# ---- block 1 ----
==> config.mk <==
export PLATFORM = sky130hd
export DESIGN_NAME = computie_bus_regs
export DESIGN_NICKNAME = d
export VERILOG_FILES = /design/src/rtl/computie_bus_pkg.sv /design/src/rtl/computie_sync2.sv /design/src/rtl/computie_bus_regs.sv
export SDC_FILE = /design/constraint.sdc
export NUM_CORES = 1
export LEC_CHECK = 0
export CORE_ASPECT_RATIO = 1.1
export CORE_MARGIN = 2
export CORE_UTILIZATION = 48
export DETAILED_ROUTE_END_ITERATION = 16
export MAX_ROUTING_LAYER = met4
export PLACE_DENSITY = 0.87
export SYNTH_ARGS = -nofsm -noshare
export SYNTH_HDL_FRONTEND = slang
export SYNTH_SLANG_ARGS = --single-unit
==> constraint.sdc <==
create_clock -name clk -period 3.2 [get_ports clk]
set_input_delay 0.64 -clock clk [delete_from_list [all_inputs] [get_ports clk]]
set_output_delay 0.64 -clock clk [all_outputs]
set_load 0.01 [all_outputs]
==> src/rtl/computie_bus_pkg.sv <==
// Types and helpers shared by the computie bus controller and its bus targets.
package computie_bus_pkg;

  // Bus target handshake states.
  typedef enum logic [1:0] {
    ST_IDLE   = 2'd0,
    ST_WAIT   = 2'd1,
    ST_ACK    = 2'd2,
    ST_IGNORE = 2'd3
  } bus_target_state_t;

  // Default register bank base address on the 8-bit bus.
  localparam logic [7:0] DEFAULT_BASE_ADDR = 8'h40;

  // Width of the acknowledge delay counter (delays 0..15).
  localparam int ACK_CNT_W = 4;

  // Number of registers decoded by a given count of low address bits.
  function automatic int num_regs(input int addr_bits);
    return 1 << addr_bits;
  endfunction

endpackage

==> src/rtl/computie_sync2.sv <==
// Two-flop synchronizer for an asynchronous bus pin, with a falling-edge
// detector on the synchronized output. Flops come out of reset at RESET_VAL
// so an idle-high pin does not produce a spurious edge after reset.
module computie_sync2 #(
  parameter logic RESET_VAL = 1'b1
) (
  input  logic clk,
  input  logic reset,
  input  logic async_i,
  output logic sync_o,
  output logic fall_o
);

  logic s1_q;
  logic s2_q;
  logic s2_prev_q;

  // Synchronizer chain plus one-cycle history of the synchronized level.
  always_ff @(posedge clk) begin
    if (reset) begin
      s1_q      <= RESET_VAL;
      s2_q      <= RESET_VAL;
      s2_prev_q <= RESET_VAL;
    end else begin
      s1_q      <= async_i;
      s2_q      <= s1_q;
      s2_prev_q <= s2_q;
    end
  end

  assign sync_o = s2_q;
  assign fall_o = !s2_q && s2_prev_q;

endmodule

==> src/rtl/computie_bus_regs.sv <==
// Register-bank bus target behind computie_bus_ctrl. Decodes the latched
// address on the synchronized strobe falling edge, waits ACK_DELAY cycles,
// performs the read or write and holds data_ack low until the strobe releases.
module computie_bus_regs
  import computie_bus_pkg::*;
#(
  parameter int                  BITWIDTH    = 8,
  parameter int                  ADDR_BITS   = 2,
  parameter logic [BITWIDTH-1:0] BASE_ADDR   = DEFAULT_BASE_ADDR,
  parameter int                  ACK_DELAY   = 2,
  parameter logic [BITWIDTH-1:0] RESET_VALUE = '0,
  localparam int                 NUM_REGS    = num_regs(ADDR_BITS)
) (
  input  logic                         clk,
  input  logic                         reset,
  input  logic                         addr_strobe,
  input  logic                         read_write,
  input  logic [BITWIDTH-1:0]          addr_in,
  input  logic [BITWIDTH-1:0]          data_in,
  output logic [BITWIDTH-1:0]          data_out,
  output logic                         data_ack,
  output logic                         selected,
  output logic [NUM_REGS*BITWIDTH-1:0] regs_flat,
  output logic [NUM_REGS-1:0]          reg_wr_pulse
);

  logic strobe_sync;
  logic strobe_fall;

  computie_sync2 #(
    .RESET_VAL (1'b1)
  ) u_strobe_sync (
    .clk     (clk),
    .reset   (reset),
    .async_i (addr_strobe),
    .sync_o  (strobe_sync),
    .fall_o  (strobe_fall)
  );

  bus_target_state_t     state_q, state_d;
  logic [ACK_CNT_W-1:0]  cnt_q, cnt_d;
  logic [ADDR_BITS-1:0]  addr_q, addr_d;
  logic                  rd_q, rd_d;
  logic [BITWIDTH-1:0]   data_out_q;
  logic [NUM_REGS-1:0]   pulse_q;
  logic [BITWIDTH-1:0]   regs_q [NUM_REGS];

  logic                  do_access;
  logic [ADDR_BITS-1:0]  acc_addr;
  logic                  acc_rd;
  logic [NUM_REGS-1:0]   wr_sel;
  logic                  addr_hit;

  assign addr_hit = (addr_in[BITWIDTH-1:ADDR_BITS] == BASE_ADDR[BITWIDTH-1:ADDR_BITS]);

  // State register and captured cycle attributes.
  always_ff @(posedge clk) begin
    if (reset) begin
      state_q <= ST_IDLE;
      cnt_q   <= '0;
      addr_q  <= '0;
      rd_q    <= 1'b0;
    end else begin
      state_q <= state_d;
      cnt_q   <= cnt_d;
      addr_q  <= addr_d;
      rd_q    <= rd_d;
    end
  end

  // Next-state logic. The decode cycle counts as one of the wait cycles, so
  // the counter is loaded with ACK_DELAY-1 and a zero delay goes straight to
  // ACK; this keeps pin-fall to ack at ACK_DELAY+3 edges.
  always_comb begin
    state_d   = state_q;
    cnt_d     = cnt_q;
    addr_d    = addr_q;
    rd_d      = rd_q;
    do_access = 1'b0;
    acc_addr  = addr_q;
    acc_rd    = rd_q;
    case (state_q)
      ST_IDLE: begin
        if (strobe_fall) begin
          addr_d = addr_in[ADDR_BITS-1:0];
          rd_d   = read_write;
          if (addr_hit) begin
            if (ACK_DELAY == 0) begin
              do_access = 1'b1;
              acc_addr  = addr_in[ADDR_BITS-1:0];
              acc_rd    = read_write;
              state_d   = ST_ACK;
            end else begin
              cnt_d   = ACK_CNT_W'(ACK_DELAY - 1);
              state_d = ST_WAIT;
            end
          end else begin
            state_d = ST_IGNORE;
          end
        end
      end
      ST_WAIT: begin
        if (strobe_sync) begin
          state_d = ST_IDLE;
        end else if (cnt_q == '0) begin
          do_access = 1'b1;
          state_d   = ST_ACK;
        end else begin
          cnt_d = cnt_q - ACK_CNT_W'(1);
        end
      end
      ST_ACK: begin
        if (strobe_sync) state_d = ST_IDLE;
      end
      ST_IGNORE: begin
        if (strobe_sync) state_d = ST_IDLE;
      end
      default: state_d = ST_IDLE;
    endcase
  end

  // Bus handshake outputs decoded from the current state.
  always_comb begin
    data_ack = 1'b1;
    selected = 1'b0;
    case (state_q)
      ST_WAIT: selected = 1'b1;
      ST_ACK: begin
        selected = 1'b1;
        data_ack = 1'b0;
      end
      default: ;
    endcase
  end

  // Per-register storage, write strobes and flattened view.
  genvar gi;
  generate
    for (gi = 0; gi < NUM_REGS; gi++) begin : g_reg
      assign wr_sel[gi] = do_access && !acc_rd && (acc_addr == ADDR_BITS'(gi));

      // Register gi is only ever changed by a completed bus write.
      always_ff @(posedge clk) begin
        if (reset) begin
          regs_q[gi] <= RESET_VALUE;
        end else if (wr_sel[gi]) begin
          regs_q[gi] <= data_in;
        end
      end

      assign regs_flat[gi*BITWIDTH +: BITWIDTH] = regs_q[gi];
    end
  endgenerate

  // Read data capture and write notification pulses.
  always_ff @(posedge clk) begin
    if (reset) begin
      data_out_q <= '0;
      pulse_q    <= '0;
    end else begin
      pulse_q <= wr_sel;
      if (do_access && acc_rd) begin
        data_out_q <= regs_q[acc_addr];
      end
    end
  end

  assign data_out     = data_out_q;
  assign reg_wr_pulse = pulse_q;

endmodule
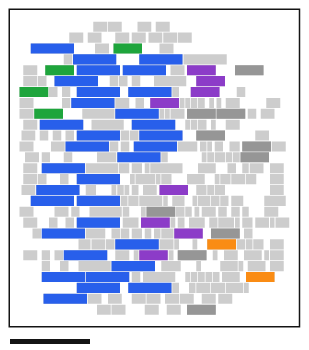
Figure 1: block 1, sequential cells grouped by signal name.
The bar under the picture is 20 microns long. Other sequential cells in the stronger grey, the rest of the logic in the fainter grey.
- green: reg_wr_pulse (sequential cells 4; where upper left)
- blue: regs_q (sequential cells 32)
- purple: data_out (sequential cells 8)
- orange: state_q (sequential cells 2)
- not coloured: 10

==> ds_physical_params.txt <==
Summary of implementation characteristics

Parameter                              Value

Yosys
  Adder Area Share    0.03570
  Area fraction in xor and xnor cells    0
  Syn_area_per_cell    ~12 sq um
  Count of instantiated cells in the yosys netlist    approximately 200

Power
  Relative contribution of combinational cells to total power    0.190
  Power in combinational cells    303 uW
  Leakage Power    ~0.0012 uW

Final timing
  Hold WS    approximately 0.42 ns
  RSZ-0062 raised after global routing    no

Worst setup path
  Startpoint of the lowest-slack register-to-register path    cnt_q[0]$_SDFFE_PP0P_
  Arrival time of data at the critical path endpoint    around 2.6 ns
  Crit path required time    3.23 ns

Clock tree
  Clk slew on worst S/H paths    0.10 ns
  Hold bufs inserted after CTS    0

Routing
  DR vias    roughly 1,800

Cells and area
  Commonest cells after routing, fill and taps aside    65 x sky130_fd_sc_hd__clkdlybuf4s50_1, 32 x sky130_fd_sc_hd__and2_1, 32 x sky130_fd_sc_hd__edfxtp_1

Placement
  HPWL reported at the end of detailed placement    3.963 mm

Status
  Outcome    completed
## area by class of cell
| cell class | instances | area, sq um | share of cell area |
|---|---|---|---|
| clock inverters | 3 | 47.55 | 0.01430 |
| repair buffers | 72 | 703.2 | 0.2114 |
| well taps | 58 | 72.57 | 0.02182 |
| flip-flops and latches | 56 | 1441 | 0.4334 |
| multi-input cells | 131 | 962.2 | 0.2893 |
| clock buffers | 5 | 68.82 | 0.02069 |
| inverters | 8 | 30.03 | 0.009029 |
## flip-flops by register name (all words and copies together) (netlist names)
| signal | count |
|---|---|
| regs_q | 32 |
| data_out | 8 |
| cnt_q | 4 |
| reg_wr_pulse | 4 |
| acc_addr | 2 |
| state_q | 2 |
| acc_rd | 1 |
| u_strobe_sync.s1_q | 1 |
| u_strobe_sync.s2_prev_q | 1 |
| u_strobe_sync.sync_o | 1 |
## worst max-delay path, cell delays in order (launching register included)
cell and delay [ns]:
sky130_fd_sc_hd__dfxtp_1 0.32, sky130_fd_sc_hd__inv_1 0.11, sky130_fd_sc_hd__ha_1 0.17, sky130_fd_sc_hd__nor3b_1 0.53
sky130_fd_sc_hd__nand4b_1 0.30, sky130_fd_sc_hd__o21ai_0 0.56, sky130_fd_sc_hd__buf_4 0.26

# ---- block 2 ----
File: config.mk
export PLATFORM = sky130hd
export DESIGN_NAME = tlc_phase_sched
export DESIGN_NICKNAME = d
export VERILOG_FILES = /design/src/rtl/tlc_pkg.sv /design/src/rtl/tlc_phase_timer.sv /design/src/rtl/tlc_phase_sched.sv
export SDC_FILE = /design/constraint.sdc
export NUM_CORES = 1
export LEC_CHECK = 0
export CORE_MARGIN = 1
export CORE_UTILIZATION = 55
export DETAILED_ROUTE_END_ITERATION = 6
export GPL_TIMING_DRIVEN = 0
export PLACE_DENSITY = 0.81
export SETUP_SLACK_MARGIN = 0.15
export SLEW_MARGIN = 10
export SYNTH_ARGS = -nofsm -noshare
export SYNTH_HDL_FRONTEND = slang
export SYNTH_HIERARCHICAL = 1
export SYNTH_SLANG_ARGS = --single-unit
File: constraint.sdc
create_clock -name clk -period 4.75 [get_ports clk]
set_clock_uncertainty 0.1 [all_clocks]
set_input_delay 0.7125 -clock clk [delete_from_list [all_inputs] [get_ports clk]]
set_output_delay 0.7125 -clock clk [all_outputs]
set_load 0.05 [all_outputs]
File: src/rtl/tlc_pkg.sv
// ---------------------------------------------------------------------------
// tlc_pkg
// Shared definitions for the two-road intersection phase scheduler:
//   - lamp colour codes RED/YEL/GRN as driven on the rA/rB signal heads
//   - tlc_phase_e : 3-bit phase/state code (also exported on the phase port)
//   - tlc_dir_e   : road identifier, A=0, B=1
// ---------------------------------------------------------------------------
package tlc_pkg;

    localparam logic [1:0] RED = 2'b00;
    localparam logic [1:0] YEL = 2'b01;
    localparam logic [1:0] GRN = 2'b10;

    typedef enum logic [2:0] {
        A_GRN = 3'd0,
        A_YEL = 3'd1,
        AR_AB = 3'd2,
        B_GRN = 3'd3,
        B_YEL = 3'd4,
        AR_BA = 3'd5,
        WALK  = 3'd6
    } tlc_phase_e;

    typedef enum logic {
        DIR_A = 1'b0,
        DIR_B = 1'b1
    } tlc_dir_e;

endpackage

File: src/rtl/tlc_phase_timer.sv
// ---------------------------------------------------------------------------
// tlc_phase_timer
// Per-phase tick counter for the intersection scheduler.
// Ports:
//   clk      in  clock
//   rst      in  asynchronous active-high reset (count -> 0)
//   clr      in  clear the count (phase change); has priority over tick
//   tick     in  timebase strobe; the count advances only when tick=1
//   elapsed  out count+1, i.e. ticks spent in the phase including the
//                current tick; one bit wider so a saturated count cannot wrap
// The count saturates at 2^CNT_W-1.
// ---------------------------------------------------------------------------
module tlc_phase_timer #(
    parameter int CNT_W = 8
) (
    input  logic             clk,
    input  logic             rst,
    input  logic             clr,
    input  logic             tick,
    output logic [CNT_W:0]   elapsed
);

    logic [CNT_W-1:0] cnt_q;
    logic [CNT_W-1:0] cnt_d;

    always_comb begin
        cnt_d = cnt_q;
        if (clr) begin
            cnt_d = '0;
        end else if (tick && (cnt_q != {CNT_W{1'b1}})) begin
            cnt_d = cnt_q + 1'b1;
        end
    end

    always_ff @(posedge clk or posedge rst) begin
        if (rst) begin
            cnt_q <= '0;
        end else begin
            cnt_q <= cnt_d;
        end
    end

    assign elapsed = {1'b0, cnt_q} + {{CNT_W{1'b0}}, 1'b1};

endmodule

File: src/rtl/tlc_phase_sched.sv
// ---------------------------------------------------------------------------
// tlc_phase_sched
// Demand-driven phase scheduler for a two-road intersection (A / B):
// green -> yellow -> all-red -> opposite green, with min/max green times,
// a latched pedestrian request served by an all-red WALK phase, and all
// timing counted in ticks of an external timebase strobe.
// Ports:
//   clk        in   clock
//   rst        in   asynchronous active-high reset
//   tick       in   1-cycle timebase strobe; transitions happen only on ticks
//   sen_a      in   vehicle present on road A (level)
//   sen_b      in   vehicle present on road B (level)
//   ped_req    in   pedestrian button (pulse or level), latched until served
//   emerg_req  in   emergency preemption request (only with EMERG_PREEMPT_EN)
//   emerg_dir  in   preempted road, 0=A 1=B (only with EMERG_PREEMPT_EN)
//   rA, rB     out  lamp codes RED=00 YEL=01 GRN=10
//   walk       out  pedestrian WALK lamp
//   phase      out  current phase code (tlc_phase_e)
// Build option: define EMERG_PREEMPT_EN to add emergency preemption.
// ---------------------------------------------------------------------------
module tlc_phase_sched
    import tlc_pkg::*;
#(
    parameter int CNT_W  = 8,
    parameter int GMIN_A = 8,
    parameter int GMAX_A = 32,
    parameter int GMIN_B = 8,
    parameter int GMAX_B = 32,
    parameter int YEL_T  = 4,
    parameter int ARED_T = 2,
    parameter int PED_T  = 10
) (
    input  logic       clk,
    input  logic       rst,
    input  logic       tick,
    input  logic       sen_a,
    input  logic       sen_b,
    input  logic       ped_req,
`ifdef EMERG_PREEMPT_EN
    input  logic       emerg_req,
    input  logic       emerg_dir,
`endif
    output logic [1:0] rA,
    output logic [1:0] rB,
    output logic       walk,
    output logic [2:0] phase
);

    localparam logic [CNT_W:0] GMIN_A_C = (CNT_W+1)'(GMIN_A);
    localparam logic [CNT_W:0] GMAX_A_C = (CNT_W+1)'(GMAX_A);
    localparam logic [CNT_W:0] GMIN_B_C = (CNT_W+1)'(GMIN_B);
    localparam logic [CNT_W:0] GMAX_B_C = (CNT_W+1)'(GMAX_B);
    localparam logic [CNT_W:0] YEL_C    = (CNT_W+1)'(YEL_T);
    localparam logic [CNT_W:0] ARED_C   = (CNT_W+1)'(ARED_T);
    localparam logic [CNT_W:0] PED_C    = (CNT_W+1)'(PED_T);

    tlc_phase_e       state_q, state_d;
    tlc_dir_e         last_dir_q, last_dir_d;
    logic             ped_pend_q, ped_pend_d;
    logic [CNT_W:0]   e;
    logic             timer_clr;
    logic             go_a;
    logic             go_b;
    logic             walk_end;
    tlc_phase_e       walk_exit;

    tlc_phase_timer #(.CNT_W(CNT_W)) u_timer (
        .clk     (clk),
        .rst     (rst),
        .clr     (timer_clr),
        .tick    (tick),
        .elapsed (e)
    );

    // Green release conditions: min green served, opposing demand present,
    // and either no own-road demand or max green reached.
    always_comb begin
        go_a      = (e >= GMIN_A_C) && (sen_b || ped_pend_q) && (!sen_a || (e >= GMAX_A_C));
        go_b      = (e >= GMIN_B_C) && (sen_a || ped_pend_q) && (!sen_b || (e >= GMAX_B_C));
        walk_end  = (e == PED_C);
        walk_exit = (last_dir_q == DIR_A) ? B_GRN : A_GRN;
`ifdef EMERG_PREEMPT_EN
        // Preemption: hold the requested green, cut the other one and any
        // WALK short on the next tick, heading for the requested road.
        if (emerg_req) begin
            go_a      = (emerg_dir == DIR_B);
            go_b      = (emerg_dir == DIR_A);
            walk_end  = 1'b1;
            walk_exit = (emerg_dir == DIR_B) ? B_GRN : A_GRN;
        end
`else
        // No preemption: release conditions stand as computed above.
`endif
    end

    always_comb begin
        state_d    = state_q;
        last_dir_d = last_dir_q;
        if (tick) begin
            case (state_q)
                A_GRN: if (go_a) state_d = A_YEL;
                A_YEL: if (e == YEL_C) begin
                    state_d    = AR_AB;
                    last_dir_d = DIR_A;
                end
                AR_AB: if (e == ARED_C) state_d = ped_pend_q ? WALK : B_GRN;
                B_GRN: if (go_b) state_d = B_YEL;
                B_YEL: if (e == YEL_C) begin
                    state_d    = AR_BA;
                    last_dir_d = DIR_B;
                end
                AR_BA: if (e == ARED_C) state_d = ped_pend_q ? WALK : A_GRN;
                WALK:  if (walk_end) state_d = walk_exit;
                default: state_d = A_GRN;
            endcase
        end
    end

    assign timer_clr = (state_d != state_q);

    // A request arriving in the same cycle WALK is entered is served by
    // that WALK, so the clear dominates the set.
    always_comb begin
        ped_pend_d = ped_pend_q | ped_req;
        if ((state_d == WALK) && (state_q != WALK)) begin
            ped_pend_d = 1'b0;
        end
    end

    always_ff @(posedge clk or posedge rst) begin
        if (rst) begin
            state_q    <= A_GRN;
            last_dir_q <= DIR_A;
            ped_pend_q <= 1'b0;
        end else begin
            state_q    <= state_d;
            last_dir_q <= last_dir_d;
            ped_pend_q <= ped_pend_d;
        end
    end

    always_comb begin
        rA   = RED;
        rB   = RED;
        walk = 1'b0;
        case (state_q)
            A_GRN:   rA   = GRN;
            A_YEL:   rA   = YEL;
            B_GRN:   rB   = GRN;
            B_YEL:   rB   = YEL;
            WALK:    walk = 1'b1;
            default: ;
        endcase
    end

    assign phase = state_q;

endmodule

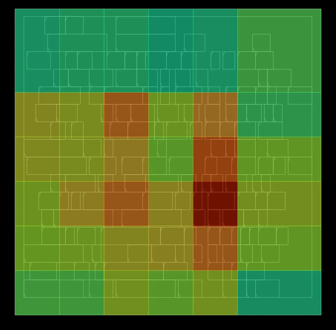
Figure 2: block 2, routing congestion map.
met2 usage: 0.4466
M1 GR Usage: 0.3412
post-layout util: 0.6830

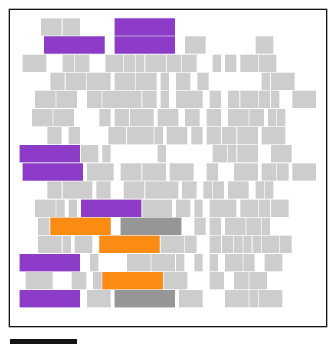
Figure 3: block 2, sequential cells grouped by signal name.
The bar under the picture is 10 microns long. Other sequential cells in the stronger grey, the rest of the logic in the fainter grey.
- purple: u_timer/cnt_q (sequential cells 8)
- orange: phase (sequential cells 3)
- not coloured: 2

power breakdown:
| part | internal (uW) | total, uW | switching, uW | leakage (uW) |
|---|---|---|---|---|
| sequential | 139 | 179 | 39.4 | 0.000169 |
| clock | 31.2 | 66.5 | 35.3 | 0.0000177 |
| combinational | 174 | 472 | 298 | 0.000396 |
layout make-up:
type | count | area (sq um)
plain buffers | 7 | 43.79
well taps | 27 | 33.78
clock inverters | 1 | 5.005
clock buffers | 3 | 22.52
repair buffers | 13 | 130.1
multi-input cells | 109 | 743.2
flip-flops and latches | 13 | 325.3
fillers | 170 | 615.6
inverters | 6 | 22.52
registers in the layout, summed over array words and instances, names as in the netlist:
signal,cells
ped_pend_q,1
last_dir_q,1
phase,3
u_timer/cnt_q,8
kinds of logic (layout without fill, tap and decap cells):
family	count (synthesis)	after routing
fa+ha+maj	1	1
compound gates	38	38
mux	3	3
buf+inv	13	30
flops	13	13
xor+xnor	6	6
simple gates	61	61
routing by layer:
layer	routed length, microns	global-route usage	vias to the layer above
li1	-	-	553
met1	1226	0.3412	523
met2	1420	0.4466	43
met3	126	0.01887	6
met4	29	0.1257	0
met5	0	0	-
==> ds_physical_params.txt <==
Summary of implementation characteristics

Parameter                              Value

Yosys
  Area fraction in xor and xnor cells    0.04631
  Synth Warn #    6

Final timing
  Setup ws final    approximately 0.98 ns
  Fin Setup TNS    0 ns

Status
  Outcome    completed

Cells and area
  Layout cell share with drive strength beyond 1    0.09211
  Top logic cell by instance count in the layout    sky130_fd_sc_hd__nor2_1

Power
  Max IR drop VDD    between 400 and 500 uV
  Cell Pwr Density    approximately 540 nW/um^2

Worst setup path
  Worst reg2reg endpoint    u_timer/cnt_q[1]$_DFFE_PP0P_
  Startpoint of the lowest-slack register-to-register path    u_timer/cnt_q[0]$_DFFE_PP0P_
  Arrival time of data at the critical path endpoint    3.87 ns
  Register-to-Register Path Depth    11

Run
  Number of warnings in the stage logs    26

Worst hold path
  Class of the most critical hold timing path    flip-flop to flip-flop
  Hold Path Stages    1
  Hold wc startpoint    last_dir_q$_DFFE_PP0P_

Clock tree
  Post-cts repair resize count    0

Placement
  HPWL reported at the end of detailed placement    between 2 and 2.5 mm
  Routability cong.    0.9113

Global routing
  Number of global-route vias before repair    between 900 and 1,000
  Total global-route track usage    0.2636

# ---- block 3 ----
**src/rtl/store_buffer_coalesce_pkg.sv**
```systemverilog
// Shared definitions for the store buffer: size encodings, drain FSM states and
// byte-lane helpers used by both the buffer and its forwarding lookup.
package store_buffer_coalesce_pkg;

  localparam int SB_DEPTH_DEFAULT = 4;

  localparam logic [1:0] SZ_BYTE = 2'b00;
  localparam logic [1:0] SZ_HALF = 2'b01;
  localparam logic [1:0] SZ_WORD = 2'b10;

  typedef enum logic {
    S_IDLE,
    S_SEND
  } drain_state_e;

  function automatic logic [3:0] byte_mask(input logic [1:0] lo, input logic [1:0] size);
    logic [3:0] m;
    case (size)
      SZ_BYTE: m = 4'b0001 << lo;
      SZ_HALF: m = 4'b0011 << lo;
      SZ_WORD: m = 4'b1111;
      default: m = 4'b0000;
    endcase
    return m;
  endfunction

  function automatic logic is_aligned(input logic [1:0] lo, input logic [1:0] size);
    logic ok;
    case (size)
      SZ_BYTE: ok = 1'b1;
      SZ_HALF: ok = (lo[0] == 1'b0);
      SZ_WORD: ok = (lo == 2'b00);
      default: ok = 1'b0;
    endcase
    return ok;
  endfunction

  function automatic logic [31:0] lane_shift(input logic [31:0] d, input logic [1:0] lo);
    return d << {lo, 3'b000};
  endfunction

  function automatic logic [31:0] expand_mask(input logic [3:0] m);
    logic [31:0] e;
    for (int b = 0; b < 4; b++) e[8*b +: 8] = {8{m[b]}};
    return e;
  endfunction

  // Keeps only the bytes a right-aligned load of this size returns.
  function automatic logic [31:0] size_keep(input logic [1:0] size);
    logic [31:0] k;
    case (size)
      SZ_BYTE: k = 32'h0000_00FF;
      SZ_HALF: k = 32'h0000_FFFF;
      SZ_WORD: k = 32'hFFFF_FFFF;
      default: k = 32'h0000_0000;
    endcase
    return k;
  endfunction

endpackage

```
**src/rtl/store_buffer_coalesce_fwd_lookup.sv**
```systemverilog
// Combinational youngest-first store-to-load forwarding match over the buffer
// entries; the first intersecting entry decides between hit and conflict.
module sb_fwd_lookup
  import store_buffer_coalesce_pkg::*;
#(
  parameter int SB_DEPTH = SB_DEPTH_DEFAULT,
  parameter int ADDR_W   = 32,
  localparam int PTR_W   = $clog2(SB_DEPTH)
) (
  input  logic                               ld_req,
  input  logic [ADDR_W-1:0]                  ld_addr,
  input  logic [1:0]                         ld_size,
  input  logic [SB_DEPTH-1:0]                valid,
  input  logic [SB_DEPTH-1:0][ADDR_W-3:0]    waddr,
  input  logic [SB_DEPTH-1:0][3:0]           mask,
  input  logic [SB_DEPTH-1:0][31:0]          data,
  input  logic [PTR_W-1:0]                   head,
  output logic                               ld_hit,
  output logic                               ld_conflict,
  output logic [31:0]                        ld_data
);

  logic [3:0]       lmask;
  logic [PTR_W-1:0] idx;
  logic             found;

  always_comb begin
    ld_hit      = 1'b0;
    ld_conflict = 1'b0;
    ld_data     = 32'h0;
    found       = 1'b0;
    idx         = '0;
    lmask       = byte_mask(ld_addr[1:0], ld_size);
    // Age order: i=0 is the youngest entry (head-1), wrapping back to the oldest.
    for (int i = 0; i < SB_DEPTH; i++) begin
      idx = head - PTR_W'(i + 1);
      if (!found && valid[idx] && (waddr[idx] == ld_addr[ADDR_W-1:2]) &&
          ((mask[idx] & lmask) != 4'b0000)) begin
        found = 1'b1;
        if ((mask[idx] & lmask) == lmask) begin
          ld_hit  = 1'b1;
          ld_data = (data[idx] >> {ld_addr[1:0], 3'b000}) & size_keep(ld_size);
        end else begin
          ld_conflict = 1'b1;
        end
      end
    end
    if (!ld_req) begin
      ld_hit      = 1'b0;
      ld_conflict = 1'b0;
      ld_data     = 32'h0;
    end
  end

endmodule

```
**src/rtl/store_buffer_coalesce.sv**
```systemverilog
// Circular store buffer between LSU and dcache with byte masks, forwarding and a
// valid/ready drain port. Define SB_COALESCE_EN to merge stores into the youngest entry.
module store_buffer_coalesce
  import store_buffer_coalesce_pkg::*;
#(
  parameter int SB_DEPTH = SB_DEPTH_DEFAULT,
  parameter int ADDR_W   = 32,
  localparam int CNT_W   = $clog2(SB_DEPTH) + 1
) (
  input  logic              clk,
  input  logic              reset_n,
  input  logic              st_valid,
  output logic              st_ready,
  input  logic [ADDR_W-1:0] st_addr,
  input  logic [31:0]       st_data,
  input  logic [1:0]        st_size,
  input  logic              dtlb_hit,
  output logic              st_misalign,
  input  logic              ld_req,
  input  logic [ADDR_W-1:0] ld_addr,
  input  logic [1:0]        ld_size,
  output logic              ld_hit,
  output logic              ld_conflict,
  output logic [31:0]       ld_data,
  input  logic              drain_force,
  output logic              dc_valid,
  input  logic              dc_ready,
  output logic [ADDR_W-1:0] dc_addr,
  output logic [31:0]       dc_data,
  output logic [3:0]        dc_be,
  output logic              full_out,
  output logic              empty_out
);

  // Drain handshake: a beat transfers on a rising clk edge where dc_valid && dc_ready;
  // dc_addr/dc_data/dc_be stay stable while dc_valid is high and dc_ready is low.

  localparam int PTR_W = $clog2(SB_DEPTH);

  logic [SB_DEPTH-1:0]             valid_q;
  logic [SB_DEPTH-1:0][ADDR_W-3:0] waddr_q;
  logic [SB_DEPTH-1:0][3:0]        mask_q;
  logic [SB_DEPTH-1:0][31:0]       data_q;
  logic [PTR_W-1:0]                head_q, tail_q, youngest;
  logic [CNT_W-1:0]                count_q;
  drain_state_e                    state_q, state_d;

  logic             st_aligned, merge_ok, merge_block, accept, do_alloc, do_merge;
  logic [3:0]       st_mask;
  logic [31:0]      st_lane;
  logic             drain_cond, load_dc, clear_dc, pop;
  logic [PTR_W-1:0] load_idx;

  assign full_out   = (count_q == CNT_W'(SB_DEPTH));
  assign empty_out  = (count_q == '0);
  assign youngest   = head_q - PTR_W'(1);
  assign st_aligned = is_aligned(st_addr[1:0], st_size);
  assign st_mask    = byte_mask(st_addr[1:0], st_size);
  assign st_lane    = lane_shift(st_data, st_addr[1:0]) & expand_mask(st_mask);
  assign drain_cond = !empty_out && (full_out || !st_valid || drain_force);

  always_comb begin
    state_d  = state_q;
    load_dc  = 1'b0;
    clear_dc = 1'b0;
    pop      = 1'b0;
    load_idx = tail_q;
    case (state_q)
      S_IDLE: begin
        if (drain_cond) begin
          load_dc = 1'b1;
          state_d = S_SEND;
        end
      end
      S_SEND: begin
        if (dc_ready) begin
          pop = 1'b1;
          if (drain_cond && (count_q > CNT_W'(1))) begin
            load_dc  = 1'b1;
            load_idx = tail_q + PTR_W'(1);
          end else begin
            clear_dc = 1'b1;
            state_d  = S_IDLE;
          end
        end
      end
      default: state_d = S_IDLE;
    endcase
  end

  // An entry being sent, or being captured into dc_* this cycle, must not absorb a merge.
  assign merge_block = ((state_q == S_SEND) && (youngest == tail_q)) ||
                       (load_dc && (youngest == load_idx));

`ifdef SB_COALESCE_EN
  assign merge_ok = !empty_out && valid_q[youngest] &&
                    (waddr_q[youngest] == st_addr[ADDR_W-1:2]) && !merge_block;
`else
  assign merge_ok = 1'b0;
`endif

  assign st_ready = !full_out || merge_ok;
  assign accept   = st_valid && dtlb_hit && st_aligned && st_ready;
  assign do_merge = accept && merge_ok;
  assign do_alloc = accept && !merge_ok;

  always_ff @(posedge clk) begin
    if (!reset_n) begin
      state_q     <= S_IDLE;
      head_q      <= '0;
      tail_q      <= '0;
      count_q     <= '0;
      valid_q     <= '0;
      waddr_q     <= '0;
      mask_q      <= '0;
      data_q      <= '0;
      dc_valid    <= 1'b0;
      dc_addr     <= '0;
      dc_data     <= '0;
      dc_be       <= '0;
      st_misalign <= 1'b0;
    end else begin
      state_q     <= state_d;
      st_misalign <= st_valid && dtlb_hit && !st_aligned;
      if (do_alloc) begin
        valid_q[head_q] <= 1'b1;
        waddr_q[head_q] <= st_addr[ADDR_W-1:2];
        mask_q[head_q]  <= st_mask;
        data_q[head_q]  <= st_lane;
        head_q          <= head_q + PTR_W'(1);
      end
      if (do_merge) begin
        mask_q[youngest] <= mask_q[youngest] | st_mask;
        data_q[youngest] <= (data_q[youngest] & ~expand_mask(st_mask)) | st_lane;
      end
      if (pop) begin
        valid_q[tail_q] <= 1'b0;
        tail_q          <= tail_q + PTR_W'(1);
      end
      case ({do_alloc, pop})
        2'b10:   count_q <= count_q + CNT_W'(1);
        2'b01:   count_q <= count_q - CNT_W'(1);
        default: count_q <= count_q;
      endcase
      if (load_dc) begin
        dc_valid <= 1'b1;
        dc_addr  <= {waddr_q[load_idx], 2'b00};
        dc_data  <= data_q[load_idx];
        dc_be    <= mask_q[load_idx];
      end else if (clear_dc) begin
        dc_valid <= 1'b0;
      end
    end
  end

  sb_fwd_lookup #(
    .SB_DEPTH (SB_DEPTH),
    .ADDR_W   (ADDR_W)
  ) u_fwd (
    .ld_req      (ld_req),
    .ld_addr     (ld_addr),
    .ld_size     (ld_size),
    .valid       (valid_q),
    .waddr       (waddr_q),
    .mask        (mask_q),
    .data        (data_q),
    .head        (head_q),
    .ld_hit      (ld_hit),
    .ld_conflict (ld_conflict),
    .ld_data     (ld_data)
  );

endmodule

```
**config.mk**
```make
export PLATFORM = sky130hd
export DESIGN_NAME = store_buffer_coalesce
export DESIGN_NICKNAME = d
export VERILOG_FILES = /design/src/rtl/store_buffer_coalesce_pkg.sv /design/src/rtl/store_buffer_coalesce_fwd_lookup.sv /design/src/rtl/store_buffer_coalesce.sv
export SDC_FILE = /design/constraint.sdc
export NUM_CORES = 1
export LEC_CHECK = 0
export CELL_PAD_IN_SITES_DETAIL_PLACEMENT = 1
export CELL_PAD_IN_SITES_GLOBAL_PLACEMENT = 1
export CORE_MARGIN = 5
export CORE_UTILIZATION = 45
export CTS_CLUSTER_DIAMETER = 60
export DETAILED_ROUTE_END_ITERATION = 7
export GPL_ROUTABILITY_DRIVEN = 0
export PLACE_DENSITY_LB_ADDON = 0.1
export SYNTH_ARGS = -nofsm -noshare
export SYNTH_HDL_FRONTEND = slang
export SYNTH_HIERARCHICAL = 1
export SYNTH_SLANG_ARGS = --single-unit
```
**constraint.sdc**
```tcl
create_clock -name clk -period 5.2 [get_ports clk]
set_clock_uncertainty 0.2 [all_clocks]
set_input_delay 0.52 -clock clk [delete_from_list [all_inputs] [get_ports clk]]
set_output_delay 0.52 -clock clk [all_outputs]
set_load 0.01 [all_outputs]
```
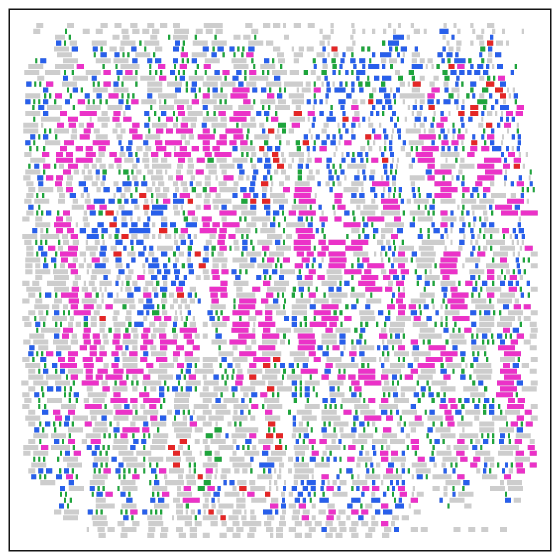
Figure 4: block 3, logic cells by family.
- magenta: mux cells (cells 517; most used mux2i_1)
- green: nand cells (cells 730; most used nand2_1; where widely spread)
- red: non-inverting ao/oa cells (cells 57; most used o211a_1; where widely spread)
- blue: aoi and oai cells (cells 726; most used a21boi_1; where widely spread)

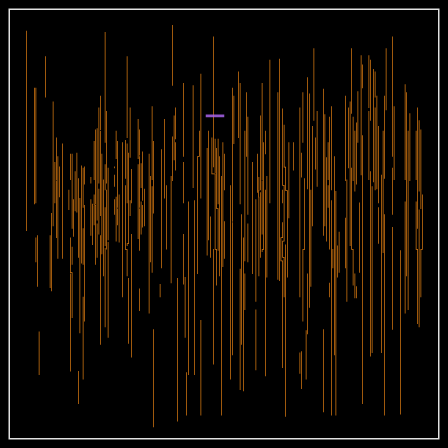
Figure 5: block 3, metal layers overlaid.
Only two layers are drawn.
- orange: M4 (wire length 12,000 microns)
- purple: M5 (wire length 9.20 microns)

==> ds_physical_params.txt <==
Summary of implementation characteristics

Parameter                              Value

Status
  Outcome    completed

Clock tree
  Number of clock buffers inserted by TritonCTS    approximately 47
  Maximum count of clock buffers along a single path    3

Worst setup path
  Type of the setup path with the least slack    flip-flop to output pin
  Nature of the critical path startpoint    flip-flop
  Category of the worst setup path capture point    output pin
  Family of cells with the greatest summed delay on the critical path    buffers and inverters
  Crit-path most repeated cell    sky130_fd_sc_hd__buf_6
  Cells along the critical path    buf_6 > buf_12 > buf_6 > mux2i_1 > xor2_1 > nand3_1 > a211oi_4 > buf_4 > nand4b_1 > buf_4 > nand4b_1 > buf_6 > buf_12 > nand2b_2 > o221a_2 > a21oi_2 > buf_2
  Slowest cell on the critical path    sky130_fd_sc_hd__a211oi_4

Cells and area
  Top logic cell by instance count in the layout    sky130_fd_sc_hd__nand2_1
  Total of clock buffers placed in the layout    between 60 and 70
  Register ranked first by flip-flop count    data_q
  Fill count    6,688
  Number of flip-flops and latches    344
  Number of multi-input logic gates    2,427
  Count of plain and timing-repair buffers in the layout    425
  Post-layout util    0.5524
  Largest register FFs    128

Yosys
  Async set-reset flop share out of synthesis    0
  Most common flop cell mapped by yosys    sky130_fd_sc_hd__dfxtp_1
  Portion of netlist area occupied by mux cells    0.2503
  Most frequent cell after synthesis    sky130_fd_sc_hd__nand2_1
  Count of state elements after synthesis    344
  Syn Inst Count    roughly 3,100
  Synth Area in Compound Gates    0.2111
  Cell area after synthesis    ~26,000 sq um
  YS chip area    around 26,000 sq um

Final timing
  Top achievable clock speed    about 0.19 GHz
  Number of hold-slack violations in the final timing report    0
  Tmin final    between 5 and 6 ns
  Hold WS    ~0.27 ns
  Setup ws final    roughly 0.042 ns

Power
  Switching pwr    around 2100 uW
  Cell Pwr Density    between 200 and 250 nW/um^2
  Share of total power in sequential cells    0.369

Floorplanning
  Vert. Die Dim    between 200 and 300 microns
  CORE AREA    57,590 sq um
  X dimension of the die    around 250 microns
  Number of cell rows    slightly below 90
  Chip area    ~63,000 sq um
  Core utilization at floorplan    0.4526

Global routing
  Met2 usage    0.6340
  Total global-route track usage    0.3540
  Antenna violations before repair    1
  Global-route wire length before repair    between 150 and 200 mm

Routing
  DRT iter0 DRCs    roughly 2,200
  Wire length reported by the detailed router    around 120 mm
  Routed Antenna Nets    0
  Via density    roughly 6.5

Placement
  Port bufs    between 200 and 250

Run
  Number of warnings in the stage logs    51
==> path summary, 6_finish.rpt <==
check | cells past startpoint | slack, ns | end | startpoint
max | 17 | 0.04 | ld_data[15] | head_q[1]$_SDFFE_PN0N_
min | 2 | 0.27 | dc_data[18]$_SDFFE_PN0P_ | dc_data[18]$_SDFFE_PN0P_
max reg2reg | 9 | 1.92 | dc_data[20]$_SDFFE_PN0P_ | count_q[0]$_SDFFE_PN0P_
min reg2reg | 2 | 0.27 | dc_data[18]$_SDFFE_PN0P_ | dc_data[18]$_SDFFE_PN0P_
==> power groups by stage <==
| stage | clock network (uW) | registers (uW) | logic, uW |
|---|---|---|---|
| 6_report | 3490 | 2710 | 1150 |
| 5_1_grt | 3650 | 2710 | 1190 |
| 4_1_cts | 3520 | 2700 | 1100 |
| 3_5_place_dp | 0 | 2770 | 1070 |
| 3_3_place_gp | 0 | 2760 | 1040 |
| 2_1_floorplan | 0 | 2750 | 638 |
==> repair_timing <==
item	CTS	global route
gates cloned	2	1
hold buffers	0	0
buffers inserted	18	11
pin swaps	12	27
hold endpoints to repair	0	0
endpoints found under the setup margin	34	34
resized	117	133

# ---- block 4 ----
`config.mk`:
```
export PLATFORM = sky130hd
export DESIGN_NAME = program_counter_stack
export DESIGN_NICKNAME = d
export VERILOG_FILES = /design/src/rtl/program_counter_stack.sv
export SDC_FILE = /design/constraint.sdc
export NUM_CORES = 1
export LEC_CHECK = 0
export CORE_UTILIZATION = 32
export CTS_CLUSTER_DIAMETER = 120
export CTS_CLUSTER_SIZE = 28
export DETAILED_ROUTE_END_ITERATION = 8
export HOLD_SLACK_MARGIN = 0.03
export PLACE_DENSITY_LB_ADDON = 0.15
export SETUP_SLACK_MARGIN = 0.15
export SLEW_MARGIN = 20
export SYNTH_ARGS = -nofsm -noshare
export SYNTH_HDL_FRONTEND = slang
export SYNTH_SLANG_ARGS = --single-unit
```
`constraint.sdc`:
```
create_clock -name clk -period 2.3 [get_ports clk]
set_input_delay 0.46 -clock clk [delete_from_list [all_inputs] [get_ports clk]]
set_output_delay 0.46 -clock clk [all_outputs]
set_load 0.1 [all_outputs]
```
`src/rtl/program_counter_stack.sv`:
```
// Sequencer PC with stall, jump, branch and call/return via a LIFO stack.
// Define PC_TRAP_EN to redirect stack faults to TRAP_VECTOR with a trap pulse.
module program_counter_stack #(
  parameter int PC_W        = 8,
  parameter int STEP        = 1,
  parameter int RESET_PC    = 0,
  parameter int STACK_DEPTH = 4,
  parameter int TRAP_VECTOR = 'hF0
) (
  input  logic                             clk,
  input  logic                             reset,
  input  logic                             stall,
  input  logic                             jump,
  input  logic                             branch,
  input  logic                             call,
  input  logic                             ret,
  input  logic [PC_W-1:0]                  target,
  input  logic [PC_W-1:0]                  offset,
  output logic [PC_W-1:0]                  pc,
  output logic [$clog2(STACK_DEPTH+1)-1:0] sp,
  output logic                             stack_empty,
  output logic                             stack_full,
  output logic                             err_ovf,
  output logic                             err_unf,
  output logic                             trap
);

  localparam int SP_W = $clog2(STACK_DEPTH + 1);
  localparam int IX_W = (STACK_DEPTH > 1) ? $clog2(STACK_DEPTH) : 1;

  localparam logic [PC_W-1:0] STEP_V  = PC_W'(STEP);
  localparam logic [PC_W-1:0] RST_PC  = PC_W'(RESET_PC);
  localparam logic [PC_W-1:0] TRAP_PC = PC_W'(TRAP_VECTOR);
  localparam logic [SP_W-1:0] DEPTH_V = SP_W'(STACK_DEPTH);

`ifdef PC_TRAP_EN
  localparam bit TRAP_EN = 1'b1;
`else
  localparam bit TRAP_EN = 1'b0;
`endif

  logic [PC_W-1:0] stk [2**IX_W];

  logic [PC_W-1:0] pc_q, pc_n;
  logic [SP_W-1:0] sp_q, sp_n;
  logic            ovf_q, ovf_n;
  logic            unf_q, unf_n;
  logic            trap_q;
  logic            fault;
  logic            push;
  logic            empty;
  logic            full;
  logic [PC_W-1:0] seq_pc;
  logic [IX_W-1:0] push_ix;
  logic [IX_W-1:0] pop_ix;

  assign empty   = (sp_q == '0);
  assign full    = (sp_q == DEPTH_V);
  assign seq_pc  = pc_q + STEP_V;
  assign push_ix = IX_W'(sp_q);
  assign pop_ix  = IX_W'(sp_q - 1'b1);

  // Highest active strobe wins; the rest are dropped.
  always_comb begin
    pc_n  = seq_pc;
    sp_n  = sp_q;
    ovf_n = ovf_q;
    unf_n = unf_q;
    push  = 1'b0;
    fault = 1'b0;
    if (stall) begin
      pc_n = pc_q;
    end else if (ret) begin
      if (empty) begin
        unf_n = 1'b1;
        fault = 1'b1;
      end else begin
        pc_n = stk[pop_ix];
        sp_n = sp_q - 1'b1;
      end
    end else if (call) begin
      pc_n = target;
      if (full) begin
        ovf_n = 1'b1;
        fault = 1'b1;
      end else begin
        push = 1'b1;
        sp_n = sp_q + 1'b1;
      end
    end else if (jump) begin
      pc_n = target;
    end else if (branch) begin
      pc_n = pc_q + offset;
    end
    if (TRAP_EN && fault) pc_n = TRAP_PC;
  end

  always_ff @(posedge clk or negedge reset) begin
    if (!reset) begin
      pc_q   <= RST_PC;
      sp_q   <= '0;
      ovf_q  <= 1'b0;
      unf_q  <= 1'b0;
      trap_q <= 1'b0;
    end else begin
      pc_q   <= pc_n;
      sp_q   <= sp_n;
      ovf_q  <= ovf_n;
      unf_q  <= unf_n;
      trap_q <= fault;
    end
  end

  // Stack contents need no reset: entries at or above sp are never read.
  always_ff @(posedge clk) begin
    if (push) stk[push_ix] <= seq_pc;
  end

  assign pc          = pc_q;
  assign sp          = sp_q;
  assign stack_empty = empty;
  assign stack_full  = full;
  assign err_ovf     = ovf_q;
  assign err_unf     = unf_q;
  assign trap        = TRAP_EN & trap_q;

endmodule

```
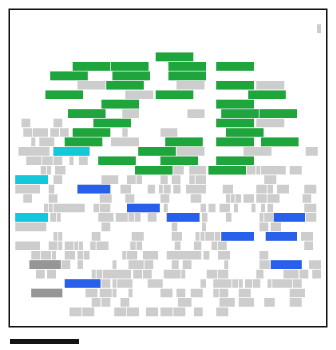
Figure 6: block 4, sequential cells grouped by signal name.
The bar under the picture is 20 microns long. Other sequential cells in the stronger grey, the rest of the logic in the fainter grey.
- green: stk (sequential cells 32)
- blue: pc (sequential cells 8)
- cyan: sp (sequential cells 3)
- not coloured: 2

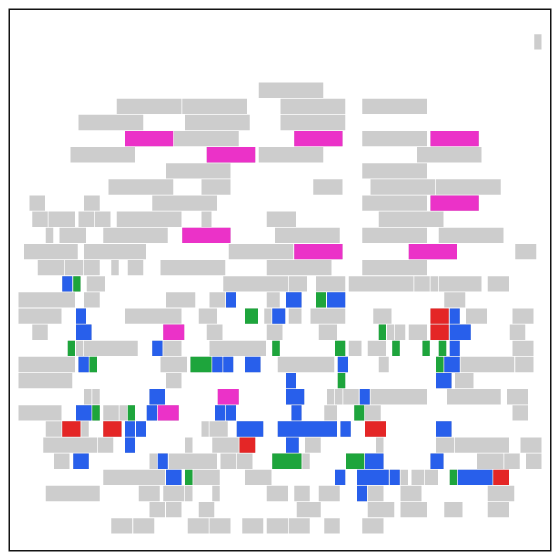
Figure 7: block 4, logic cells by family.
- blue: aoi and oai cells (cells 45; most used o21ai_0)
- red: non-inverting ao/oa cells (cells 7; most used a22o_1)
- green: nand cells (cells 21; most used nand2_1)
- magenta: mux cells (cells 11; most used mux4_2)

==> ds_physical_params.txt <==
Summary of implementation characteristics

Parameter                              Value

Power
  Leakage Power    around 0.0012 uW
  Sequential power    approximately 1300 uW
  Clock group    roughly 500 uW
  Switching pwr    approximately 2200 uW

Yosys
  Synth Warn #    0
  Largest area contributor in the netlist    sky130_fd_sc_hd__edfxtp_1
  Adder Area Share    0.07692
  Area fraction in xor and xnor cells    0.04783
  Count of flip-flops with a built-in enable after synthesis    32
  Portion of netlist area occupied by mux cells    0.08284
  Top cells by count    32 x sky130_fd_sc_hd__edfxtp_1, 14 x sky130_fd_sc_hd__ha_1, 14 x sky130_fd_sc_hd__nand2_1, 13 x sky130_fd_sc_hd__dfrtp_1
  Post-synthesis sequential area ratio    0.5069
  Async set-reset flop share out of synthesis    0.2889

Final timing
  Final period utilization    0.8676
  Top achievable clock speed    ~0.50 GHz
  Setup ws final    roughly 0.3 ns

Status
  Outcome    completed

Cells and area
  Layout overhead on the synthesized area    27.71%
  Fill count    about 730

Worst hold path
  Class of the most critical hold timing path    flip-flop to flip-flop
  Endpoint of the worst hold path    err_unf$_DFFE_PN0P_

Worst setup path
  Crit path required time    2.47 ns
  Nature of the critical path startpoint    input pin

Clock tree
  Hold bufs inserted after CTS    0
  TritonCTS clock tree    built
  Depth of the CTS H-tree    2

Routing
  Routed wire per std cell    about 17 microns
  Routed Antenna Nets    0

Floorplanning
  Number of cell rows    32
[routing by layer]
layer / track usage / wire, microns / part of all wire
met1: 0.2186 / 2822 / 0.47
met2: 0.2462 / 2839 / 0.48
met3: 0.04271 / 255 / 0.043
met4: 0.02513 / 34 / 0.0057
met5: 0 / 0 / 0
[registers in the layout, indices dropped and copies added, names as in the netlist]
signal and flops:
err_unf 1, stk 32, sp 3, err_ovf 1, pc 8
[cell type report]
class	count	area [sq um]	area share
clock buffer	5	68.82	0.02124
inverter	9	38.79	0.01197
timing repair buffer	51	475.5	0.1467
clock inverter	3	21.27	0.006564
sequential	45	1301	0.4015
multi-input combinational	140	1207	0.3726
tap	102	127.6	0.03938
[worst max-delay path, stage by stage]
cell	delay [ns]
sky130_fd_sc_hd__clkdlybuf4s50_1	0.41
sky130_fd_sc_hd__ha_1	0.39
sky130_fd_sc_hd__o21ai_0	0.30
sky130_fd_sc_hd__o21ai_1	0.14
sky130_fd_sc_hd__a41oi_2	0.23
sky130_fd_sc_hd__xnor2_1	0.14
sky130_fd_sc_hd__o211ai_1	0.09

# ---- block 5 ----
Figure 8. Metal layers overlaid (block 5).
Only two layers are drawn.
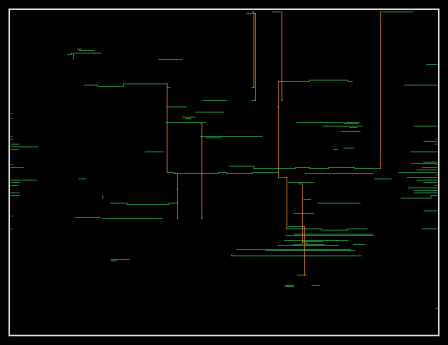
Figure 9. Sequential cells grouped by signal name (block 5).
The bar under the picture is 50 microns long. Other sequential cells in the stronger grey, the rest of the logic in the fainter grey.
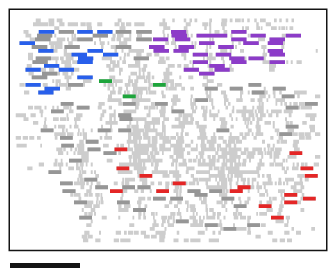
**src/rtl/comp_mult_seq.sv**
```systemverilog
// Complex-multiply job sequencer: fetches operand pairs from memory, hands them to an external
// multiplier and writes sign-extended results back. Optional start-time range check: COMP_MULT_SEQ_RANGE_CHK_EN.
module comp_mult_seq #(
  parameter int DWIDTH = 8,
  parameter int SYS_AW = 16
) (
  input  logic                      clk,
  input  logic                      rst_n,
  input  logic                      sw_rst,
  input  logic [SYS_AW-1:0]         op1_ba,
  input  logic [SYS_AW-1:0]         op2_ba,
  input  logic [SYS_AW-1:0]         res_ba,
  input  logic [15:0]               nr_op,
  input  logic                      start,
  output logic                      busy,
  output logic                      done,
  output logic                      err,
  output logic                      mem_ce,
  output logic                      mem_we,
  output logic [SYS_AW-1:0]         mem_addr,
  output logic [DWIDTH-1:0]         mem_wr_data,
  input  logic [DWIDTH-1:0]         mem_rd_data,
  output logic                      op_val,
  input  logic                      op_rdy,
  output logic [4*DWIDTH-1:0]       op_data,
  input  logic                      res_val,
  output logic                      res_rdy,
  input  logic [2*(2*DWIDTH+1)-1:0] res_data
);
  localparam int RW = 2*DWIDTH+1;
  localparam int EW = 3*DWIDTH;

  typedef enum logic [2:0] {IDLE, RD, CAP, OPV, RESW, WR, DONE} state_t;

  state_t               state, next_state;
  logic [2:0]           cnt;
  logic [15:0]          ops_left;
  logic [SYS_AW-1:0]    op1_ptr, op2_ptr, res_ptr;
  logic [DWIDTH-1:0]    opw_p0 [4];
  logic signed [RW-1:0] xr_p1, yr_p1;
  logic [6*DWIDTH-1:0]  res_words;
  logic                 accept, range_err;

  function automatic logic [EW-1:0] sext(input logic signed [RW-1:0] v);
    logic signed [EW-1:0] w;
    w = EW'(v);
    return w;
  endfunction

  assign accept = (state == IDLE) && start;

`ifdef COMP_MULT_SEQ_RANGE_CHK_EN
  localparam int XW = SYS_AW + 20;
  logic [XW-1:0] op1_end, op2_end, res_end;
  logic          err_q;

  // Last address touched by each region, computed wide enough that overflow is visible.
  always_comb begin
    op1_end   = XW'(op1_ba) + (XW'(nr_op) << 1) - XW'(1);
    op2_end   = XW'(op2_ba) + (XW'(nr_op) << 1) - XW'(1);
    res_end   = XW'(res_ba) + XW'(nr_op) * XW'(6) - XW'(1);
    range_err = (nr_op != 16'd0) &&
                (((op1_end >> SYS_AW) != '0) || ((op2_end >> SYS_AW) != '0) ||
                 ((res_end >> SYS_AW) != '0));
  end

  always_ff @(posedge clk or negedge rst_n) begin
    if (!rst_n)      err_q <= 1'b0;
    else if (sw_rst) err_q <= 1'b0;
    else if (accept) err_q <= range_err;
  end
  assign err = err_q;
`else
  assign range_err = 1'b0;
  assign err       = 1'b0;
`endif

  always_ff @(posedge clk or negedge rst_n) begin
    if (!rst_n) begin
      state    <= IDLE;
      cnt      <= 3'd0;
      ops_left <= 16'd0;
      op1_ptr  <= '0;
      op2_ptr  <= '0;
      res_ptr  <= '0;
    end else if (sw_rst) begin
      state    <= IDLE;
      cnt      <= 3'd0;
      ops_left <= 16'd0;
      op1_ptr  <= '0;
      op2_ptr  <= '0;
      res_ptr  <= '0;
    end else begin
      state <= next_state;
      cnt   <= (next_state != state) ? 3'd0 : cnt + 3'd1;
      if (accept) begin
        ops_left <= nr_op;
        op1_ptr  <= op1_ba;
        op2_ptr  <= op2_ba;
        res_ptr  <= res_ba;
      end else if (state == WR && cnt == 3'd5) begin
        ops_left <= ops_left - 16'd1;
        op1_ptr  <= op1_ptr + SYS_AW'(2);
        op2_ptr  <= op2_ptr + SYS_AW'(2);
        res_ptr  <= res_ptr + SYS_AW'(6);
      end
    end
  end

  // Stage p0: read data lands one cycle after each read; stage p1: multiplier result capture.
  always_ff @(posedge clk) begin
    if (state == RD && cnt != 3'd0) opw_p0[cnt[1:0] - 2'd1] <= mem_rd_data;
    if (state == CAP)               opw_p0[3]               <= mem_rd_data;
    if (state == RESW && res_val) begin
      xr_p1 <= res_data[2*RW-1:RW];
      yr_p1 <= res_data[RW-1:0];
    end
  end

  assign res_words = {sext(yr_p1), sext(xr_p1)};

  always_comb begin
    next_state  = state;
    mem_ce      = 1'b0;
    mem_we      = 1'b0;
    mem_addr    = '0;
    mem_wr_data = '0;
    op_val      = 1'b0;
    op_data     = '0;
    res_rdy     = 1'b0;
    case (state)
      IDLE: if (start) next_state = (nr_op == 16'd0 || range_err) ? DONE : RD;
      RD: begin
        mem_ce = 1'b1;
        case (cnt[1:0])
          2'd0:    mem_addr = op1_ptr;
          2'd1:    mem_addr = op1_ptr + SYS_AW'(1);
          2'd2:    mem_addr = op2_ptr;
          default: mem_addr = op2_ptr + SYS_AW'(1);
        endcase
        if (cnt == 3'd3) next_state = CAP;
      end
      CAP: next_state = OPV;
      OPV: begin
        op_val  = 1'b1;
        op_data = {opw_p0[0], opw_p0[2], opw_p0[1], opw_p0[3]};
        if (op_rdy) next_state = RESW;
      end
      RESW: begin
        res_rdy = 1'b1;
        if (res_val) next_state = WR;
      end
      WR: begin
        mem_ce      = 1'b1;
        mem_we      = 1'b1;
        mem_addr    = res_ptr + SYS_AW'(cnt);
        mem_wr_data = res_words[cnt*DWIDTH +: DWIDTH];
        if (cnt == 3'd5) next_state = (ops_left == 16'd1) ? DONE : RD;
      end
      DONE:    next_state = IDLE;
      default: next_state = IDLE;
    endcase
  end

  assign busy = (state != IDLE);
  assign done = (state == DONE);

endmodule

```
**config.mk**
```make
export PLATFORM = sky130hd
export DESIGN_NAME = comp_mult_seq
export DESIGN_NICKNAME = d
export VERILOG_FILES = /design/src/rtl/comp_mult_seq.sv
export SDC_FILE = /design/constraint.sdc
export NUM_CORES = 1
export LEC_CHECK = 0
export ABC_AREA = 1
export CORE_ASPECT_RATIO = 0.75
export CORE_MARGIN = 4
export CORE_UTILIZATION = 24
export CTS_BUF_LIST = sky130_fd_sc_hd__clkbuf_4 sky130_fd_sc_hd__clkbuf_8
export DETAILED_ROUTE_END_ITERATION = 8
export PLACE_DENSITY_LB_ADDON = 0.08
export SLEW_MARGIN = 20
export SYNTH_ARGS = -nofsm -noshare
export SYNTH_HDL_FRONTEND = slang
export SYNTH_SLANG_ARGS = --single-unit
```
**constraint.sdc**
```tcl
create_clock -name clk -period 2.8 [get_ports clk]
set_input_delay 0.56 -clock clk [delete_from_list [all_inputs] [get_ports clk]]
set_output_delay 0.56 -clock clk [all_outputs]
set_load 0.02 [all_outputs]
```
==> ds_physical_params.txt <==
Summary of implementation characteristics

Parameter                              Value

Yosys
  Largest area contributor in the netlist    sky130_fd_sc_hd__edfxtp_1
  Synth Warn #    0
  Cell area after synthesis    ~8600 sq um
  Cell area leaders    sky130_fd_sc_hd__edfxtp_1 23%, sky130_fd_sc_hd__dfrtp_1 20%, sky130_fd_sc_hd__nand2_1 11%, sky130_fd_sc_hd__inv_1 6.0%, sky130_fd_sc_hd__nor2_1 5.9%
  YS chip area    ~8600 sq um
  Synth Area in Compound Gates    0.1701
  Comb area leader    simple AND/OR/NAND/NOR gates
  Cell variety after synth    around 49
  Syn_area_per_cell    roughly 7.6 sq um
  Area share of the leading cell type in the synthesized netlist    0.2301

Cells and area
  Count of plain and timing-repair buffers in the layout    319
  Largest contributor to cell area by class    combinational gates
  Antenna diode instance count    0
  Largest regs    opw_p0: 32 flops, xr_p1: 17 flops, yr_p1: 17 flops
  Largest register FFs    32
  Top logic cell by instance count in the layout    sky130_fd_sc_hd__nand2_1
  Number of nets in the layout    1,553
  Inverters, non-clock    142
  Number of multi-input logic gates    approximately 800

Placement
  HPWL reported at the end of detailed placement    roughly 25 mm
  Routability cong.    between 0.8 and 0.9
  Cell area after placement    11,680 sq um
  Port bufs    between 150 and 200
  Post-place setup slack    -0.4454 ns

Global routing
  Met2 usage    0.2676
  Met3 Track Usage GR    0.03327

Run
  Number of warnings in the stage logs    32
  Max-cap violations    0

Final timing
  Setup ws final    -0.2833 ns
  RSZ-0062 raised after global routing    yes
  Number of endpoints failing setup at the final stage    18
  Top achievable clock speed    ~0.32 GHz
  Tmin final    approximately 3.1 ns

Worst setup path
  Slowest cell on the critical path    sky130_fd_sc_hd__dfrtp_1
  Register-to-Register Path Depth    7
  Number of buffer and inverter stages on the critical path    5

Floorplanning
  Number of ports placed on the die boundary    roughly 180
  X dimension of the die    roughly 230 microns

Power
  Sequential power    about 2400 uW
  Leakage Power    0.005548 uW
  Clock group    approximately 1800 uW
  Max IR drop VDD    ~240 uV

Status
  Outcome    complete, but fails checks
  Failing checks    negative setup slack

Clock tree
  Depth of the CTS H-tree    4
  # clock sinks    136
  Number of clock buffers inserted by TritonCTS    17
  Maximum count of clock buffers along a single path    2
  Clock root cell    sky130_fd_sc_hd__clkbuf_8
  Number of buffers added for setup after CTS    19

Routing
  Met2 routed WL    15.36 mm
  DRT met1 WL    16.15 mm
  Via density    around 4.6
  Amount of wire on met3 after detailed routing    1.449 mm

Worst hold path
  Class of the most critical hold timing path    input pin to asynchronous set/reset pin
Notes on Figure 8 above:
- orange: M4 (wire length 473 microns)
- green: M3 (wire length 1,450 microns)

Notes on Figure 9 above:
- green: state (sequential cells 3)
- red: op2_ptr (sequential cells 16)
- blue: xr_p1 (sequential cells 17; where upper left)
- purple: opw_p0 (sequential cells 32)

[stage by stage]
stage	utilization	hold WS, ns	total power (uW)	setup TNS, ns	instances
global route	0.3710	0.06044	6626	-6.435	1896
CTS	0.3621	0.04250	6204	-3.975	1890
finish	0.3710	0.05243	6235	-3.190	1896
floorplan	-	0.2644	3339	0	1140
detailed placement	0.3332	0.4977	4191	-3.597	1840
global placement	0.3332	0.4877	4195	-3.659	1840
[cells in the mapped netlist, drive strengths merged]
| master | number |
|---|---|
| a22oi | 1 |
| fa | 1 |
| a221o | 8 |
| or2 | 5 |
| clkinv | 1 |
| o221ai | 1 |
| inv | 141 |
| o22ai | 29 |
| nand2 | 264 |
| nor2 | 137 |
| o32ai | 1 |
| nand3 | 68 |
| a31oi | 2 |
| xor2 | 27 |
| xnor2 | 2 |
| a32o | 1 |
| conb | 1 |
| o211ai | 22 |
| nand4 | 12 |
| edfxtp | 66 |
| mux2i | 4 |
| o21bai | 2 |
| buf | 26 |
| o21ai | 120 |
| nor4 | 2 |
| dfrtp | 70 |
| and2 | 1 |
| a21o | 1 |
| nor3 | 24 |
| ha | 14 |
| o31ai | 1 |
| a21oi | 58 |
| a21boi | 1 |
| clkbuf | 26 |

# ---- block 6 ----
### config.mk
export PLATFORM = sky130hd
export DESIGN_NAME = pc_gen
export DESIGN_NICKNAME = d
export VERILOG_FILES = /design/src/rtl/pc_gen.sv
export SDC_FILE = /design/constraint.sdc
export NUM_CORES = 1
export LEC_CHECK = 0
export CORE_MARGIN = 10
export CORE_UTILIZATION = 52
export CTS_CLUSTER_DIAMETER = 30
export DETAILED_ROUTE_END_ITERATION = 7
export PLACE_DENSITY = 0.86
export SLEW_MARGIN = 15
export SYNTH_ARGS = -nofsm -noshare
export SYNTH_HDL_FRONTEND = slang
export SYNTH_SLANG_ARGS = --single-unit
### constraint.sdc
create_clock -name clk -period 5.5 [get_ports clk]
set_clock_uncertainty 0.2 [all_clocks]
set_input_delay 0.825 -clock clk [delete_from_list [all_inputs] [get_ports clk]]
set_output_delay 0.825 -clock clk [all_outputs]
set_load 0.03 [all_outputs]
### src/rtl/pc_gen.sv
// Program-counter generator feeding a registered-address instruction memory.
// Tracks the PC/validity of the instruction the fetch stage is presenting.
module pc_gen #(
    parameter logic [31:0] RESET_PC = 32'h0000_0000,
    parameter int unsigned ADDR_W   = 11,
    parameter logic [31:0] PC_INC   = 32'd1
) (
    input  logic        clk,
    input  logic        rst,
    input  logic        stall,
    input  logic        redirect,
    input  logic [31:0] redirect_pc,
    input  logic        halt,
    output logic [31:0] pc,
    output logic [31:0] fetch_pc,
    output logic [31:0] fetch_pc_next,
    output logic        fetch_valid,
    output logic        addr_err,
    output logic        halted,
    output logic [31:0] fetch_count
);

    typedef enum logic [1:0] {StBoot, StRun, StHalt} state_t;

    state_t      state_q, state_d;
    logic [31:0] pc_q, pc_d;
    logic [31:0] fetch_pc_q, fetch_pc_d;
    logic [31:0] count_q, count_d;
    logic        fetch_valid_q, fetch_valid_d;
    logic        addr_err_q, addr_err_d;

    logic        load_en;
    logic [31:0] load_pc;
    logic        load_valid;
    logic [31:0] seq_pc;

    assign seq_pc = pc_q + PC_INC;

    function automatic logic out_of_range(input logic [31:0] a);
        return (a >> ADDR_W) != 32'd0;
    endfunction

    always_comb begin
        state_d       = state_q;
        pc_d          = pc_q;
        fetch_pc_d    = fetch_pc_q;
        fetch_valid_d = fetch_valid_q;
        addr_err_d    = addr_err_q;
        count_d       = count_q;
        load_en       = 1'b0;
        load_pc       = seq_pc;
        load_valid    = 1'b1;

        case (state_q)
            StBoot: begin
                load_en = 1'b1;
                state_d = StRun;
            end
            StRun: begin
                // The presented instruction is consumed whenever it is valid and not held.
                if (fetch_valid_q && !stall) begin
                    count_d = count_q + 32'd1;
                end
                if (redirect) begin
                    load_en    = 1'b1;
                    load_pc    = redirect_pc;
                    load_valid = 1'b0;
                end else if (halt) begin
                    fetch_valid_d = 1'b0;
                    state_d       = StHalt;
                end else if (!stall) begin
                    load_en = 1'b1;
                end
            end
            StHalt: begin
                fetch_valid_d = 1'b0;
            end
            default: begin
                state_d = StHalt;
            end
        endcase

        if (load_en) begin
            fetch_pc_d = pc_q;
            pc_d       = load_pc;
            if (out_of_range(load_pc)) begin
                addr_err_d    = 1'b1;
                fetch_valid_d = 1'b0;
                state_d       = StHalt;
            end else begin
                fetch_valid_d = load_valid;
            end
        end
    end

    always_ff @(posedge clk or posedge rst) begin
        if (rst) begin
            state_q       <= StBoot;
            pc_q          <= RESET_PC;
            fetch_pc_q    <= RESET_PC;
            fetch_valid_q <= 1'b0;
            addr_err_q    <= 1'b0;
            count_q       <= 32'd0;
        end else begin
            state_q       <= state_d;
            pc_q          <= pc_d;
            fetch_pc_q    <= fetch_pc_d;
            fetch_valid_q <= fetch_valid_d;
            addr_err_q    <= addr_err_d;
            count_q       <= count_d;
        end
    end

    assign pc            = pc_q;
    assign fetch_pc      = fetch_pc_q;
    assign fetch_pc_next = fetch_pc_q + PC_INC;
    assign fetch_valid   = fetch_valid_q;
    assign addr_err      = addr_err_q;
    assign halted        = (state_q == StHalt);
    assign fetch_count   = count_q;

endmodule

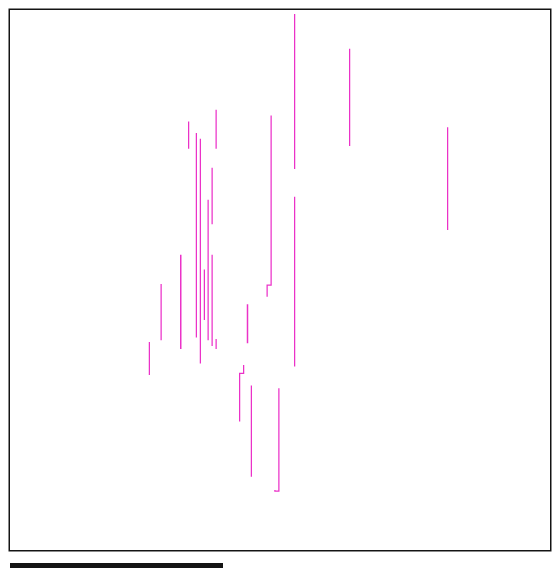
Figure 10: block 6, metal 4.
The bar under the picture is 50 microns long.
- longest straight run: 52.4 microns
- share of all routed wire: 2.4%

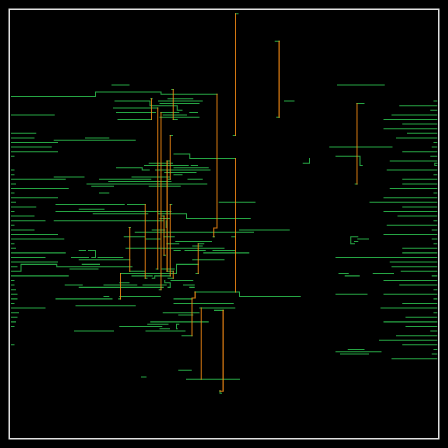
Figure 11: block 6, metal layers overlaid.
Only two layers are drawn.
- orange: M4 (wire length 471 microns)
- green: M3 (wire length 2,040 microns)

==> through the flow <==
step           instances  worst slack, ns  utilization
6_report             992            1.081       0.7203
5_1_grt              992           0.8455       0.7203
4_1_cts              992            1.067       0.7201
3_5_place_dp         977            1.430       0.6934
3_3_place_gp         977            1.566       0.6934
2_1_floorplan        706            1.856            -
==> per-layer routing <==
metal	track usage	vias up
met5	0	-
met4	0.07703	0
met3	0.06289	48
met2	0.3712	355
met1	0.3154	2927
li1	-	2772
==> registers in the layout (all words and copies together), names as in the netlist <==
register	count
fetch_count	32
fetch_pc	32
pc	32
state_q	2
addr_err	1
fetch_valid	1
==> kinds of logic (layout without fill, tap and decap cells) <==
family | count (synthesis) | after routing | synth area share
AND-OR/OR-AND | 126 | 126 | 0.1286
flip-flops | 100 | 100 | 0.4238
AND/OR/NAND/NOR | 349 | 349 | 0.2914
multiplexers | 5 | 5 | 0.009112
XOR/XNOR | 68 | 68 | 0.1009
buffers and inverters | 55 | 201 | 0.03984
adder cells (fa/ha/maj) | 3 | 3 | 0.006358
==> ds_physical_params.txt <==
Summary of implementation characteristics

Parameter                              Value

Yosys
  Async set-reset flop share out of synthesis    1.000
  Area share of the leading cell type in the synthesized netlist    0.4238
  Top cells by count    151 x sky130_fd_sc_hd__nand2_1, 100 x sky130_fd_sc_hd__dfrtp_1, 49 x sky130_fd_sc_hd__xnor2_1, 47 x sky130_fd_sc_hd__nor2_1, 39 x sky130_fd_sc_hd__a21oi_1
  Synth Warn #    0
  Cell variety after synth    60
  YS chip area    between 5000 and 6000 sq um
  Net count of the mapped netlist    between 700 and 800
  Most common flop cell mapped by yosys    sky130_fd_sc_hd__dfrtp_1
  Cell area leaders    sky130_fd_sc_hd__dfrtp_1 42%, sky130_fd_sc_hd__nand2_1 9.6%, sky130_fd_sc_hd__xnor2_1 7.3%, sky130_fd_sc_hd__a21oi_1 3.3%, sky130_fd_sc_hd__o21ai_0 3.2%
  Syn_area_per_cell    between 8 and 9 sq um

Final timing
  Fin Setup TNS    0 ns
  Number of endpoints failing setup at the final stage    0
  Number of slew-limit violations in the final report    0

Routing
  Routed wire per std cell    roughly 20 microns
  Iteration count of the initial detailed-routing pass    5
  DRT met1 WL    approximately 8.3 mm
  DR vias    approximately 6,100

Cells and area
  Number of flip-flops and latches    100
  Fill count    822
  Largest contributor to cell area by class    combinational gates
  Sequential Area    2502 sq um
  Sequential fraction of total cell area    0.3163
  Layout overhead on the synthesized area    33.99%
  Buffering overhead    0.2160

Worst hold path
  Endpoint of the worst hold path    fetch_count[31]$_DFFE_PP0P_
  Hold wc startpoint    fetch_count[31]$_DFFE_PP0P_
  Hold Path Stages    1
  Class of the most critical hold timing path    flip-flop to flip-flop

Power
  Internal power component    about 1100 uW
  Main power-consuming group    registers
  Power Total    around 1400 uW
  Clock group    between 600 and 700 uW
  Max IR drop VDD    about 110 uV

Global routing
  Remaining global-route overflow    0

Clock tree
  TritonCTS clock tree    built
  Maximum count of clock buffers along a single path    2
  # clock sinks    ~100

Worst setup path
  Cells along the critical path    nand4_1 > nor3_1 > nand3_1 > or2_2 > nor2_1 > nand3_1 > xnor2_1 > clkdlybuf4s50_1
  Number of buffer and inverter stages on the critical path    1
  Worst reg2reg endpoint    state_q[1]$_DFF_PP0_
  Nature of the critical path startpoint    flip-flop
  Type of the setup path with the least slack    flip-flop to output pin

Floorplanning
  CORE AREA    10,980 sq um
  Core utilization at floorplan    0.5376
  Number of cell rows    38

Status
  Outcome    completed

Placement
  Port bufs    between 150 and 200

# ---- block 7 ----
$ cat src/rtl/cp0_irq_controller.sv
// CP0 interrupt feeder: synchronises four external request lines,
// applies polarity/mode/enable and latches pending state for Cause.IP[7:4].
module cp0_irq_controller #(
  parameter int SYNC_STAGES = 2
) (
  input  logic        clk,
  input  logic        reset,
  input  logic [3:0]  irq_in,
  input  logic        bus_we,
  input  logic [2:0]  bus_addr,
  input  logic [31:0] bus_wdata,
  output logic [31:0] bus_rdata,
  output logic [3:0]  irq_out
);

  logic [3:0] sync_q [SYNC_STAGES];
  logic [3:0] sync;
  logic [3:0] pend_q, pend_d;
  logic [3:0] prev_q, prev_d;
  logic [3:0] en_q, en_d;
  logic [3:0] mode_q, mode_d;
  logic [3:0] pol_q, pol_d;

  logic       wr_en, wr_mode, wr_pol, wr_ack;
  logic [3:0] ack, eff, rise;
  logic [3:0] mode_chg, pol_chg, edge_nxt;
  logic [1:0] claim_idx;

  assign sync    = sync_q[SYNC_STAGES-1];
  assign wr_en   = bus_we && (bus_addr == 3'd1);
  assign wr_mode = bus_we && (bus_addr == 3'd2);
  assign wr_pol  = bus_we && (bus_addr == 3'd3);
  assign wr_ack  = bus_we && (bus_addr == 3'd4);
  assign irq_out = pend_q & en_q;

  // Input synchroniser chain for the asynchronous request lines
  always_ff @(posedge clk) begin
    if (reset) begin
      for (int k = 0; k < SYNC_STAGES; k++)
        sync_q[k] <= '0;
    end else begin
      sync_q[0] <= irq_in;
      for (int k = 1; k < SYNC_STAGES; k++)
        sync_q[k] <= sync_q[k-1];
    end
  end

  // Next-state for configuration, edge history and pending bits
  always_comb begin
    en_d   = en_q;
    mode_d = mode_q;
    pol_d  = pol_q;
    if (wr_en)   en_d   = bus_wdata[3:0];
    if (wr_mode) mode_d = bus_wdata[3:0];
    if (wr_pol)  pol_d  = bus_wdata[3:0];
    ack      = wr_ack ? bus_wdata[3:0] : 4'b0;
    eff      = sync ^ pol_q;
    rise     = eff & ~prev_q;
    mode_chg = mode_d ^ mode_q;
    pol_chg  = pol_d ^ pol_q;
    // a new edge beats an ACK; a polarity flip drops edge state
    edge_nxt = ((pend_q & ~ack) | rise) & ~pol_chg;
    pend_d   = ((mode_q & edge_nxt) | (~mode_q & eff))
             & ~mode_chg;
    // history follows the new polarity so a flip is not an edge
    prev_d   = sync ^ pol_d;
  end

  // State registers
  always_ff @(posedge clk) begin
    if (reset) begin
      pend_q <= '0;
      prev_q <= '0;
      en_q   <= '0;
      mode_q <= '0;
      pol_q  <= '0;
    end else begin
      pend_q <= pend_d;
      prev_q <= prev_d;
      en_q   <= en_d;
      mode_q <= mode_d;
      pol_q  <= pol_d;
    end
  end

  // Highest-numbered active output for CLAIM
  always_comb begin
    claim_idx = 2'd0;
    if (irq_out[1]) claim_idx = 2'd1;
    if (irq_out[2]) claim_idx = 2'd2;
    if (irq_out[3]) claim_idx = 2'd3;
  end

  // Combinational register read mux
  always_comb begin
    bus_rdata = 32'b0;
    case (bus_addr)
      3'd0: bus_rdata[3:0] = pend_q;
      3'd1: bus_rdata[3:0] = en_q;
      3'd2: bus_rdata[3:0] = mode_q;
      3'd3: bus_rdata[3:0] = pol_q;
      3'd5: begin
        bus_rdata[31]  = |irq_out;
        bus_rdata[1:0] = claim_idx;
      end
      default: bus_rdata = 32'b0;
    endcase
  end

endmodule
$ cat config.mk
export PLATFORM = sky130hd
export DESIGN_NAME = cp0_irq_controller
export DESIGN_NICKNAME = d
export VERILOG_FILES = /design/src/rtl/cp0_irq_controller.sv
export SDC_FILE = /design/constraint.sdc
export NUM_CORES = 1
export LEC_CHECK = 0
export ABC_AREA = 0
export CORE_MARGIN = 3
export CORE_UTILIZATION = 29
export DETAILED_ROUTE_END_ITERATION = 8
export GPL_ROUTABILITY_DRIVEN = 0
export GPL_TIMING_DRIVEN = 0
export PLACE_DENSITY = 0.65
export SYNTH_ARGS = -nofsm -noshare
export SYNTH_HDL_FRONTEND = slang
export SYNTH_SLANG_ARGS = --single-unit
$ cat constraint.sdc
create_clock -name clk -period 1.4 [get_ports clk]
set_input_delay 0.21 -clock clk [delete_from_list [all_inputs] [get_ports clk]]
set_output_delay 0.21 -clock clk [all_outputs]
set_load 0.01 [all_outputs]
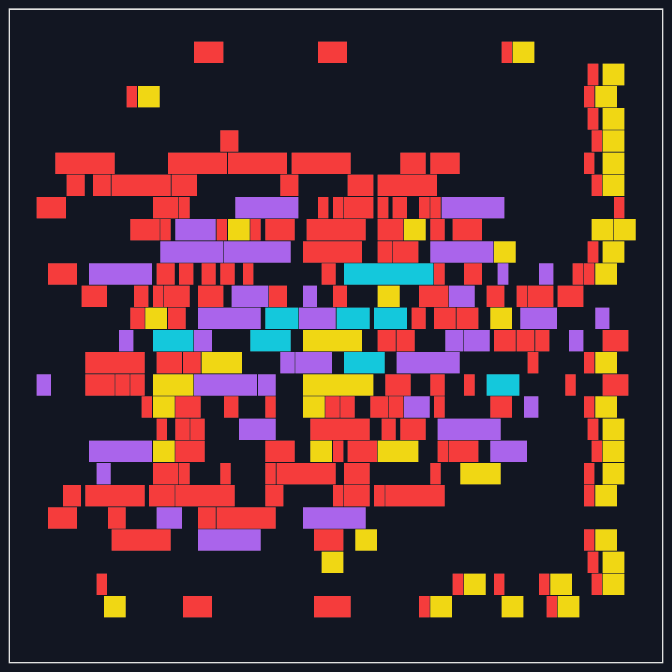
Figure 12: block 7, sizing map.
- purple: x2 (cells 37; share 15%)
- yellow: x3 and x4 (cells 45; share 18%)
- red: x1 and smaller (cells 155; share 63%)
- cyan: x6 and larger (cells 8; share 3.3%)

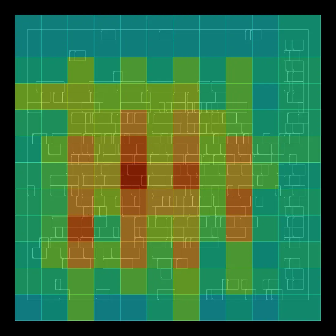
Figure 13: block 7, routing congestion map.
most used routing layer: met2
met3 Track Usage GR: 0.02935
met2 usage: 0.1987

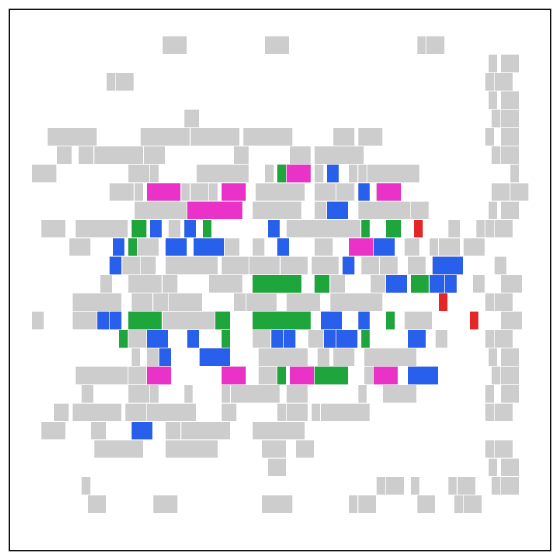
Figure 14: block 7, logic cells by family.
- red: inv cells (cells 3; most used inv_1)
- blue: aoi and oai cells (cells 32)
- magenta: mux cells (cells 10; most used mux2i_1)
- green: nand cells (cells 18; most used nand2_1)

==> ds_physical_params.txt <==
Summary of implementation characteristics

Parameter                              Value

Status
  Outcome    complete, but fails checks
  Failing checks    negative setup slack

Power
  Power Total    roughly 1800 uW
  Sequential power    roughly 840 uW
  Main power-consuming group    registers
  Share of total power in sequential cells    0.461
  Relative contribution of combinational cells to total power    0.192
  Leakage Power    approximately 0.0010 uW
  Max IR drop VDD    582.5 uV

Yosys
  Most common flop cell mapped by yosys    sky130_fd_sc_hd__dfxtp_1
  Cell area after synthesis    roughly 1600 sq um
  Top cells by count    29 x sky130_fd_sc_hd__buf_4, 28 x sky130_fd_sc_hd__dfxtp_1, 19 x sky130_fd_sc_hd__nor2_1, 14 x sky130_fd_sc_hd__nor2b_1
  Portion of netlist area occupied by mux cells    0.07329
  Syn Inst Count    roughly 180

Cells and area
  Area fraction of clock buffers and clock inverters    0.03211
  Number of nets in the layout    around 290
  Layout cell share with drive strength beyond 1    0.3673
  Fill count    between 500 and 600
  Number of multi-input logic gates    between 100 and 150
  Inverters, non-clock    3
  Antenna diode instance count    0
  Cell area after layout    between 2000 and 2500 sq um
  Sequential fraction of total cell area    0.2592
  Count of plain and timing-repair buffers in the layout    between 60 and 70
  Post-Layout Cell Count    315

Routing
  DRT met1 WL    between 1.5 and 2 mm
  Routed Antenna Nets    0
  DRT iter0 DRCs    41
  Amount of wire on met3 after detailed routing    278 microns
  Number of DRC violations after detailed routing    0
  Wire length reported by the detailed router    approximately 3.7 mm

Final timing
  Number of endpoints failing setup at the final stage    3
  Setup ws final    -0.1792 ns

Worst setup path
  Number of buffer and inverter stages on the critical path    2
  Family of cells with the greatest summed delay on the critical path    multiplexers
  Slowest cell on the critical path    sky130_fd_sc_hd__mux4_2
  Capturing element of the worst setup path    bus_rdata[0]

Clock tree
  Number of clock buffers inserted by TritonCTS    3
  TritonCTS clock tree    built
  # clock sinks    28
  Clock root cell    sky130_fd_sc_hd__clkbuf_8

Run
  Max-cap violations    0

Floorplanning
  X dimension of the die    80.00 microns
[registers in the layout, indices dropped and copies added, names as in the netlist]
register  flops
sync_q        8
en_q          4
mode_q        4
pend_q        4
pol_q         4
prev_q        4
[layout by cell type (no fill, tap or decap), types with 3 or more instances in the layout]
cell type and n:
sky130_fd_sc_hd__buf_4 39, sky130_fd_sc_hd__conb_1 27, sky130_fd_sc_hd__nor2_1 17, sky130_fd_sc_hd__dfxtp_1 16, sky130_fd_sc_hd__nor2b_1 12, sky130_fd_sc_hd__dfxtp_2 12, sky130_fd_sc_hd__nand2_1 9, sky130_fd_sc_hd__a21oi_1 9
sky130_fd_sc_hd__o21ai_0 9, sky130_fd_sc_hd__clkdlybuf4s50_1 9, sky130_fd_sc_hd__mux2i_1 8, sky130_fd_sc_hd__buf_2 8, sky130_fd_sc_hd__xnor2_1 8, sky130_fd_sc_hd__dlygate4sd2_1 5, sky130_fd_sc_hd__buf_6 4, sky130_fd_sc_hd__nor3_1 4
sky130_fd_sc_hd__o2bb2ai_1 4, sky130_fd_sc_hd__xor2_1 4, sky130_fd_sc_hd__a211oi_2 3, sky130_fd_sc_hd__nand2b_1 3, sky130_fd_sc_hd__clkbuf_8 3

# ---- block 8 ----
Figure 15. Routing congestion map (block 8).
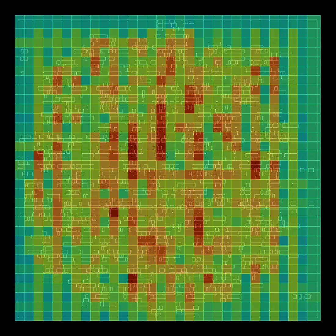
Figure 16. Metal layers overlaid (block 8).
Only two layers are drawn.
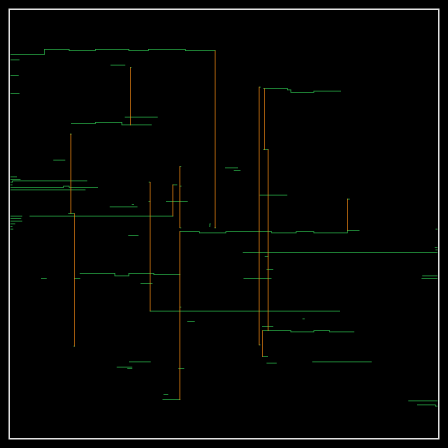
## src/rtl/hazard_pkg.sv

```systemverilog
// Shared types, default widths and the zero-register-aware index compare for the hazard unit.
package hazard_pkg;

  localparam int unsigned DefRegAw = 5;
  localparam int unsigned DefLatW  = 4;

  typedef logic [DefRegAw-1:0] reg_idx_t;
  typedef logic [DefLatW-1:0]  lat_t;

  // Operands are zero-extended by the caller so any REG_AW up to 32 compares exactly.
  function automatic logic match(input logic [31:0] a, input logic [31:0] b, input logic exempt);
    return (a == b) && !(exempt && (a == 32'd0));
  endfunction

endpackage

```

## src/rtl/hazard_sb_entry.sv

```systemverilog
// One scoreboard entry: a pending bit plus a latency countdown (count 0 = wait for done strobe).
module hazard_sb_entry #(
  parameter int unsigned LatW = 4
) (
  input  logic            clk_i,
  input  logic            rst_ni,
  input  logic            set_i,
  input  logic [LatW-1:0] lat_i,
  input  logic            done_i,
  output logic            pending_o
);

  logic            pending_q, pending_d;
  logic [LatW-1:0] count_q, count_d;

  always_comb begin
    pending_d = pending_q;
    count_d   = count_q;
    if (set_i) begin
      // A new issue overrides any decrement or completion landing in the same cycle.
      pending_d = 1'b1;
      count_d   = lat_i;
    end else if (pending_q && (count_q != '0)) begin
      count_d = count_q - LatW'(1);
      if (count_q == LatW'(1)) pending_d = 1'b0;
    end else if (pending_q && done_i) begin
      pending_d = 1'b0;
    end
  end

  always_ff @(posedge clk_i or negedge rst_ni) begin
    if (!rst_ni) begin
      pending_q <= 1'b0;
      count_q   <= '0;
    end else begin
      pending_q <= pending_d;
      count_q   <= count_d;
    end
  end

  assign pending_o = pending_q;

endmodule

```

## src/rtl/hazard_scoreboard_unit.sv

```systemverilog
// Load-use, variable-latency scoreboard and branch-flush hazard control for the D/E boundary.
// Optional HAZARD_PERF_EN adds saturating stall_cnt / flush_cnt outputs.
module hazard_scoreboard_unit
  import hazard_pkg::*;
#(
  parameter int unsigned REG_AW          = DefRegAw,
  parameter int unsigned LAT_W           = DefLatW,
  parameter int unsigned ZERO_REG_EXEMPT = 1
) (
  input  logic              clk,
  input  logic              rst,
  input  logic [REG_AW-1:0] RS1_D,
  input  logic [REG_AW-1:0] RS2_D,
  input  logic [REG_AW-1:0] RD_D,
  input  logic              RegWriteD,
  input  logic [REG_AW-1:0] RD_E,
  input  logic              RegWriteE,
  input  logic              ResultSrcE,
  input  logic              PCSrcE,
  input  logic              mc_issue,
  input  logic [REG_AW-1:0] mc_rd,
  input  logic [LAT_W-1:0]  mc_lat,
  input  logic              mc_done,
  input  logic [REG_AW-1:0] mc_done_rd,
  output logic              StallF,
  output logic              StallD,
  output logic              FlushD,
  output logic              FlushE,
`ifdef HAZARD_PERF_EN
  output logic [31:0]       stall_cnt,
  output logic [31:0]       flush_cnt,
`endif
  output logic              sb_busy
);

  localparam int unsigned NumRegs    = 2 ** REG_AW;
  localparam bit          ExemptZero = (ZERO_REG_EXEMPT != 0);

  logic [NumRegs-1:0] pending;

  for (genvar r = 0; r < NumRegs; r++) begin : g_entry
    localparam bit Exempt = ExemptZero && (r == 0);
    logic set, done;
    assign set  = mc_issue && (mc_rd == REG_AW'(r)) && !Exempt;
    assign done = mc_done && (mc_done_rd == REG_AW'(r));

    hazard_sb_entry #(
      .LatW (LAT_W)
    ) u_entry (
      .clk_i     (clk),
      .rst_ni    (rst),
      .set_i     (set),
      .lat_i     (mc_lat),
      .done_i    (done),
      .pending_o (pending[r])
    );
  end

  logic lw_stall, mc_stall, sb_stall, hz;

  always_comb begin
    lw_stall = ResultSrcE && RegWriteE &&
               (match(32'(RS1_D), 32'(RD_E), ExemptZero) ||
                match(32'(RS2_D), 32'(RD_E), ExemptZero));
    // Covers the issue cycle, before the entry has been registered.
    mc_stall = mc_issue &&
               (match(32'(RS1_D), 32'(mc_rd), ExemptZero) ||
                match(32'(RS2_D), 32'(mc_rd), ExemptZero) ||
                (RegWriteD && match(32'(RD_D), 32'(mc_rd), ExemptZero)));
    sb_stall = pending[RS1_D] || pending[RS2_D] || (RegWriteD && pending[RD_D]);
    hz       = lw_stall || mc_stall || sb_stall;

    if (PCSrcE) begin
      StallF = 1'b0;
      StallD = 1'b0;
      FlushD = 1'b1;
      FlushE = 1'b1;
    end else begin
      StallF = hz;
      StallD = hz;
      FlushD = 1'b0;
      FlushE = hz;
    end
  end

  assign sb_busy = |pending;

`ifdef HAZARD_PERF_EN
  logic [31:0] stall_cnt_q, stall_cnt_d;
  logic [31:0] flush_cnt_q, flush_cnt_d;

  always_comb begin
    stall_cnt_d = stall_cnt_q;
    flush_cnt_d = flush_cnt_q;
    if (StallD && (stall_cnt_q != '1)) stall_cnt_d = stall_cnt_q + 32'd1;
    if (FlushD && (flush_cnt_q != '1)) flush_cnt_d = flush_cnt_q + 32'd1;
  end

  always_ff @(posedge clk or negedge rst) begin
    if (!rst) begin
      stall_cnt_q <= '0;
      flush_cnt_q <= '0;
    end else begin
      stall_cnt_q <= stall_cnt_d;
      flush_cnt_q <= flush_cnt_d;
    end
  end

  assign stall_cnt = stall_cnt_q;
  assign flush_cnt = flush_cnt_q;
`endif

endmodule
```

## config.mk

```make
export PLATFORM = sky130hd
export DESIGN_NAME = hazard_scoreboard_unit
export DESIGN_NICKNAME = d
export VERILOG_FILES = /design/src/rtl/hazard_pkg.sv /design/src/rtl/hazard_sb_entry.sv /design/src/rtl/hazard_scoreboard_unit.sv
export SDC_FILE = /design/constraint.sdc
export NUM_CORES = 1
export LEC_CHECK = 0
export CAP_MARGIN = 30
export CORE_MARGIN = 2
export CORE_UTILIZATION = 25
export CTS_CLUSTER_SIZE = 30
export DETAILED_ROUTE_END_ITERATION = 6
export MAX_ROUTING_LAYER = met4
export PLACE_DENSITY_LB_ADDON = 0.1
export SLEW_MARGIN = 10
export SYNTH_ARGS = -nofsm -noshare
export SYNTH_HDL_FRONTEND = slang
export SYNTH_HIERARCHICAL = 1
export SYNTH_SLANG_ARGS = --single-unit
```

## constraint.sdc

```tcl
create_clock -name clk -period 5.2 [get_ports clk]
set_input_delay 1.04 -clock clk [delete_from_list [all_inputs] [get_ports clk]]
set_output_delay 1.04 -clock clk [all_outputs]
set_load 0.005 [all_outputs]
```

==> ds_physical_params.txt <==
Summary of implementation characteristics

Parameter                              Value

Status
  Outcome    completed

Placement
  Port bufs    46
  HPWL reported at the end of detailed placement    25.99 mm

Worst setup path
  Cells along the critical path    clkdlybuf4s50_1 > mux4_2 > nand2b_1 > nand4b_1 > nand4_1 > a2111oi_4 > a21oi_1 > clkdlybuf4s50_1
  Highest cell delay on the worst timing path    about 0.75 ns
  Reg-to-reg slack, setup    around 3.5 ns
  Worst reg2reg endpoint    g_entry[27].u_entry/count_q[0]$_DFFE_PN0P_
  Depth of the critical timing path with buffers and inverters included    8
  Category of the worst setup path capture point    output pin
  Number of buffer and inverter stages on the critical path    2
  Register-to-Register Path Depth    5
  Slowest cell on the critical path    sky130_fd_sc_hd__clkdlybuf4s50_1

Global routing
  M1 GR Usage    0.2118
  Antenna violations before repair    1

Clock tree
  Post-cts repair resize count    0
  # clock sinks    160
  Clock root cell    sky130_fd_sc_hd__clkbuf_16
  Number of buffers added for setup after CTS    0

Cells and area
  Layout cell share with drive strength beyond 1    0.1105
  Fill count    between 5,000 and 6,000
  Top logic cell by instance count in the layout    sky130_fd_sc_hd__dfrtp_1

Yosys
  Cell area leaders    sky130_fd_sc_hd__dfrtp_1 33%, sky130_fd_sc_hd__ha_1 6.6%, sky130_fd_sc_hd__mux2i_1 6.4%, sky130_fd_sc_hd__nand2_1 4.3%, sky130_fd_sc_hd__nor3b_1 4.1%
  Async set-reset flop share out of synthesis    1.000
  Top cells by count    160 x sky130_fd_sc_hd__dfrtp_1, 138 x sky130_fd_sc_hd__nand2_1, 77 x sky130_fd_sc_hd__mux2i_1, 67 x sky130_fd_sc_hd__a21oi_1, 66 x sky130_fd_sc_hd__nor3b_1
  Syn Inst Count    ~1,300
  YS chip area    roughly 12,000 sq um
  Count of flip-flops with a built-in enable after synthesis    0

Final timing
  Top achievable clock speed    between 0.2 and 0.25 GHz
  Fin Setup TNS    0 ns
  RSZ-0062 raised after global routing    no
  Number of hold-slack violations in the final timing report    0
  Worst-margin pin slew    0.8832 ns
  Number of slew-limit violations in the final report    0

Routing
  Routed wire per std cell    approximately 20 microns
  DRT iter0 DRCs    around 530
  Routed Antenna Nets    0
  Amount of wire on met3 after detailed routing    1.104 mm

Floorplanning
  Number of cell rows    ~80
  CORE AREA    approximately 48,000 sq um

Power
  Max IR drop VDD    approximately 180 uV
  Switching power as a share of total power    0.4083
  Internal power component    approximately 4100 uW
  Clock power frac    0.188

Run
  Number of warnings in the stage logs    a little under 60
About Figure 15:
total global-route track usage: 0.1625
post-layout util: 0.2870
most used routing layer: met2
met3 Track Usage GR: 0.03082
met2 usage: 0.2525

About Figure 16:
- orange: M4 (wire length 728 microns)
- green: M3 (wire length 1,100 microns)

state kept, by name, summed over array words and instances, names as in the netlist:
register,cells
g_entry.u_entry/count_q,128
g_entry.u_entry/pending_o,32
worst max path at each step:
| stage | startpoint | endpoint | slack (ns) |
|---|---|---|---|
| floorplan | RS2_D[1] | StallF | 1.43 |
| global placement | RS1_D[1] | StallD | 0.33 |
| detailed placement | RS1_D[1] | StallF | 0.27 |
| CTS | RS1_D[1] | StallF | 0.26 |
| global route | RS1_D[1] | StallF | 0.08 |
| finish | RS1_D[1] | StallF | 0.30 |
final cells by class:
cell class,instances,area [sq um],area share
clock buffer,22,474.2,0.03468
antenna,1,2.502,0.0001830
inverter,64,240.2,0.01757
timing repair buffer,68,639.4,0.04676
multi-input combinational,997,7436,0.5438
tap,615,769.5,0.05627
clock inverter,10,108.9,0.007960
sequential,160,4004,0.2928
through the flow:
| step | area, sq um | utilization |
|---|---|---|
| floorplan | 12060 | - |
| global placement | 13060 | 0.2741 |
| detailed placement | 13090 | 0.2747 |
| CTS | 13670 | 0.2869 |
| global route | 13670 | 0.2870 |
| finish | 13670 | 0.2870 |

# ---- block 9 ----
Figure 17. Routing congestion map (block 9).
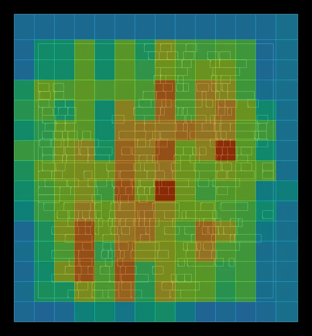
Figure 18. Sizing map (block 9).
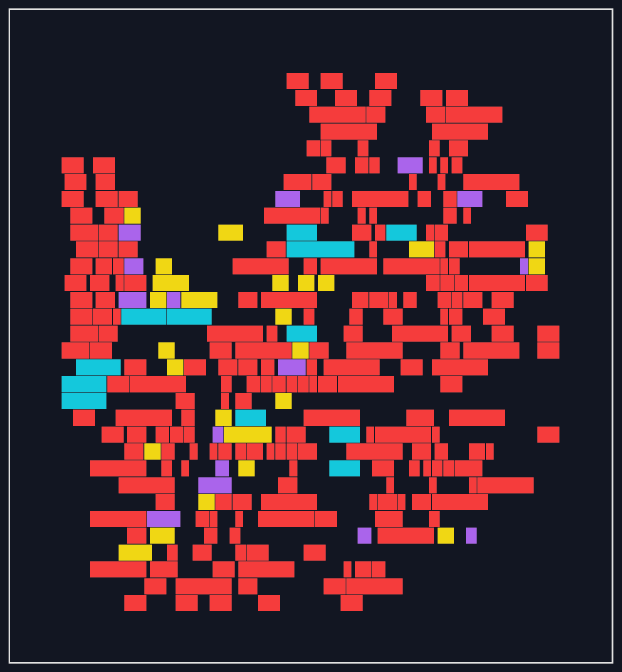
Figure 19. Logic cells by family (block 9).
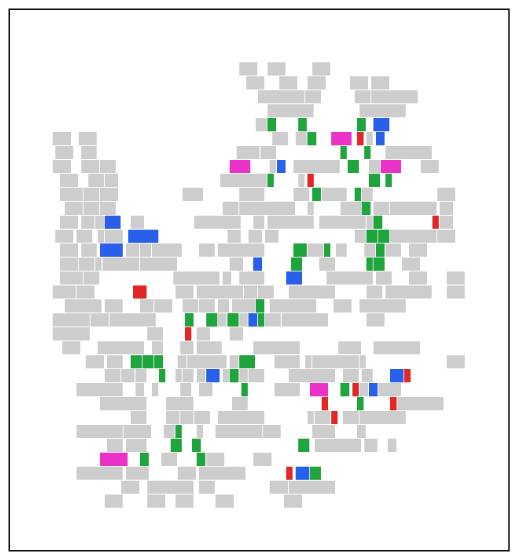
==> src/rtl/pipe_hazard_ctrl_pkg.sv <==
// Shared types and constants for the pipeline stall/flush controller.
// Holds the wait-FSM encoding, the x0 index and the load-use hazard test.
package pipe_ctrl_pkg;

    typedef enum logic {
        IDLE = 1'b0,
        WAIT = 1'b1
    } state_t;

    localparam logic [4:0] REG_ZERO     = 5'd0;
    localparam int         DEF_MAX_WAIT = 16;
    localparam int         DEF_CNT_W    = 16;

    // x0 is hard-wired to zero, so a load targeting it can never create a hazard.
    function automatic logic is_load_use(
        input logic       memread,
        input logic [4:0] rd,
        input logic [4:0] rs1,
        input logic [4:0] rs2
    );
        return memread && (rd != REG_ZERO) && ((rd == rs1) || (rd == rs2));
    endfunction

endpackage

==> src/rtl/pipe_hazard_ctrl_sat_counter.sv <==
// Saturating up-counter with enable and asynchronous active-low clear.
// Holds at all-ones instead of wrapping.
module sat_counter #(
    parameter int W = 16
) (
    input  logic         clk,
    input  logic         rst_n,
    input  logic         en,
    output logic [W-1:0] count
);

    logic [W-1:0] count_reg;

    always_ff @(posedge clk or negedge rst_n) begin
        if (!rst_n) begin
            count_reg <= '0;
        end else if (en && (count_reg != {W{1'b1}})) begin
            count_reg <= count_reg + W'(1);
        end
    end

    assign count = count_reg;

endmodule

==> src/rtl/pipe_hazard_ctrl.sv <==
// Stall/flush sequencer for the 5-stage pipeline: load-use stalls, branch
// flushes, memory-wait freeze with a sticky timeout, and performance counters.
module pipe_hazard_ctrl
    import pipe_ctrl_pkg::*;
#(
    parameter int MAX_WAIT = DEF_MAX_WAIT,
    parameter int CNT_W    = DEF_CNT_W
) (
    input  logic             clk_i,
    input  logic             rst_i,
    input  logic [4:0]       id_rs1_i,
    input  logic [4:0]       id_rs2_i,
    input  logic             ex_memread_i,
    input  logic [4:0]       ex_rd_i,
    input  logic             branch_taken_i,
    input  logic             mem_req_i,
    input  logic             mem_ack_i,
    output logic             pc_write_o,
    output logic             ifid_write_o,
    output logic             ifid_flush_o,
    output logic             idex_write_o,
    output logic             idex_flush_o,
    output logic             exmem_write_o,
    output logic             memwb_write_o,
    output logic             mem_timeout_o,
    output logic [CNT_W-1:0] stall_cnt_o,
    output logic [CNT_W-1:0] flush_cnt_o
);

    localparam int WC_W = $clog2(MAX_WAIT + 1);
    localparam int N_CNT = 2;

    state_t          state_reg;
    logic [WC_W-1:0] wait_cnt_reg;
    logic            timeout_reg;

    logic freeze;
    logic load_use;

    assign freeze = ((state_reg == IDLE) && mem_req_i && !mem_ack_i) ||
                    ((state_reg == WAIT) && !mem_ack_i);
    assign load_use = is_load_use(ex_memread_i, ex_rd_i, id_rs1_i, id_rs2_i);

    // Freeze outranks everything: the held pipe registers re-present any
    // pending hazard or branch once the access completes.
    always_comb begin
        pc_write_o    = 1'b1;
        ifid_write_o  = 1'b1;
        ifid_flush_o  = 1'b0;
        idex_write_o  = 1'b1;
        idex_flush_o  = 1'b0;
        exmem_write_o = 1'b1;
        memwb_write_o = 1'b1;
        if (!rst_i || freeze) begin
            pc_write_o    = 1'b0;
            ifid_write_o  = 1'b0;
            idex_write_o  = 1'b0;
            exmem_write_o = 1'b0;
            memwb_write_o = 1'b0;
        end else if (load_use) begin
            // ID/EX is still written so the bubble actually lands in EX.
            pc_write_o   = 1'b0;
            ifid_write_o = 1'b0;
            idex_flush_o = 1'b1;
        end else if (branch_taken_i) begin
            ifid_flush_o = 1'b1;
        end
    end

    always_ff @(posedge clk_i or negedge rst_i) begin
        if (!rst_i) begin
            state_reg    <= IDLE;
            wait_cnt_reg <= '0;
            timeout_reg  <= 1'b0;
        end else begin
            case (state_reg)
                IDLE: begin
                    wait_cnt_reg <= '0;
                    if (mem_req_i && !mem_ack_i) begin
                        state_reg <= WAIT;
                    end
                end
                WAIT: begin
                    if (mem_ack_i) begin
                        state_reg    <= IDLE;
                        wait_cnt_reg <= '0;
                    end else begin
                        if (wait_cnt_reg != WC_W'(MAX_WAIT)) begin
                            wait_cnt_reg <= wait_cnt_reg + WC_W'(1);
                        end
                        // The watchdog only reports; the access keeps waiting.
                        if (wait_cnt_reg == WC_W'(MAX_WAIT - 1)) begin
                            timeout_reg <= 1'b1;
                        end
                    end
                end
                default: state_reg <= IDLE;
            endcase
        end
    end

    assign mem_timeout_o = timeout_reg;

    logic [N_CNT-1:0] cnt_en;
    logic [CNT_W-1:0] cnt_val [N_CNT];

    assign cnt_en[0] = !pc_write_o;
    assign cnt_en[1] = ifid_flush_o;

    for (genvar gi = 0; gi < N_CNT; gi++) begin : g_cnt
        sat_counter #(
            .W(CNT_W)
        ) u_cnt (
            .clk   (clk_i),
            .rst_n (rst_i),
            .en    (cnt_en[gi]),
            .count (cnt_val[gi])
        );
    end

    assign stall_cnt_o = cnt_val[0];
    assign flush_cnt_o = cnt_val[1];

endmodule

==> config.mk <==
export PLATFORM = sky130hd
export DESIGN_NAME = pipe_hazard_ctrl
export DESIGN_NICKNAME = d
export VERILOG_FILES = /design/src/rtl/pipe_hazard_ctrl_pkg.sv /design/src/rtl/pipe_hazard_ctrl_sat_counter.sv /design/src/rtl/pipe_hazard_ctrl.sv
export SDC_FILE = /design/constraint.sdc
export NUM_CORES = 1
export LEC_CHECK = 0
export CAP_MARGIN = 10
export CORE_ASPECT_RATIO = 1.1
export CORE_MARGIN = 8
export CORE_UTILIZATION = 30
export CTS_CLUSTER_DIAMETER = 120
export DETAILED_ROUTE_END_ITERATION = 8
export PLACE_DENSITY = 0.64
export SLEW_MARGIN = 10
export SYNTH_ARGS = -nofsm -noshare
export SYNTH_HDL_FRONTEND = slang
export SYNTH_SLANG_ARGS = --single-unit
==> constraint.sdc <==
create_clock -name clk_i -period 3 [get_ports clk_i]
set_clock_uncertainty 0.2 [all_clocks]
set_input_delay 0.6 -clock clk_i [delete_from_list [all_inputs] [get_ports clk_i]]
set_output_delay 0.6 -clock clk_i [all_outputs]
set_load 0.05 [all_outputs]
==> ds_physical_params.txt <==
Summary of implementation characteristics

Parameter                              Value

Yosys
  YS chip area    roughly 2200 sq um
  Most common flop cell mapped by yosys    sky130_fd_sc_hd__dfrtp_1
  Portion of netlist area occupied by mux cells    0.02703
  Adder Area Share    0.02875
  Area fraction in xor and xnor cells    0.1530
  Top cells by count    39 x sky130_fd_sc_hd__dfrtp_1, 22 x sky130_fd_sc_hd__xor2_1, 16 x sky130_fd_sc_hd__nand3_1, 16 x sky130_fd_sc_hd__xnor2_1, 15 x sky130_fd_sc_hd__nor2_1
  Fraction of the mapped netlist area in simple logic gates    0.2588
  Most frequent cell after synthesis    sky130_fd_sc_hd__dfrtp_1
  Synth Area in Compound Gates    0.04198
  Net count of the mapped netlist    242
  Area share of the leading cell type in the synthesized netlist    0.4485
  Largest area contributor in the netlist    sky130_fd_sc_hd__dfrtp_1
  Count of flip-flops with a built-in enable after synthesis    0
  Syn Inst Count    approximately 220
  Cell area leaders    sky130_fd_sc_hd__dfrtp_1 45%, sky130_fd_sc_hd__xor2_1 8.9%, sky130_fd_sc_hd__xnor2_1 6.4%, sky130_fd_sc_hd__nand3_1 3.7%, sky130_fd_sc_hd__nand4_1 3.2%

Cells and area
  Top logic cell by instance count in the layout    sky130_fd_sc_hd__clkdlybuf4s50_1
  Logic share of the area    0.3636
  Antenna diode instance count    0
  Number of nets in the layout    between 300 and 400
  Sequential Area    a little under 1000 sq um
  Layout overhead on the synthesized area    44.85%
  Total of clock buffers placed in the layout    6
  Number of multi-input logic gates    approximately 160
  Commonest cells after routing, fill and taps aside    49 x sky130_fd_sc_hd__clkdlybuf4s50_1, 39 x sky130_fd_sc_hd__dfrtp_1, 22 x sky130_fd_sc_hd__xor2_1

Floorplanning
  Number of ports placed on the die boundary    61
  Chip area    10,240 sq um
  X dimension of the die    between 90 and 100 microns
  Number of cell rows    32
  Core utilization at floorplan    0.3105

Global routing
  Total global-route track usage    0.1050
  Global-route wire length before repair    just over 9 mm
  Remaining global-route overflow    0
  Antenna violations before repair    0
  Pin count of the biggest net entering global routing    about 40

Power
  Max IR drop VDD    434.5 uV
  Cell Pwr Density    about 630 nW/um^2

Status
  Outcome    completed

Worst setup path
  Depth of the critical timing path with buffers and inverters included    6
  Capturing element of the worst setup path    ifid_flush_o
  Reg-to-reg slack, setup    roughly 0.7 ns
  Arrival time of data at the critical path endpoint    roughly 2.1 ns
  Startpoint of the lowest-slack register-to-register path    g_cnt[0].u_cnt.count[5]$_DFFE_PN0P_
  Highest cell delay on the worst timing path    between 0.4 and 0.5 ns
  Family of cells with the greatest summed delay on the critical path    buffers and inverters
  Type of the setup path with the least slack    input pin to output pin
  Worst reg2reg endpoint    g_cnt[0].u_cnt.count[0]$_DFFE_PN0P_
  Cells along the critical path    clkdlybuf4s50_1 > or4_1 > o21ai_2 > o21ai_4 > nor2_4 > buf_12

Final timing
  Worst-margin pin slew    about 0.55 ns
  Number of slew-limit violations in the final report    0
  Top achievable clock speed    ~0.34 GHz
  Tmin final    just under 3 ns

Routing
  Number of DRC violations after detailed routing    0
  Via density    ~4.9
  Routed Antenna Nets    0
  DR vias    about 1,900

Clock tree
  Skew-Pair Late Insertion Delay    roughly 0.29 ns
  Clock root cell    sky130_fd_sc_hd__clkbuf_8
  Maximum count of clock buffers along a single path    2
  Number of buffers added for setup after CTS    0

Worst hold path
  Class of the most critical hold timing path    input pin to asynchronous set/reset pin

Placement
  HPWL reported at the end of detailed placement    4.029 mm
About Figure 17:
post-layout util: 0.4498
Routed wire per std cell: 14.15 microns

About Figure 18:
- red: x1 and smaller (cells 239; share 82%)
- yellow: x3 and x4 (cells 25; share 8.6%)
- purple: x2 (cells 15; share 5.2%)
- cyan: x6 and larger (cells 12; share 4.1%)

About Figure 19:
- red: inv cells (cells 11; most used inv_1)
- blue: aoi and oai cells (cells 13; most used a21oi_1)
- green: nand cells (cells 43; most used nand3_1)
- magenta: mux cells (cells 5; most used mux2_2)

-- routing by layer --
metal,wire length [microns],track usage,up-vias
li1,-,-,904
met1,2325,0.1260,884
met2,2499,0.1680,56
met3,442,0.04572,6
met4,55,0.02640,0
met5,0,0,-
-- through the flow --
| step | std cells | TNS, ns | hold WS [ns] | setup slack, ns | area, sq um |
|---|---|---|---|---|---|
| after detailed placement | 368 | -0.6194 | 0.2808 | -0.1247 | 2992 |
| final | 376 | 0 | 0.2025 | 0.08633 | 3152 |
| after global placement | 368 | -0.4396 | 0.2623 | -0.1057 | 2992 |
| after global routing | 376 | -0.007449 | 0.2394 | -0.006206 | 3152 |
| after floorplan | 216 | 0 | 0.1044 | 0.02583 | 2183 |
| after CTS | 376 | -0.03152 | 0.1990 | -0.03152 | 3118 |
-- timing repair --
item | in CTS | in global routing
endpoints found under the setup margin | 4 | 4
gates cloned | 0 | 0
resized | 2 | 8
pin swaps | 0 | 2
-- report_power, final --
| part | switching [uW] | total [uW] | internal [uW] |
|---|---|---|---|
| sequential | 111 | 725 | 613 |
| clock | 191 | 460 | 269 |
| combinational | 496 | 802 | 306 |

# ---- block 10 ----
--- config.mk ---
export PLATFORM = sky130hd
export DESIGN_NAME = bch_syndrome
export DESIGN_NICKNAME = d
export VERILOG_FILES = /design/src/rtl/bch_syndrome.sv
export SDC_FILE = /design/constraint.sdc
export NUM_CORES = 1
export LEC_CHECK = 0
export CAP_MARGIN = 20
export CORE_AREA = 4 4 115 84
export CTS_CLUSTER_SIZE = 16
export DETAILED_ROUTE_END_ITERATION = 8
export DIE_AREA = 0 0 119 88
export DONT_BUFFER_PORTS = 1
export PLACE_DENSITY_LB_ADDON = 0.12
export SLEW_MARGIN = 10
export SYNTH_ARGS = -nofsm -noshare
export SYNTH_HDL_FRONTEND = slang
export SYNTH_SLANG_ARGS = --single-unit
export TNS_END_PERCENT = 10
--- constraint.sdc ---
create_clock -name I_clk -period 3.3 [get_ports I_clk]
set_clock_uncertainty 0.2 [all_clocks]
set_input_delay 0.825 -clock I_clk [delete_from_list [all_inputs] [get_ports I_clk]]
set_output_delay 0.825 -clock I_clk [all_outputs]
set_load 0.01 [all_outputs]
--- src/rtl/bch_syndrome.sv ---
// bch_syndrome: bit-serial BCH syndrome generator over GF(2^C_M).
// Accepts one received bit per cycle (highest degree first) and accumulates
// S_1..S_2t by Horner's rule, S_j <= S_j*alpha^j ^ r. When C_N bits have been
// accepted, all 2t syndromes are presented in parallel with a one-cycle strobe.
//
// Ports:
//   I_clk      clock, rising edge
//   I_rst_n    asynchronous active-low reset
//   I_Bit      received codeword bit
//   I_Bit_v    I_Bit valid; a bit is accepted when I_Bit_v & O_Ready
//   I_Sop      accepted bit is the first bit (r_{n-1}) of a codeword
//   O_Ready    block accepts bits
//   O_Syn      packed syndromes, S_j at [j*C_M-1:(j-1)*C_M] (S_1 in LSBs)
//   O_Syn_v    one-cycle strobe, O_Syn complete
//   O_Err_free (only with BCH_SYN_ZERO_FLAG_EN) all syndromes zero
//
// Optional feature macro: BCH_SYN_ZERO_FLAG_EN
module bch_syndrome #(
  parameter int unsigned     C_M         = 5,
  parameter int unsigned     C_N         = 31,
  parameter int unsigned     C_T         = 3,
  parameter logic [C_M-1:0]  C_POLY_PRIM = 5'h05
) (
  input  logic                   I_clk,
  input  logic                   I_rst_n,
  input  logic                   I_Bit,
  input  logic                   I_Bit_v,
  input  logic                   I_Sop,
  output logic                   O_Ready,
  output logic [2*C_T*C_M-1:0]   O_Syn,
  output logic                   O_Syn_v
`ifdef BCH_SYN_ZERO_FLAG_EN
  ,
  output logic                   O_Err_free
`endif
);

  localparam int unsigned C_NSYN = 2 * C_T;
  localparam int unsigned C_CW   = $clog2(C_N + 1);
  localparam logic [C_CW-1:0] C_N_LAST = C_CW'(C_N);

  typedef enum logic [1:0] {
    ST_IDLE,
    ST_ACC,
    ST_DONE
  } state_t;

  state_t                        state_q, state_d;
  logic [C_CW-1:0]               cnt_q, cnt_d;
  logic [C_NSYN-1:0][C_M-1:0]    syn_q, syn_d;
  logic [C_NSYN-1:0][C_M-1:0]    syn_init, syn_upd;
  logic [C_M-1:0]                mul_tmp;
  logic                          accept;
  logic                          load_out;

  // One multiply-by-alpha step: shift left, reduce by the primitive polynomial.
  function automatic logic [C_M-1:0] mul_alpha(input logic [C_M-1:0] x);
    mul_alpha = {x[C_M-2:0], 1'b0} ^ (x[C_M-1] ? C_POLY_PRIM : '0);
  endfunction

  // Index j holds S_{j+1}, so it needs j+1 chained alpha steps.
  always_comb begin
    mul_tmp  = '0;
    syn_upd  = '0;
    syn_init = '0;
    for (int unsigned j = 0; j < C_NSYN; j++) begin
      mul_tmp = syn_q[j];
      for (int unsigned k = 0; k <= j; k++) begin
        mul_tmp = mul_alpha(mul_tmp);
      end
      syn_upd[j]  = mul_tmp ^ C_M'(I_Bit);
      syn_init[j] = C_M'(I_Bit);
    end
  end

  assign O_Ready = I_rst_n & (state_q != ST_DONE);
  assign accept  = I_Bit_v & O_Ready;

  always_comb begin
    state_d  = state_q;
    cnt_d    = cnt_q;
    syn_d    = syn_q;
    load_out = 1'b0;
    case (state_q)
      ST_IDLE: begin
        if (accept && I_Sop) begin
          syn_d   = syn_init;
          cnt_d   = C_CW'(1);
          state_d = ST_ACC;
        end
      end
      ST_ACC: begin
        if (accept) begin
          if (I_Sop) begin
            syn_d = syn_init;
            cnt_d = C_CW'(1);
          end else begin
            syn_d = syn_upd;
            cnt_d = cnt_q + 1'b1;
          end
        end
      end
      ST_DONE: begin
        cnt_d   = '0;
        state_d = ST_IDLE;
      end
      default: begin
        state_d = ST_IDLE;
      end
    endcase
    if (state_d == ST_ACC && cnt_d == C_N_LAST) begin
      state_d  = ST_DONE;
      load_out = 1'b1;
    end
  end

  // Output registers load on the edge entering DONE, so O_Syn is already
  // valid in the DONE cycle while O_Syn_v is high.
  always_ff @(posedge I_clk or negedge I_rst_n) begin
    if (!I_rst_n) begin
      state_q <= ST_IDLE;
      cnt_q   <= '0;
      syn_q   <= '0;
      O_Syn   <= '0;
      O_Syn_v <= 1'b0;
    end else begin
      state_q <= state_d;
      cnt_q   <= cnt_d;
      syn_q   <= syn_d;
      O_Syn_v <= load_out;
      if (load_out) begin
        O_Syn <= syn_d;
      end
    end
  end

`ifdef BCH_SYN_ZERO_FLAG_EN
  always_ff @(posedge I_clk or negedge I_rst_n) begin
    if (!I_rst_n) begin
      O_Err_free <= 1'b0;
    end else if (load_out) begin
      O_Err_free <= (syn_d == '0);
    end
  end
`endif

endmodule

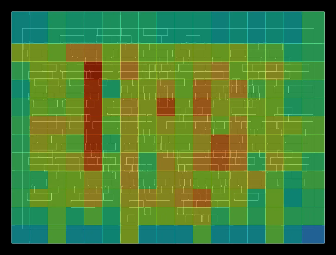
Figure 20: block 10, routing congestion map.
most used routing layer: met1
met3 Track Usage GR: 0.06327
Routed wire per std cell: 17.37 microns
M1 GR Usage: 0.2186

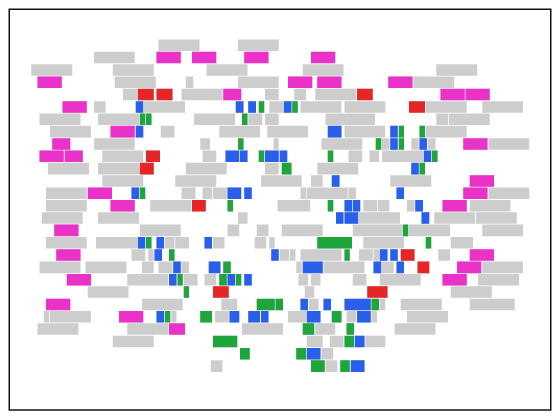
Figure 21: block 10, logic cells by family.
- green: nand cells (cells 43; most used nand2_1)
- red: non-inverting ao/oa cells (cells 11; most used a22o_2)
- blue: aoi and oai cells (cells 53; most used o21ai_0)
- magenta: mux cells (cells 31; most used mux2_4)

==> ds_physical_params.txt <==
Summary of implementation characteristics

Parameter                              Value

Clock tree
  Hold bufs inserted after CTS    1
  Maximum count of clock buffers along a single path    2
  Number of clock buffers inserted by TritonCTS    9

Routing
  Number of DRC violations after detailed routing    0
  Met2 routed WL    between 2 and 3 mm
  Amount of wire on met3 after detailed routing    between 400 and 500 microns
  DRT met1 WL    3.718 mm
  DRT iter0 DRCs    134
  Max layer used    met4
  Via density    just over 5
  Routed Antenna Nets    0

Power
  Switching pwr    755.8 uW
  Leakage Power    around 0.0018 uW
  Main power-consuming group    registers
  Clock group    between 1000 and 1500 uW
  Max IR drop VDD    between 300 and 400 uV
  Relative contribution of combinational cells to total power    0.180
  Cell Pwr Density    roughly 700 nW/um^2

Placement
  Routability cong.    ~0.76
  Port bufs    0
  HPWL reported at the end of detailed placement    between 4 and 5 mm

Worst setup path
  Critical path startpoint    state_q[0]$_DFF_PN0_
  Family of cells with the greatest summed delay on the critical path    flip-flops
  Type of the setup path with the least slack    flip-flop to flip-flop
  Number of buffer and inverter stages on the critical path    2
  Depth of the critical timing path with buffers and inverters included    6
  Category of the worst setup path capture point    flip-flop

Final timing
  Number of endpoints failing setup at the final stage    0
  Worst-margin pin slew    0.5268 ns
  Final period utilization    0.8163
  Fin Setup TNS    0 ns
  RSZ-0062 raised after global routing    no
  Top achievable clock speed    0.3712 GHz
  Number of hold-slack violations in the final timing report    0

Yosys
  Cell variety after synth    approximately 60
  Syn Inst Count    280
  Count of flip-flops with a built-in enable after synthesis    0
  YS chip area    around 3400 sq um
  Count of instantiated cells in the yosys netlist    between 200 and 300
  Most common flop cell mapped by yosys    sky130_fd_sc_hd__dfrtp_1
  Cell area after synthesis    roughly 3400 sq um
  Post-synthesis sequential area ratio    0.5048
  Largest area contributor in the netlist    sky130_fd_sc_hd__dfrtp_1
  Top cells by count    68 x sky130_fd_sc_hd__dfrtp_1, 27 x sky130_fd_sc_hd__mux2_4, 26 x sky130_fd_sc_hd__nand2_1, 19 x sky130_fd_sc_hd__o21ai_0, 18 x sky130_fd_sc_hd__a21oi_1
  Most frequent cell after synthesis    sky130_fd_sc_hd__dfrtp_1
  Net count of the mapped netlist    286
  Async set-reset flop share out of synthesis    1.000

Cells and area
  Sequential Area    roughly 1700 sq um
  Combinational gate area    1490 sq um
  Post-layout util    0.4508
  Total of clock buffers placed in the layout    10
  Sequential fraction of total cell area    0.4471
  Inverters, non-clock    8
  Fill count    roughly 760

Status
  Outcome    completed

Global routing
  Antenna violations before repair    0
  Met2 usage    0.1963
  Pin count of the biggest net entering global routing    approximately 69

Worst hold path
  Class of the most critical hold timing path    input pin to asynchronous set/reset pin

Floorplanning
  X dimension of the die    roughly 120 microns

Run
  Max-cap violations    0
  Number of warnings in the stage logs    26
-- cell families after synthesis --
kind of cell | share of synthesized area
flip-flops | 0.5048
AND-OR/OR-AND | 0.1277
multiplexers | 0.1333
XOR/XNOR | 0.04677
adder cells (fa/ha/maj) | 0.003711
buffers and inverters | 0.05308
AND/OR/NAND/NOR | 0.1307
-- state kept, by name, summed over array words and instances, names as in the netlist --
name     flops
cnt_q        5
O_Syn       30
state_q      2
O_Syn_v      1
syn_q       30
-- worst reg2reg max path, stage by stage, from the launching register on --
cell and delay (ns):
sky130_fd_sc_hd__dfrtp_1 0.68, sky130_fd_sc_hd__inv_2 0.21, sky130_fd_sc_hd__o41a_2 0.53, sky130_fd_sc_hd__o311ai_2 0.12, sky130_fd_sc_hd__nand4_4 0.26, sky130_fd_sc_hd__buf_4 0.27
sky130_fd_sc_hd__mux2_4 0.30
-- metrics by stage --
step | std cells | power (uW) | cell area [sq um] | hold WS [ns]
after floorplan | 280 | 1494 | 3371 | 0.2809
after global placement | 393 | 1589 | 3452 | 0.3183
after detailed placement | 393 | 1590 | 3452 | 0.3117
after CTS | 410 | 2676 | 3806 | 0.1770
after global routing | 410 | 2795 | 3806 | 0.1712
final | 410 | 2637 | 3806 | 0.1583

# ---- block 11 ----
Figure 22. Logic cells by family (block 11).
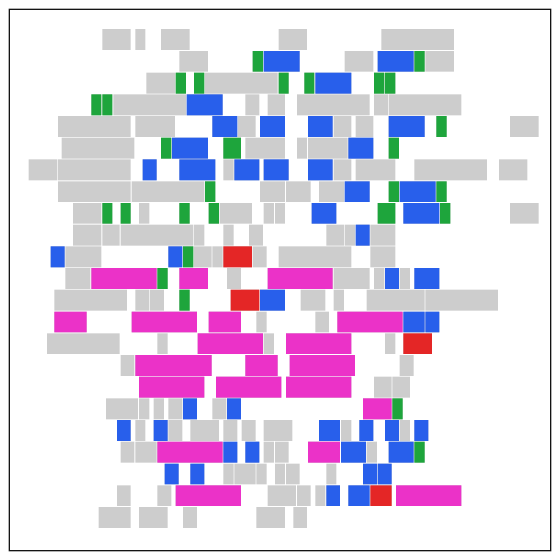
Figure 23. Metal layers overlaid (block 11).
Only two layers are drawn.
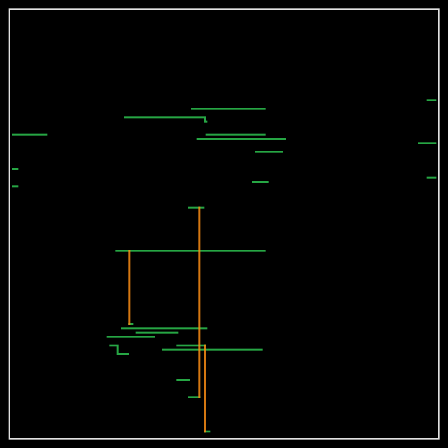
--- src/rtl/rr_arbiter8.sv ---
// 8-way round-robin arbiter driving a 3-8 decoder select with a registered index and one-hot grant.
// Optional hold timeout under contention: define RR_ARBITER8_TIMEOUT_EN.
module rr_arbiter8 #(
  parameter int unsigned MAX_HOLD = 16,
  parameter int unsigned CNT_W    = 5
) (
  input  logic       sys_clk,
  input  logic       sys_rst,
  input  logic [7:0] req,
  output logic [2:0] gnt_idx,
  output logic [7:0] gnt,
  output logic       gnt_valid
);

  typedef enum logic [0:0] {StIdle, StGrant} state_e;

  localparam logic [CNT_W-1:0] MaxHold = CNT_W'(MAX_HOLD);

  state_e           state_q;
  logic [2:0]       ptr_q;
  logic [CNT_W-1:0] hold_cnt_q;

  logic [7:0]  req_rot;
  logic [2:0]  pick_off;
  logic [2:0]  pick_idx;
  logic        owner_req;
  logic        others_req;
  logic        timeout;

  // Rotate so that bit 0 is the pointer position; the lowest set bit is the winner.
  always_comb begin
    req_rot  = 8'({req, req} >> ptr_q);
    pick_off = 3'd0;
    for (int i = 7; i >= 0; i--) begin
      if (req_rot[i]) pick_off = 3'(i);
    end
    pick_idx = ptr_q + pick_off;
  end

  assign owner_req  = req[gnt_idx];
  assign others_req = |(req & ~gnt);

`ifdef RR_ARBITER8_TIMEOUT_EN
  assign timeout = (hold_cnt_q == MaxHold) && owner_req && others_req;
`else
  assign timeout = 1'b0;
`endif

  always_ff @(posedge sys_clk or posedge sys_rst) begin
    if (sys_rst) begin
      state_q    <= StIdle;
      ptr_q      <= 3'd0;
      hold_cnt_q <= '0;
      gnt_idx    <= 3'd0;
      gnt        <= 8'h00;
      gnt_valid  <= 1'b0;
    end else begin
      unique case (state_q)
        StIdle: begin
          if (|req) begin
            state_q    <= StGrant;
            gnt_idx    <= pick_idx;
            gnt        <= 8'b1 << pick_idx;
            gnt_valid  <= 1'b1;
            hold_cnt_q <= CNT_W'(1);
          end else begin
            gnt        <= 8'h00;
            gnt_valid  <= 1'b0;
          end
        end
        StGrant: begin
          if (!owner_req || timeout) begin
            // gnt_idx is kept so the decoder select stays stable while idle.
            state_q    <= StIdle;
            ptr_q      <= gnt_idx + 3'd1;
            hold_cnt_q <= '0;
            gnt        <= 8'h00;
            gnt_valid  <= 1'b0;
          end else if (hold_cnt_q != MaxHold) begin
            hold_cnt_q <= hold_cnt_q + CNT_W'(1);
          end
        end
        default: begin
          state_q   <= StIdle;
          gnt       <= 8'h00;
          gnt_valid <= 1'b0;
        end
      endcase
    end
  end

endmodule

--- config.mk ---
export PLATFORM = sky130hd
export DESIGN_NAME = rr_arbiter8
export DESIGN_NICKNAME = d
export VERILOG_FILES = /design/src/rtl/rr_arbiter8.sv
export SDC_FILE = /design/constraint.sdc
export NUM_CORES = 1
export LEC_CHECK = 0
export CORE_UTILIZATION = 40
export CTS_CLUSTER_DIAMETER = 200
export DETAILED_ROUTE_END_ITERATION = 8
export GPL_TIMING_DRIVEN = 0
export PLACE_DENSITY = 0.68
export SLEW_MARGIN = 40
export SYNTH_ARGS = -nofsm -noshare
export SYNTH_HDL_FRONTEND = slang
export SYNTH_SLANG_ARGS = --single-unit
--- constraint.sdc ---
create_clock -name sys_clk -period 7.23 [get_ports sys_clk]
set_clock_uncertainty 0.2 [all_clocks]
set_input_delay 1.8075 -clock sys_clk [delete_from_list [all_inputs] [get_ports sys_clk]]
set_output_delay 1.8075 -clock sys_clk [all_outputs]
set_load 0.02 [all_outputs]
==> ds_physical_params.txt <==
Summary of implementation characteristics

Parameter                              Value

Status
  Outcome    completed

Routing
  DR vias    1,572

Yosys
  Post-synthesis sequential area ratio    0.2324
  Count of instantiated cells in the yosys netlist    approximately 190
  Area share of the leading cell type in the synthesized netlist    0.2324
  Count of flip-flops with a built-in enable after synthesis    0
  Count of state elements after synthesis    16

Placement
  Placed Instances    258
  HPWL reported at the end of detailed placement    about 3.1 mm

Worst setup path
  Cells along the critical path    clkdlybuf4s50_1 > mux4_2 > nor2b_1 > nor3_1 > a21oi_1 > o31ai_1 > ha_1 > inv_1 > fa_1 > xnor2_1 > and4_1 > o2111ai_1 > o211ai_2
  Slowest cell on the critical path    sky130_fd_sc_hd__xnor2_1
  Crit path required time    a little over 7 ns
  Critical path startpoint    req[3]
  Highest cell delay on the worst timing path    about 0.64 ns

Power
  Share of total power in sequential cells    0.161
  Sequential power    between 100 and 150 uW
  Clock power frac    0.087
  Relative contribution of combinational cells to total power    0.752
  Cell Pwr Density    roughly 460 nW/um^2
  Max IR drop VDD    approximately 230 uV
  Clock group    slightly above 80 uW

Clock tree
  Number of clock buffers inserted by TritonCTS    3
  TritonCTS clock tree    built
  Hold bufs inserted after CTS    0

Floorplanning
  X dimension of the die    between 60 and 70 microns
  Chip area    4574 sq um
  CORE AREA    4058 sq um

Final timing
  Worst slew margin relative to its limit    0.4773
  Setup ws final    between 1.5 and 2 ns

Cells and area
  Layout cell share with drive strength beyond 1    0.2170

Global routing
  Pin count of the biggest net entering global routing    17
  Remaining global-route overflow    0

Worst hold path
  Hold Path Stages    2
Notes on Figure 22 above:
- green: nand cells (cells 28; most used nand2_1)
- blue: aoi and oai cells (cells 45; most used a21oi_1)
- magenta: mux cells (cells 20; most used mux4_2)
- red: non-inverting ao/oa cells (cells 4; most used o211a_1)

Notes on Figure 23 above:
- orange: M4 (wire length 55.1 microns)
- green: M3 (wire length 147 microns)

==> synth_stat cells (3+ instances only) <==
master                       n
sky130_fd_sc_hd__a21oi_1    15
sky130_fd_sc_hd__and4_1      4
sky130_fd_sc_hd__buf_2      12
sky130_fd_sc_hd__buf_6       3
sky130_fd_sc_hd__clkbuf_1    7
sky130_fd_sc_hd__dfrtp_1    16
sky130_fd_sc_hd__inv_1       9
sky130_fd_sc_hd__mux4_2     13
sky130_fd_sc_hd__nand2_1    26
sky130_fd_sc_hd__nor2_1     11
sky130_fd_sc_hd__nor2b_1     3
sky130_fd_sc_hd__nor3_1     11
sky130_fd_sc_hd__nor4_1      4
sky130_fd_sc_hd__o2111ai_1   9
sky130_fd_sc_hd__o211ai_2    9
sky130_fd_sc_hd__o21ai_0     4
==> routing by layer <==
metal	global-route usage	part of all wire
met3	0.03378	0.034
met1	0.3067	0.48
met2	0.3304	0.47
met5	0	0
met4	0.04521	0.013
==> cell type report <==
cell class	instances	area, sq um
fillers	381	2037
multi-input cells	139	1146
flip-flops and latches	16	400.4
repair buffers	18	180.2
plain buffers	24	135.1
well taps	50	62.56
clock buffers	4	55.05
inverters	11	41.29


## Gallery

Sequential cells grouped by signal name.
Plate I
The bar under the picture is 50 microns long. Other sequential cells in the stronger grey, the rest of the logic in the fainter grey.
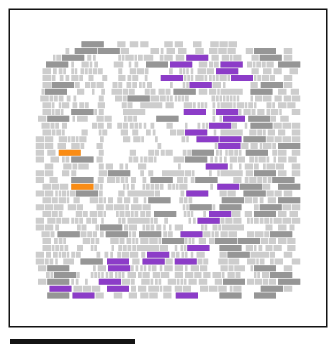
Plate II
The bar under the picture is 20 microns long. Other sequential cells in the stronger grey, the rest of the logic in the fainter grey.
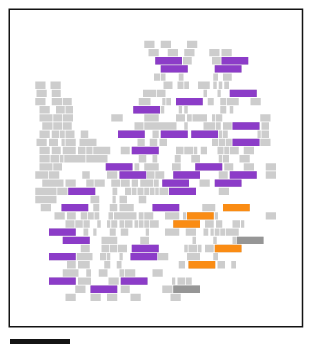
Plate III
The bar under the picture is 50 microns long. Other cells in grey.
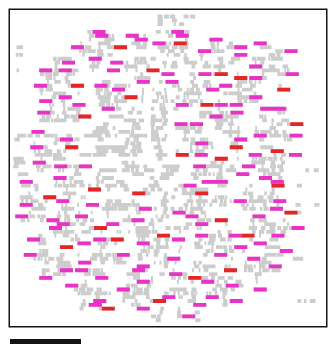
Plate IV
The bar under the picture is 20 microns long. Other sequential cells in the stronger grey, the rest of the logic in the fainter grey.
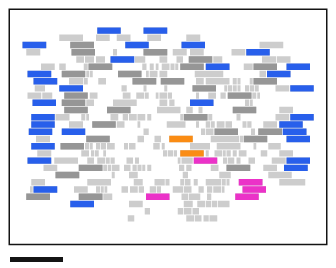
Plate V
The bar under the picture is 20 microns long. Other sequential cells in the stronger grey, the rest of the logic in the fainter grey.
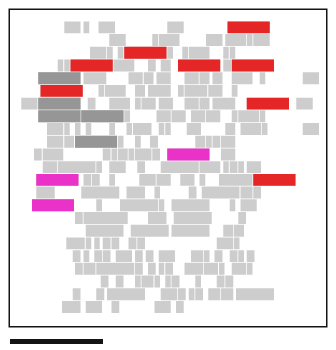
Plate VI
The bar under the picture is 20 microns long. Other sequential cells in the stronger grey, the rest of the logic in the fainter grey.
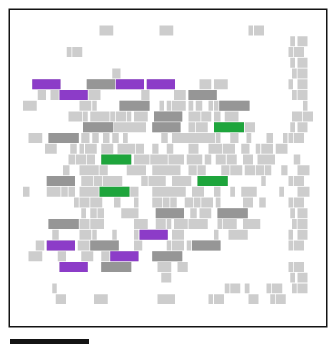
- smallest die: Plate V
- largest die: Plate III
block 8 -> Plate III
block 11 -> Plate V
block 7 -> Plate VI
block 10 -> Plate IV
block 9 -> Plate II
block 6 -> Plate I

Key to Plate III:
- magenta: g_entry.u_entry/count_q (sequential cells 128; where widely spread)
- red: g_entry.u_entry/pending_o (sequential cells 32; where widely spread)


==> notes/layouts.md <==
Pictures saved along the way, in no particular order.

Logic cells by family.
picture 1
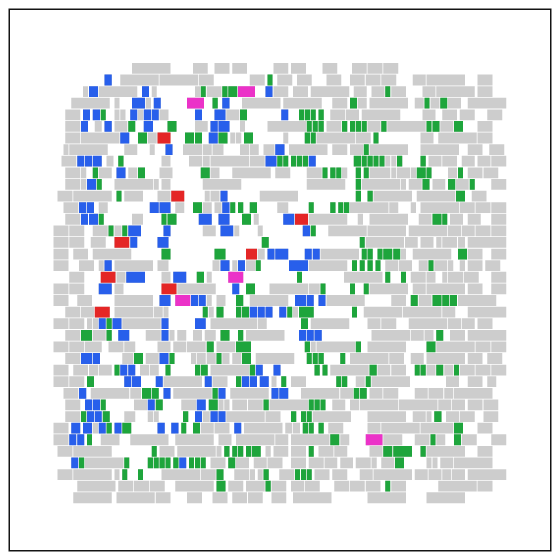
picture 2
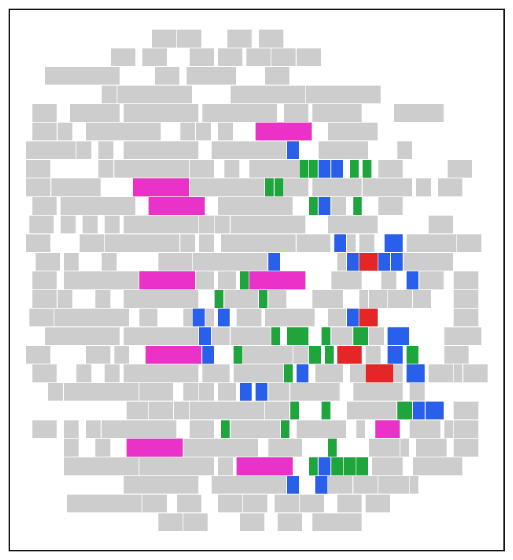
picture 3
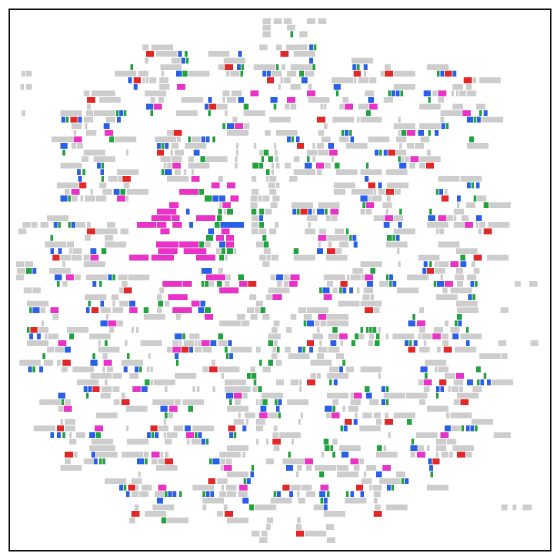
picture 4
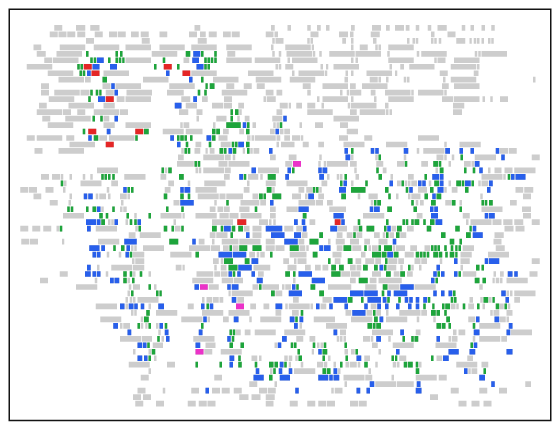
picture 5
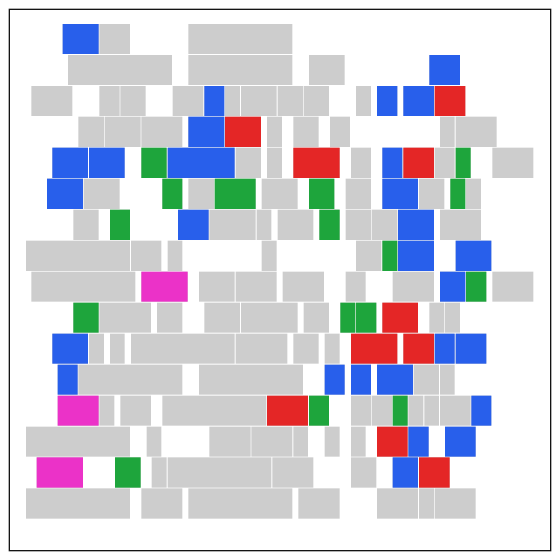
picture 2 -> block 1
picture 3 -> block 8
picture 1 -> block 6
picture 5 -> block 2
picture 4 -> block 5
Of these, fewest cells: picture 5

Power figures rest on the tool's default switching activity, not on a simulated workload.
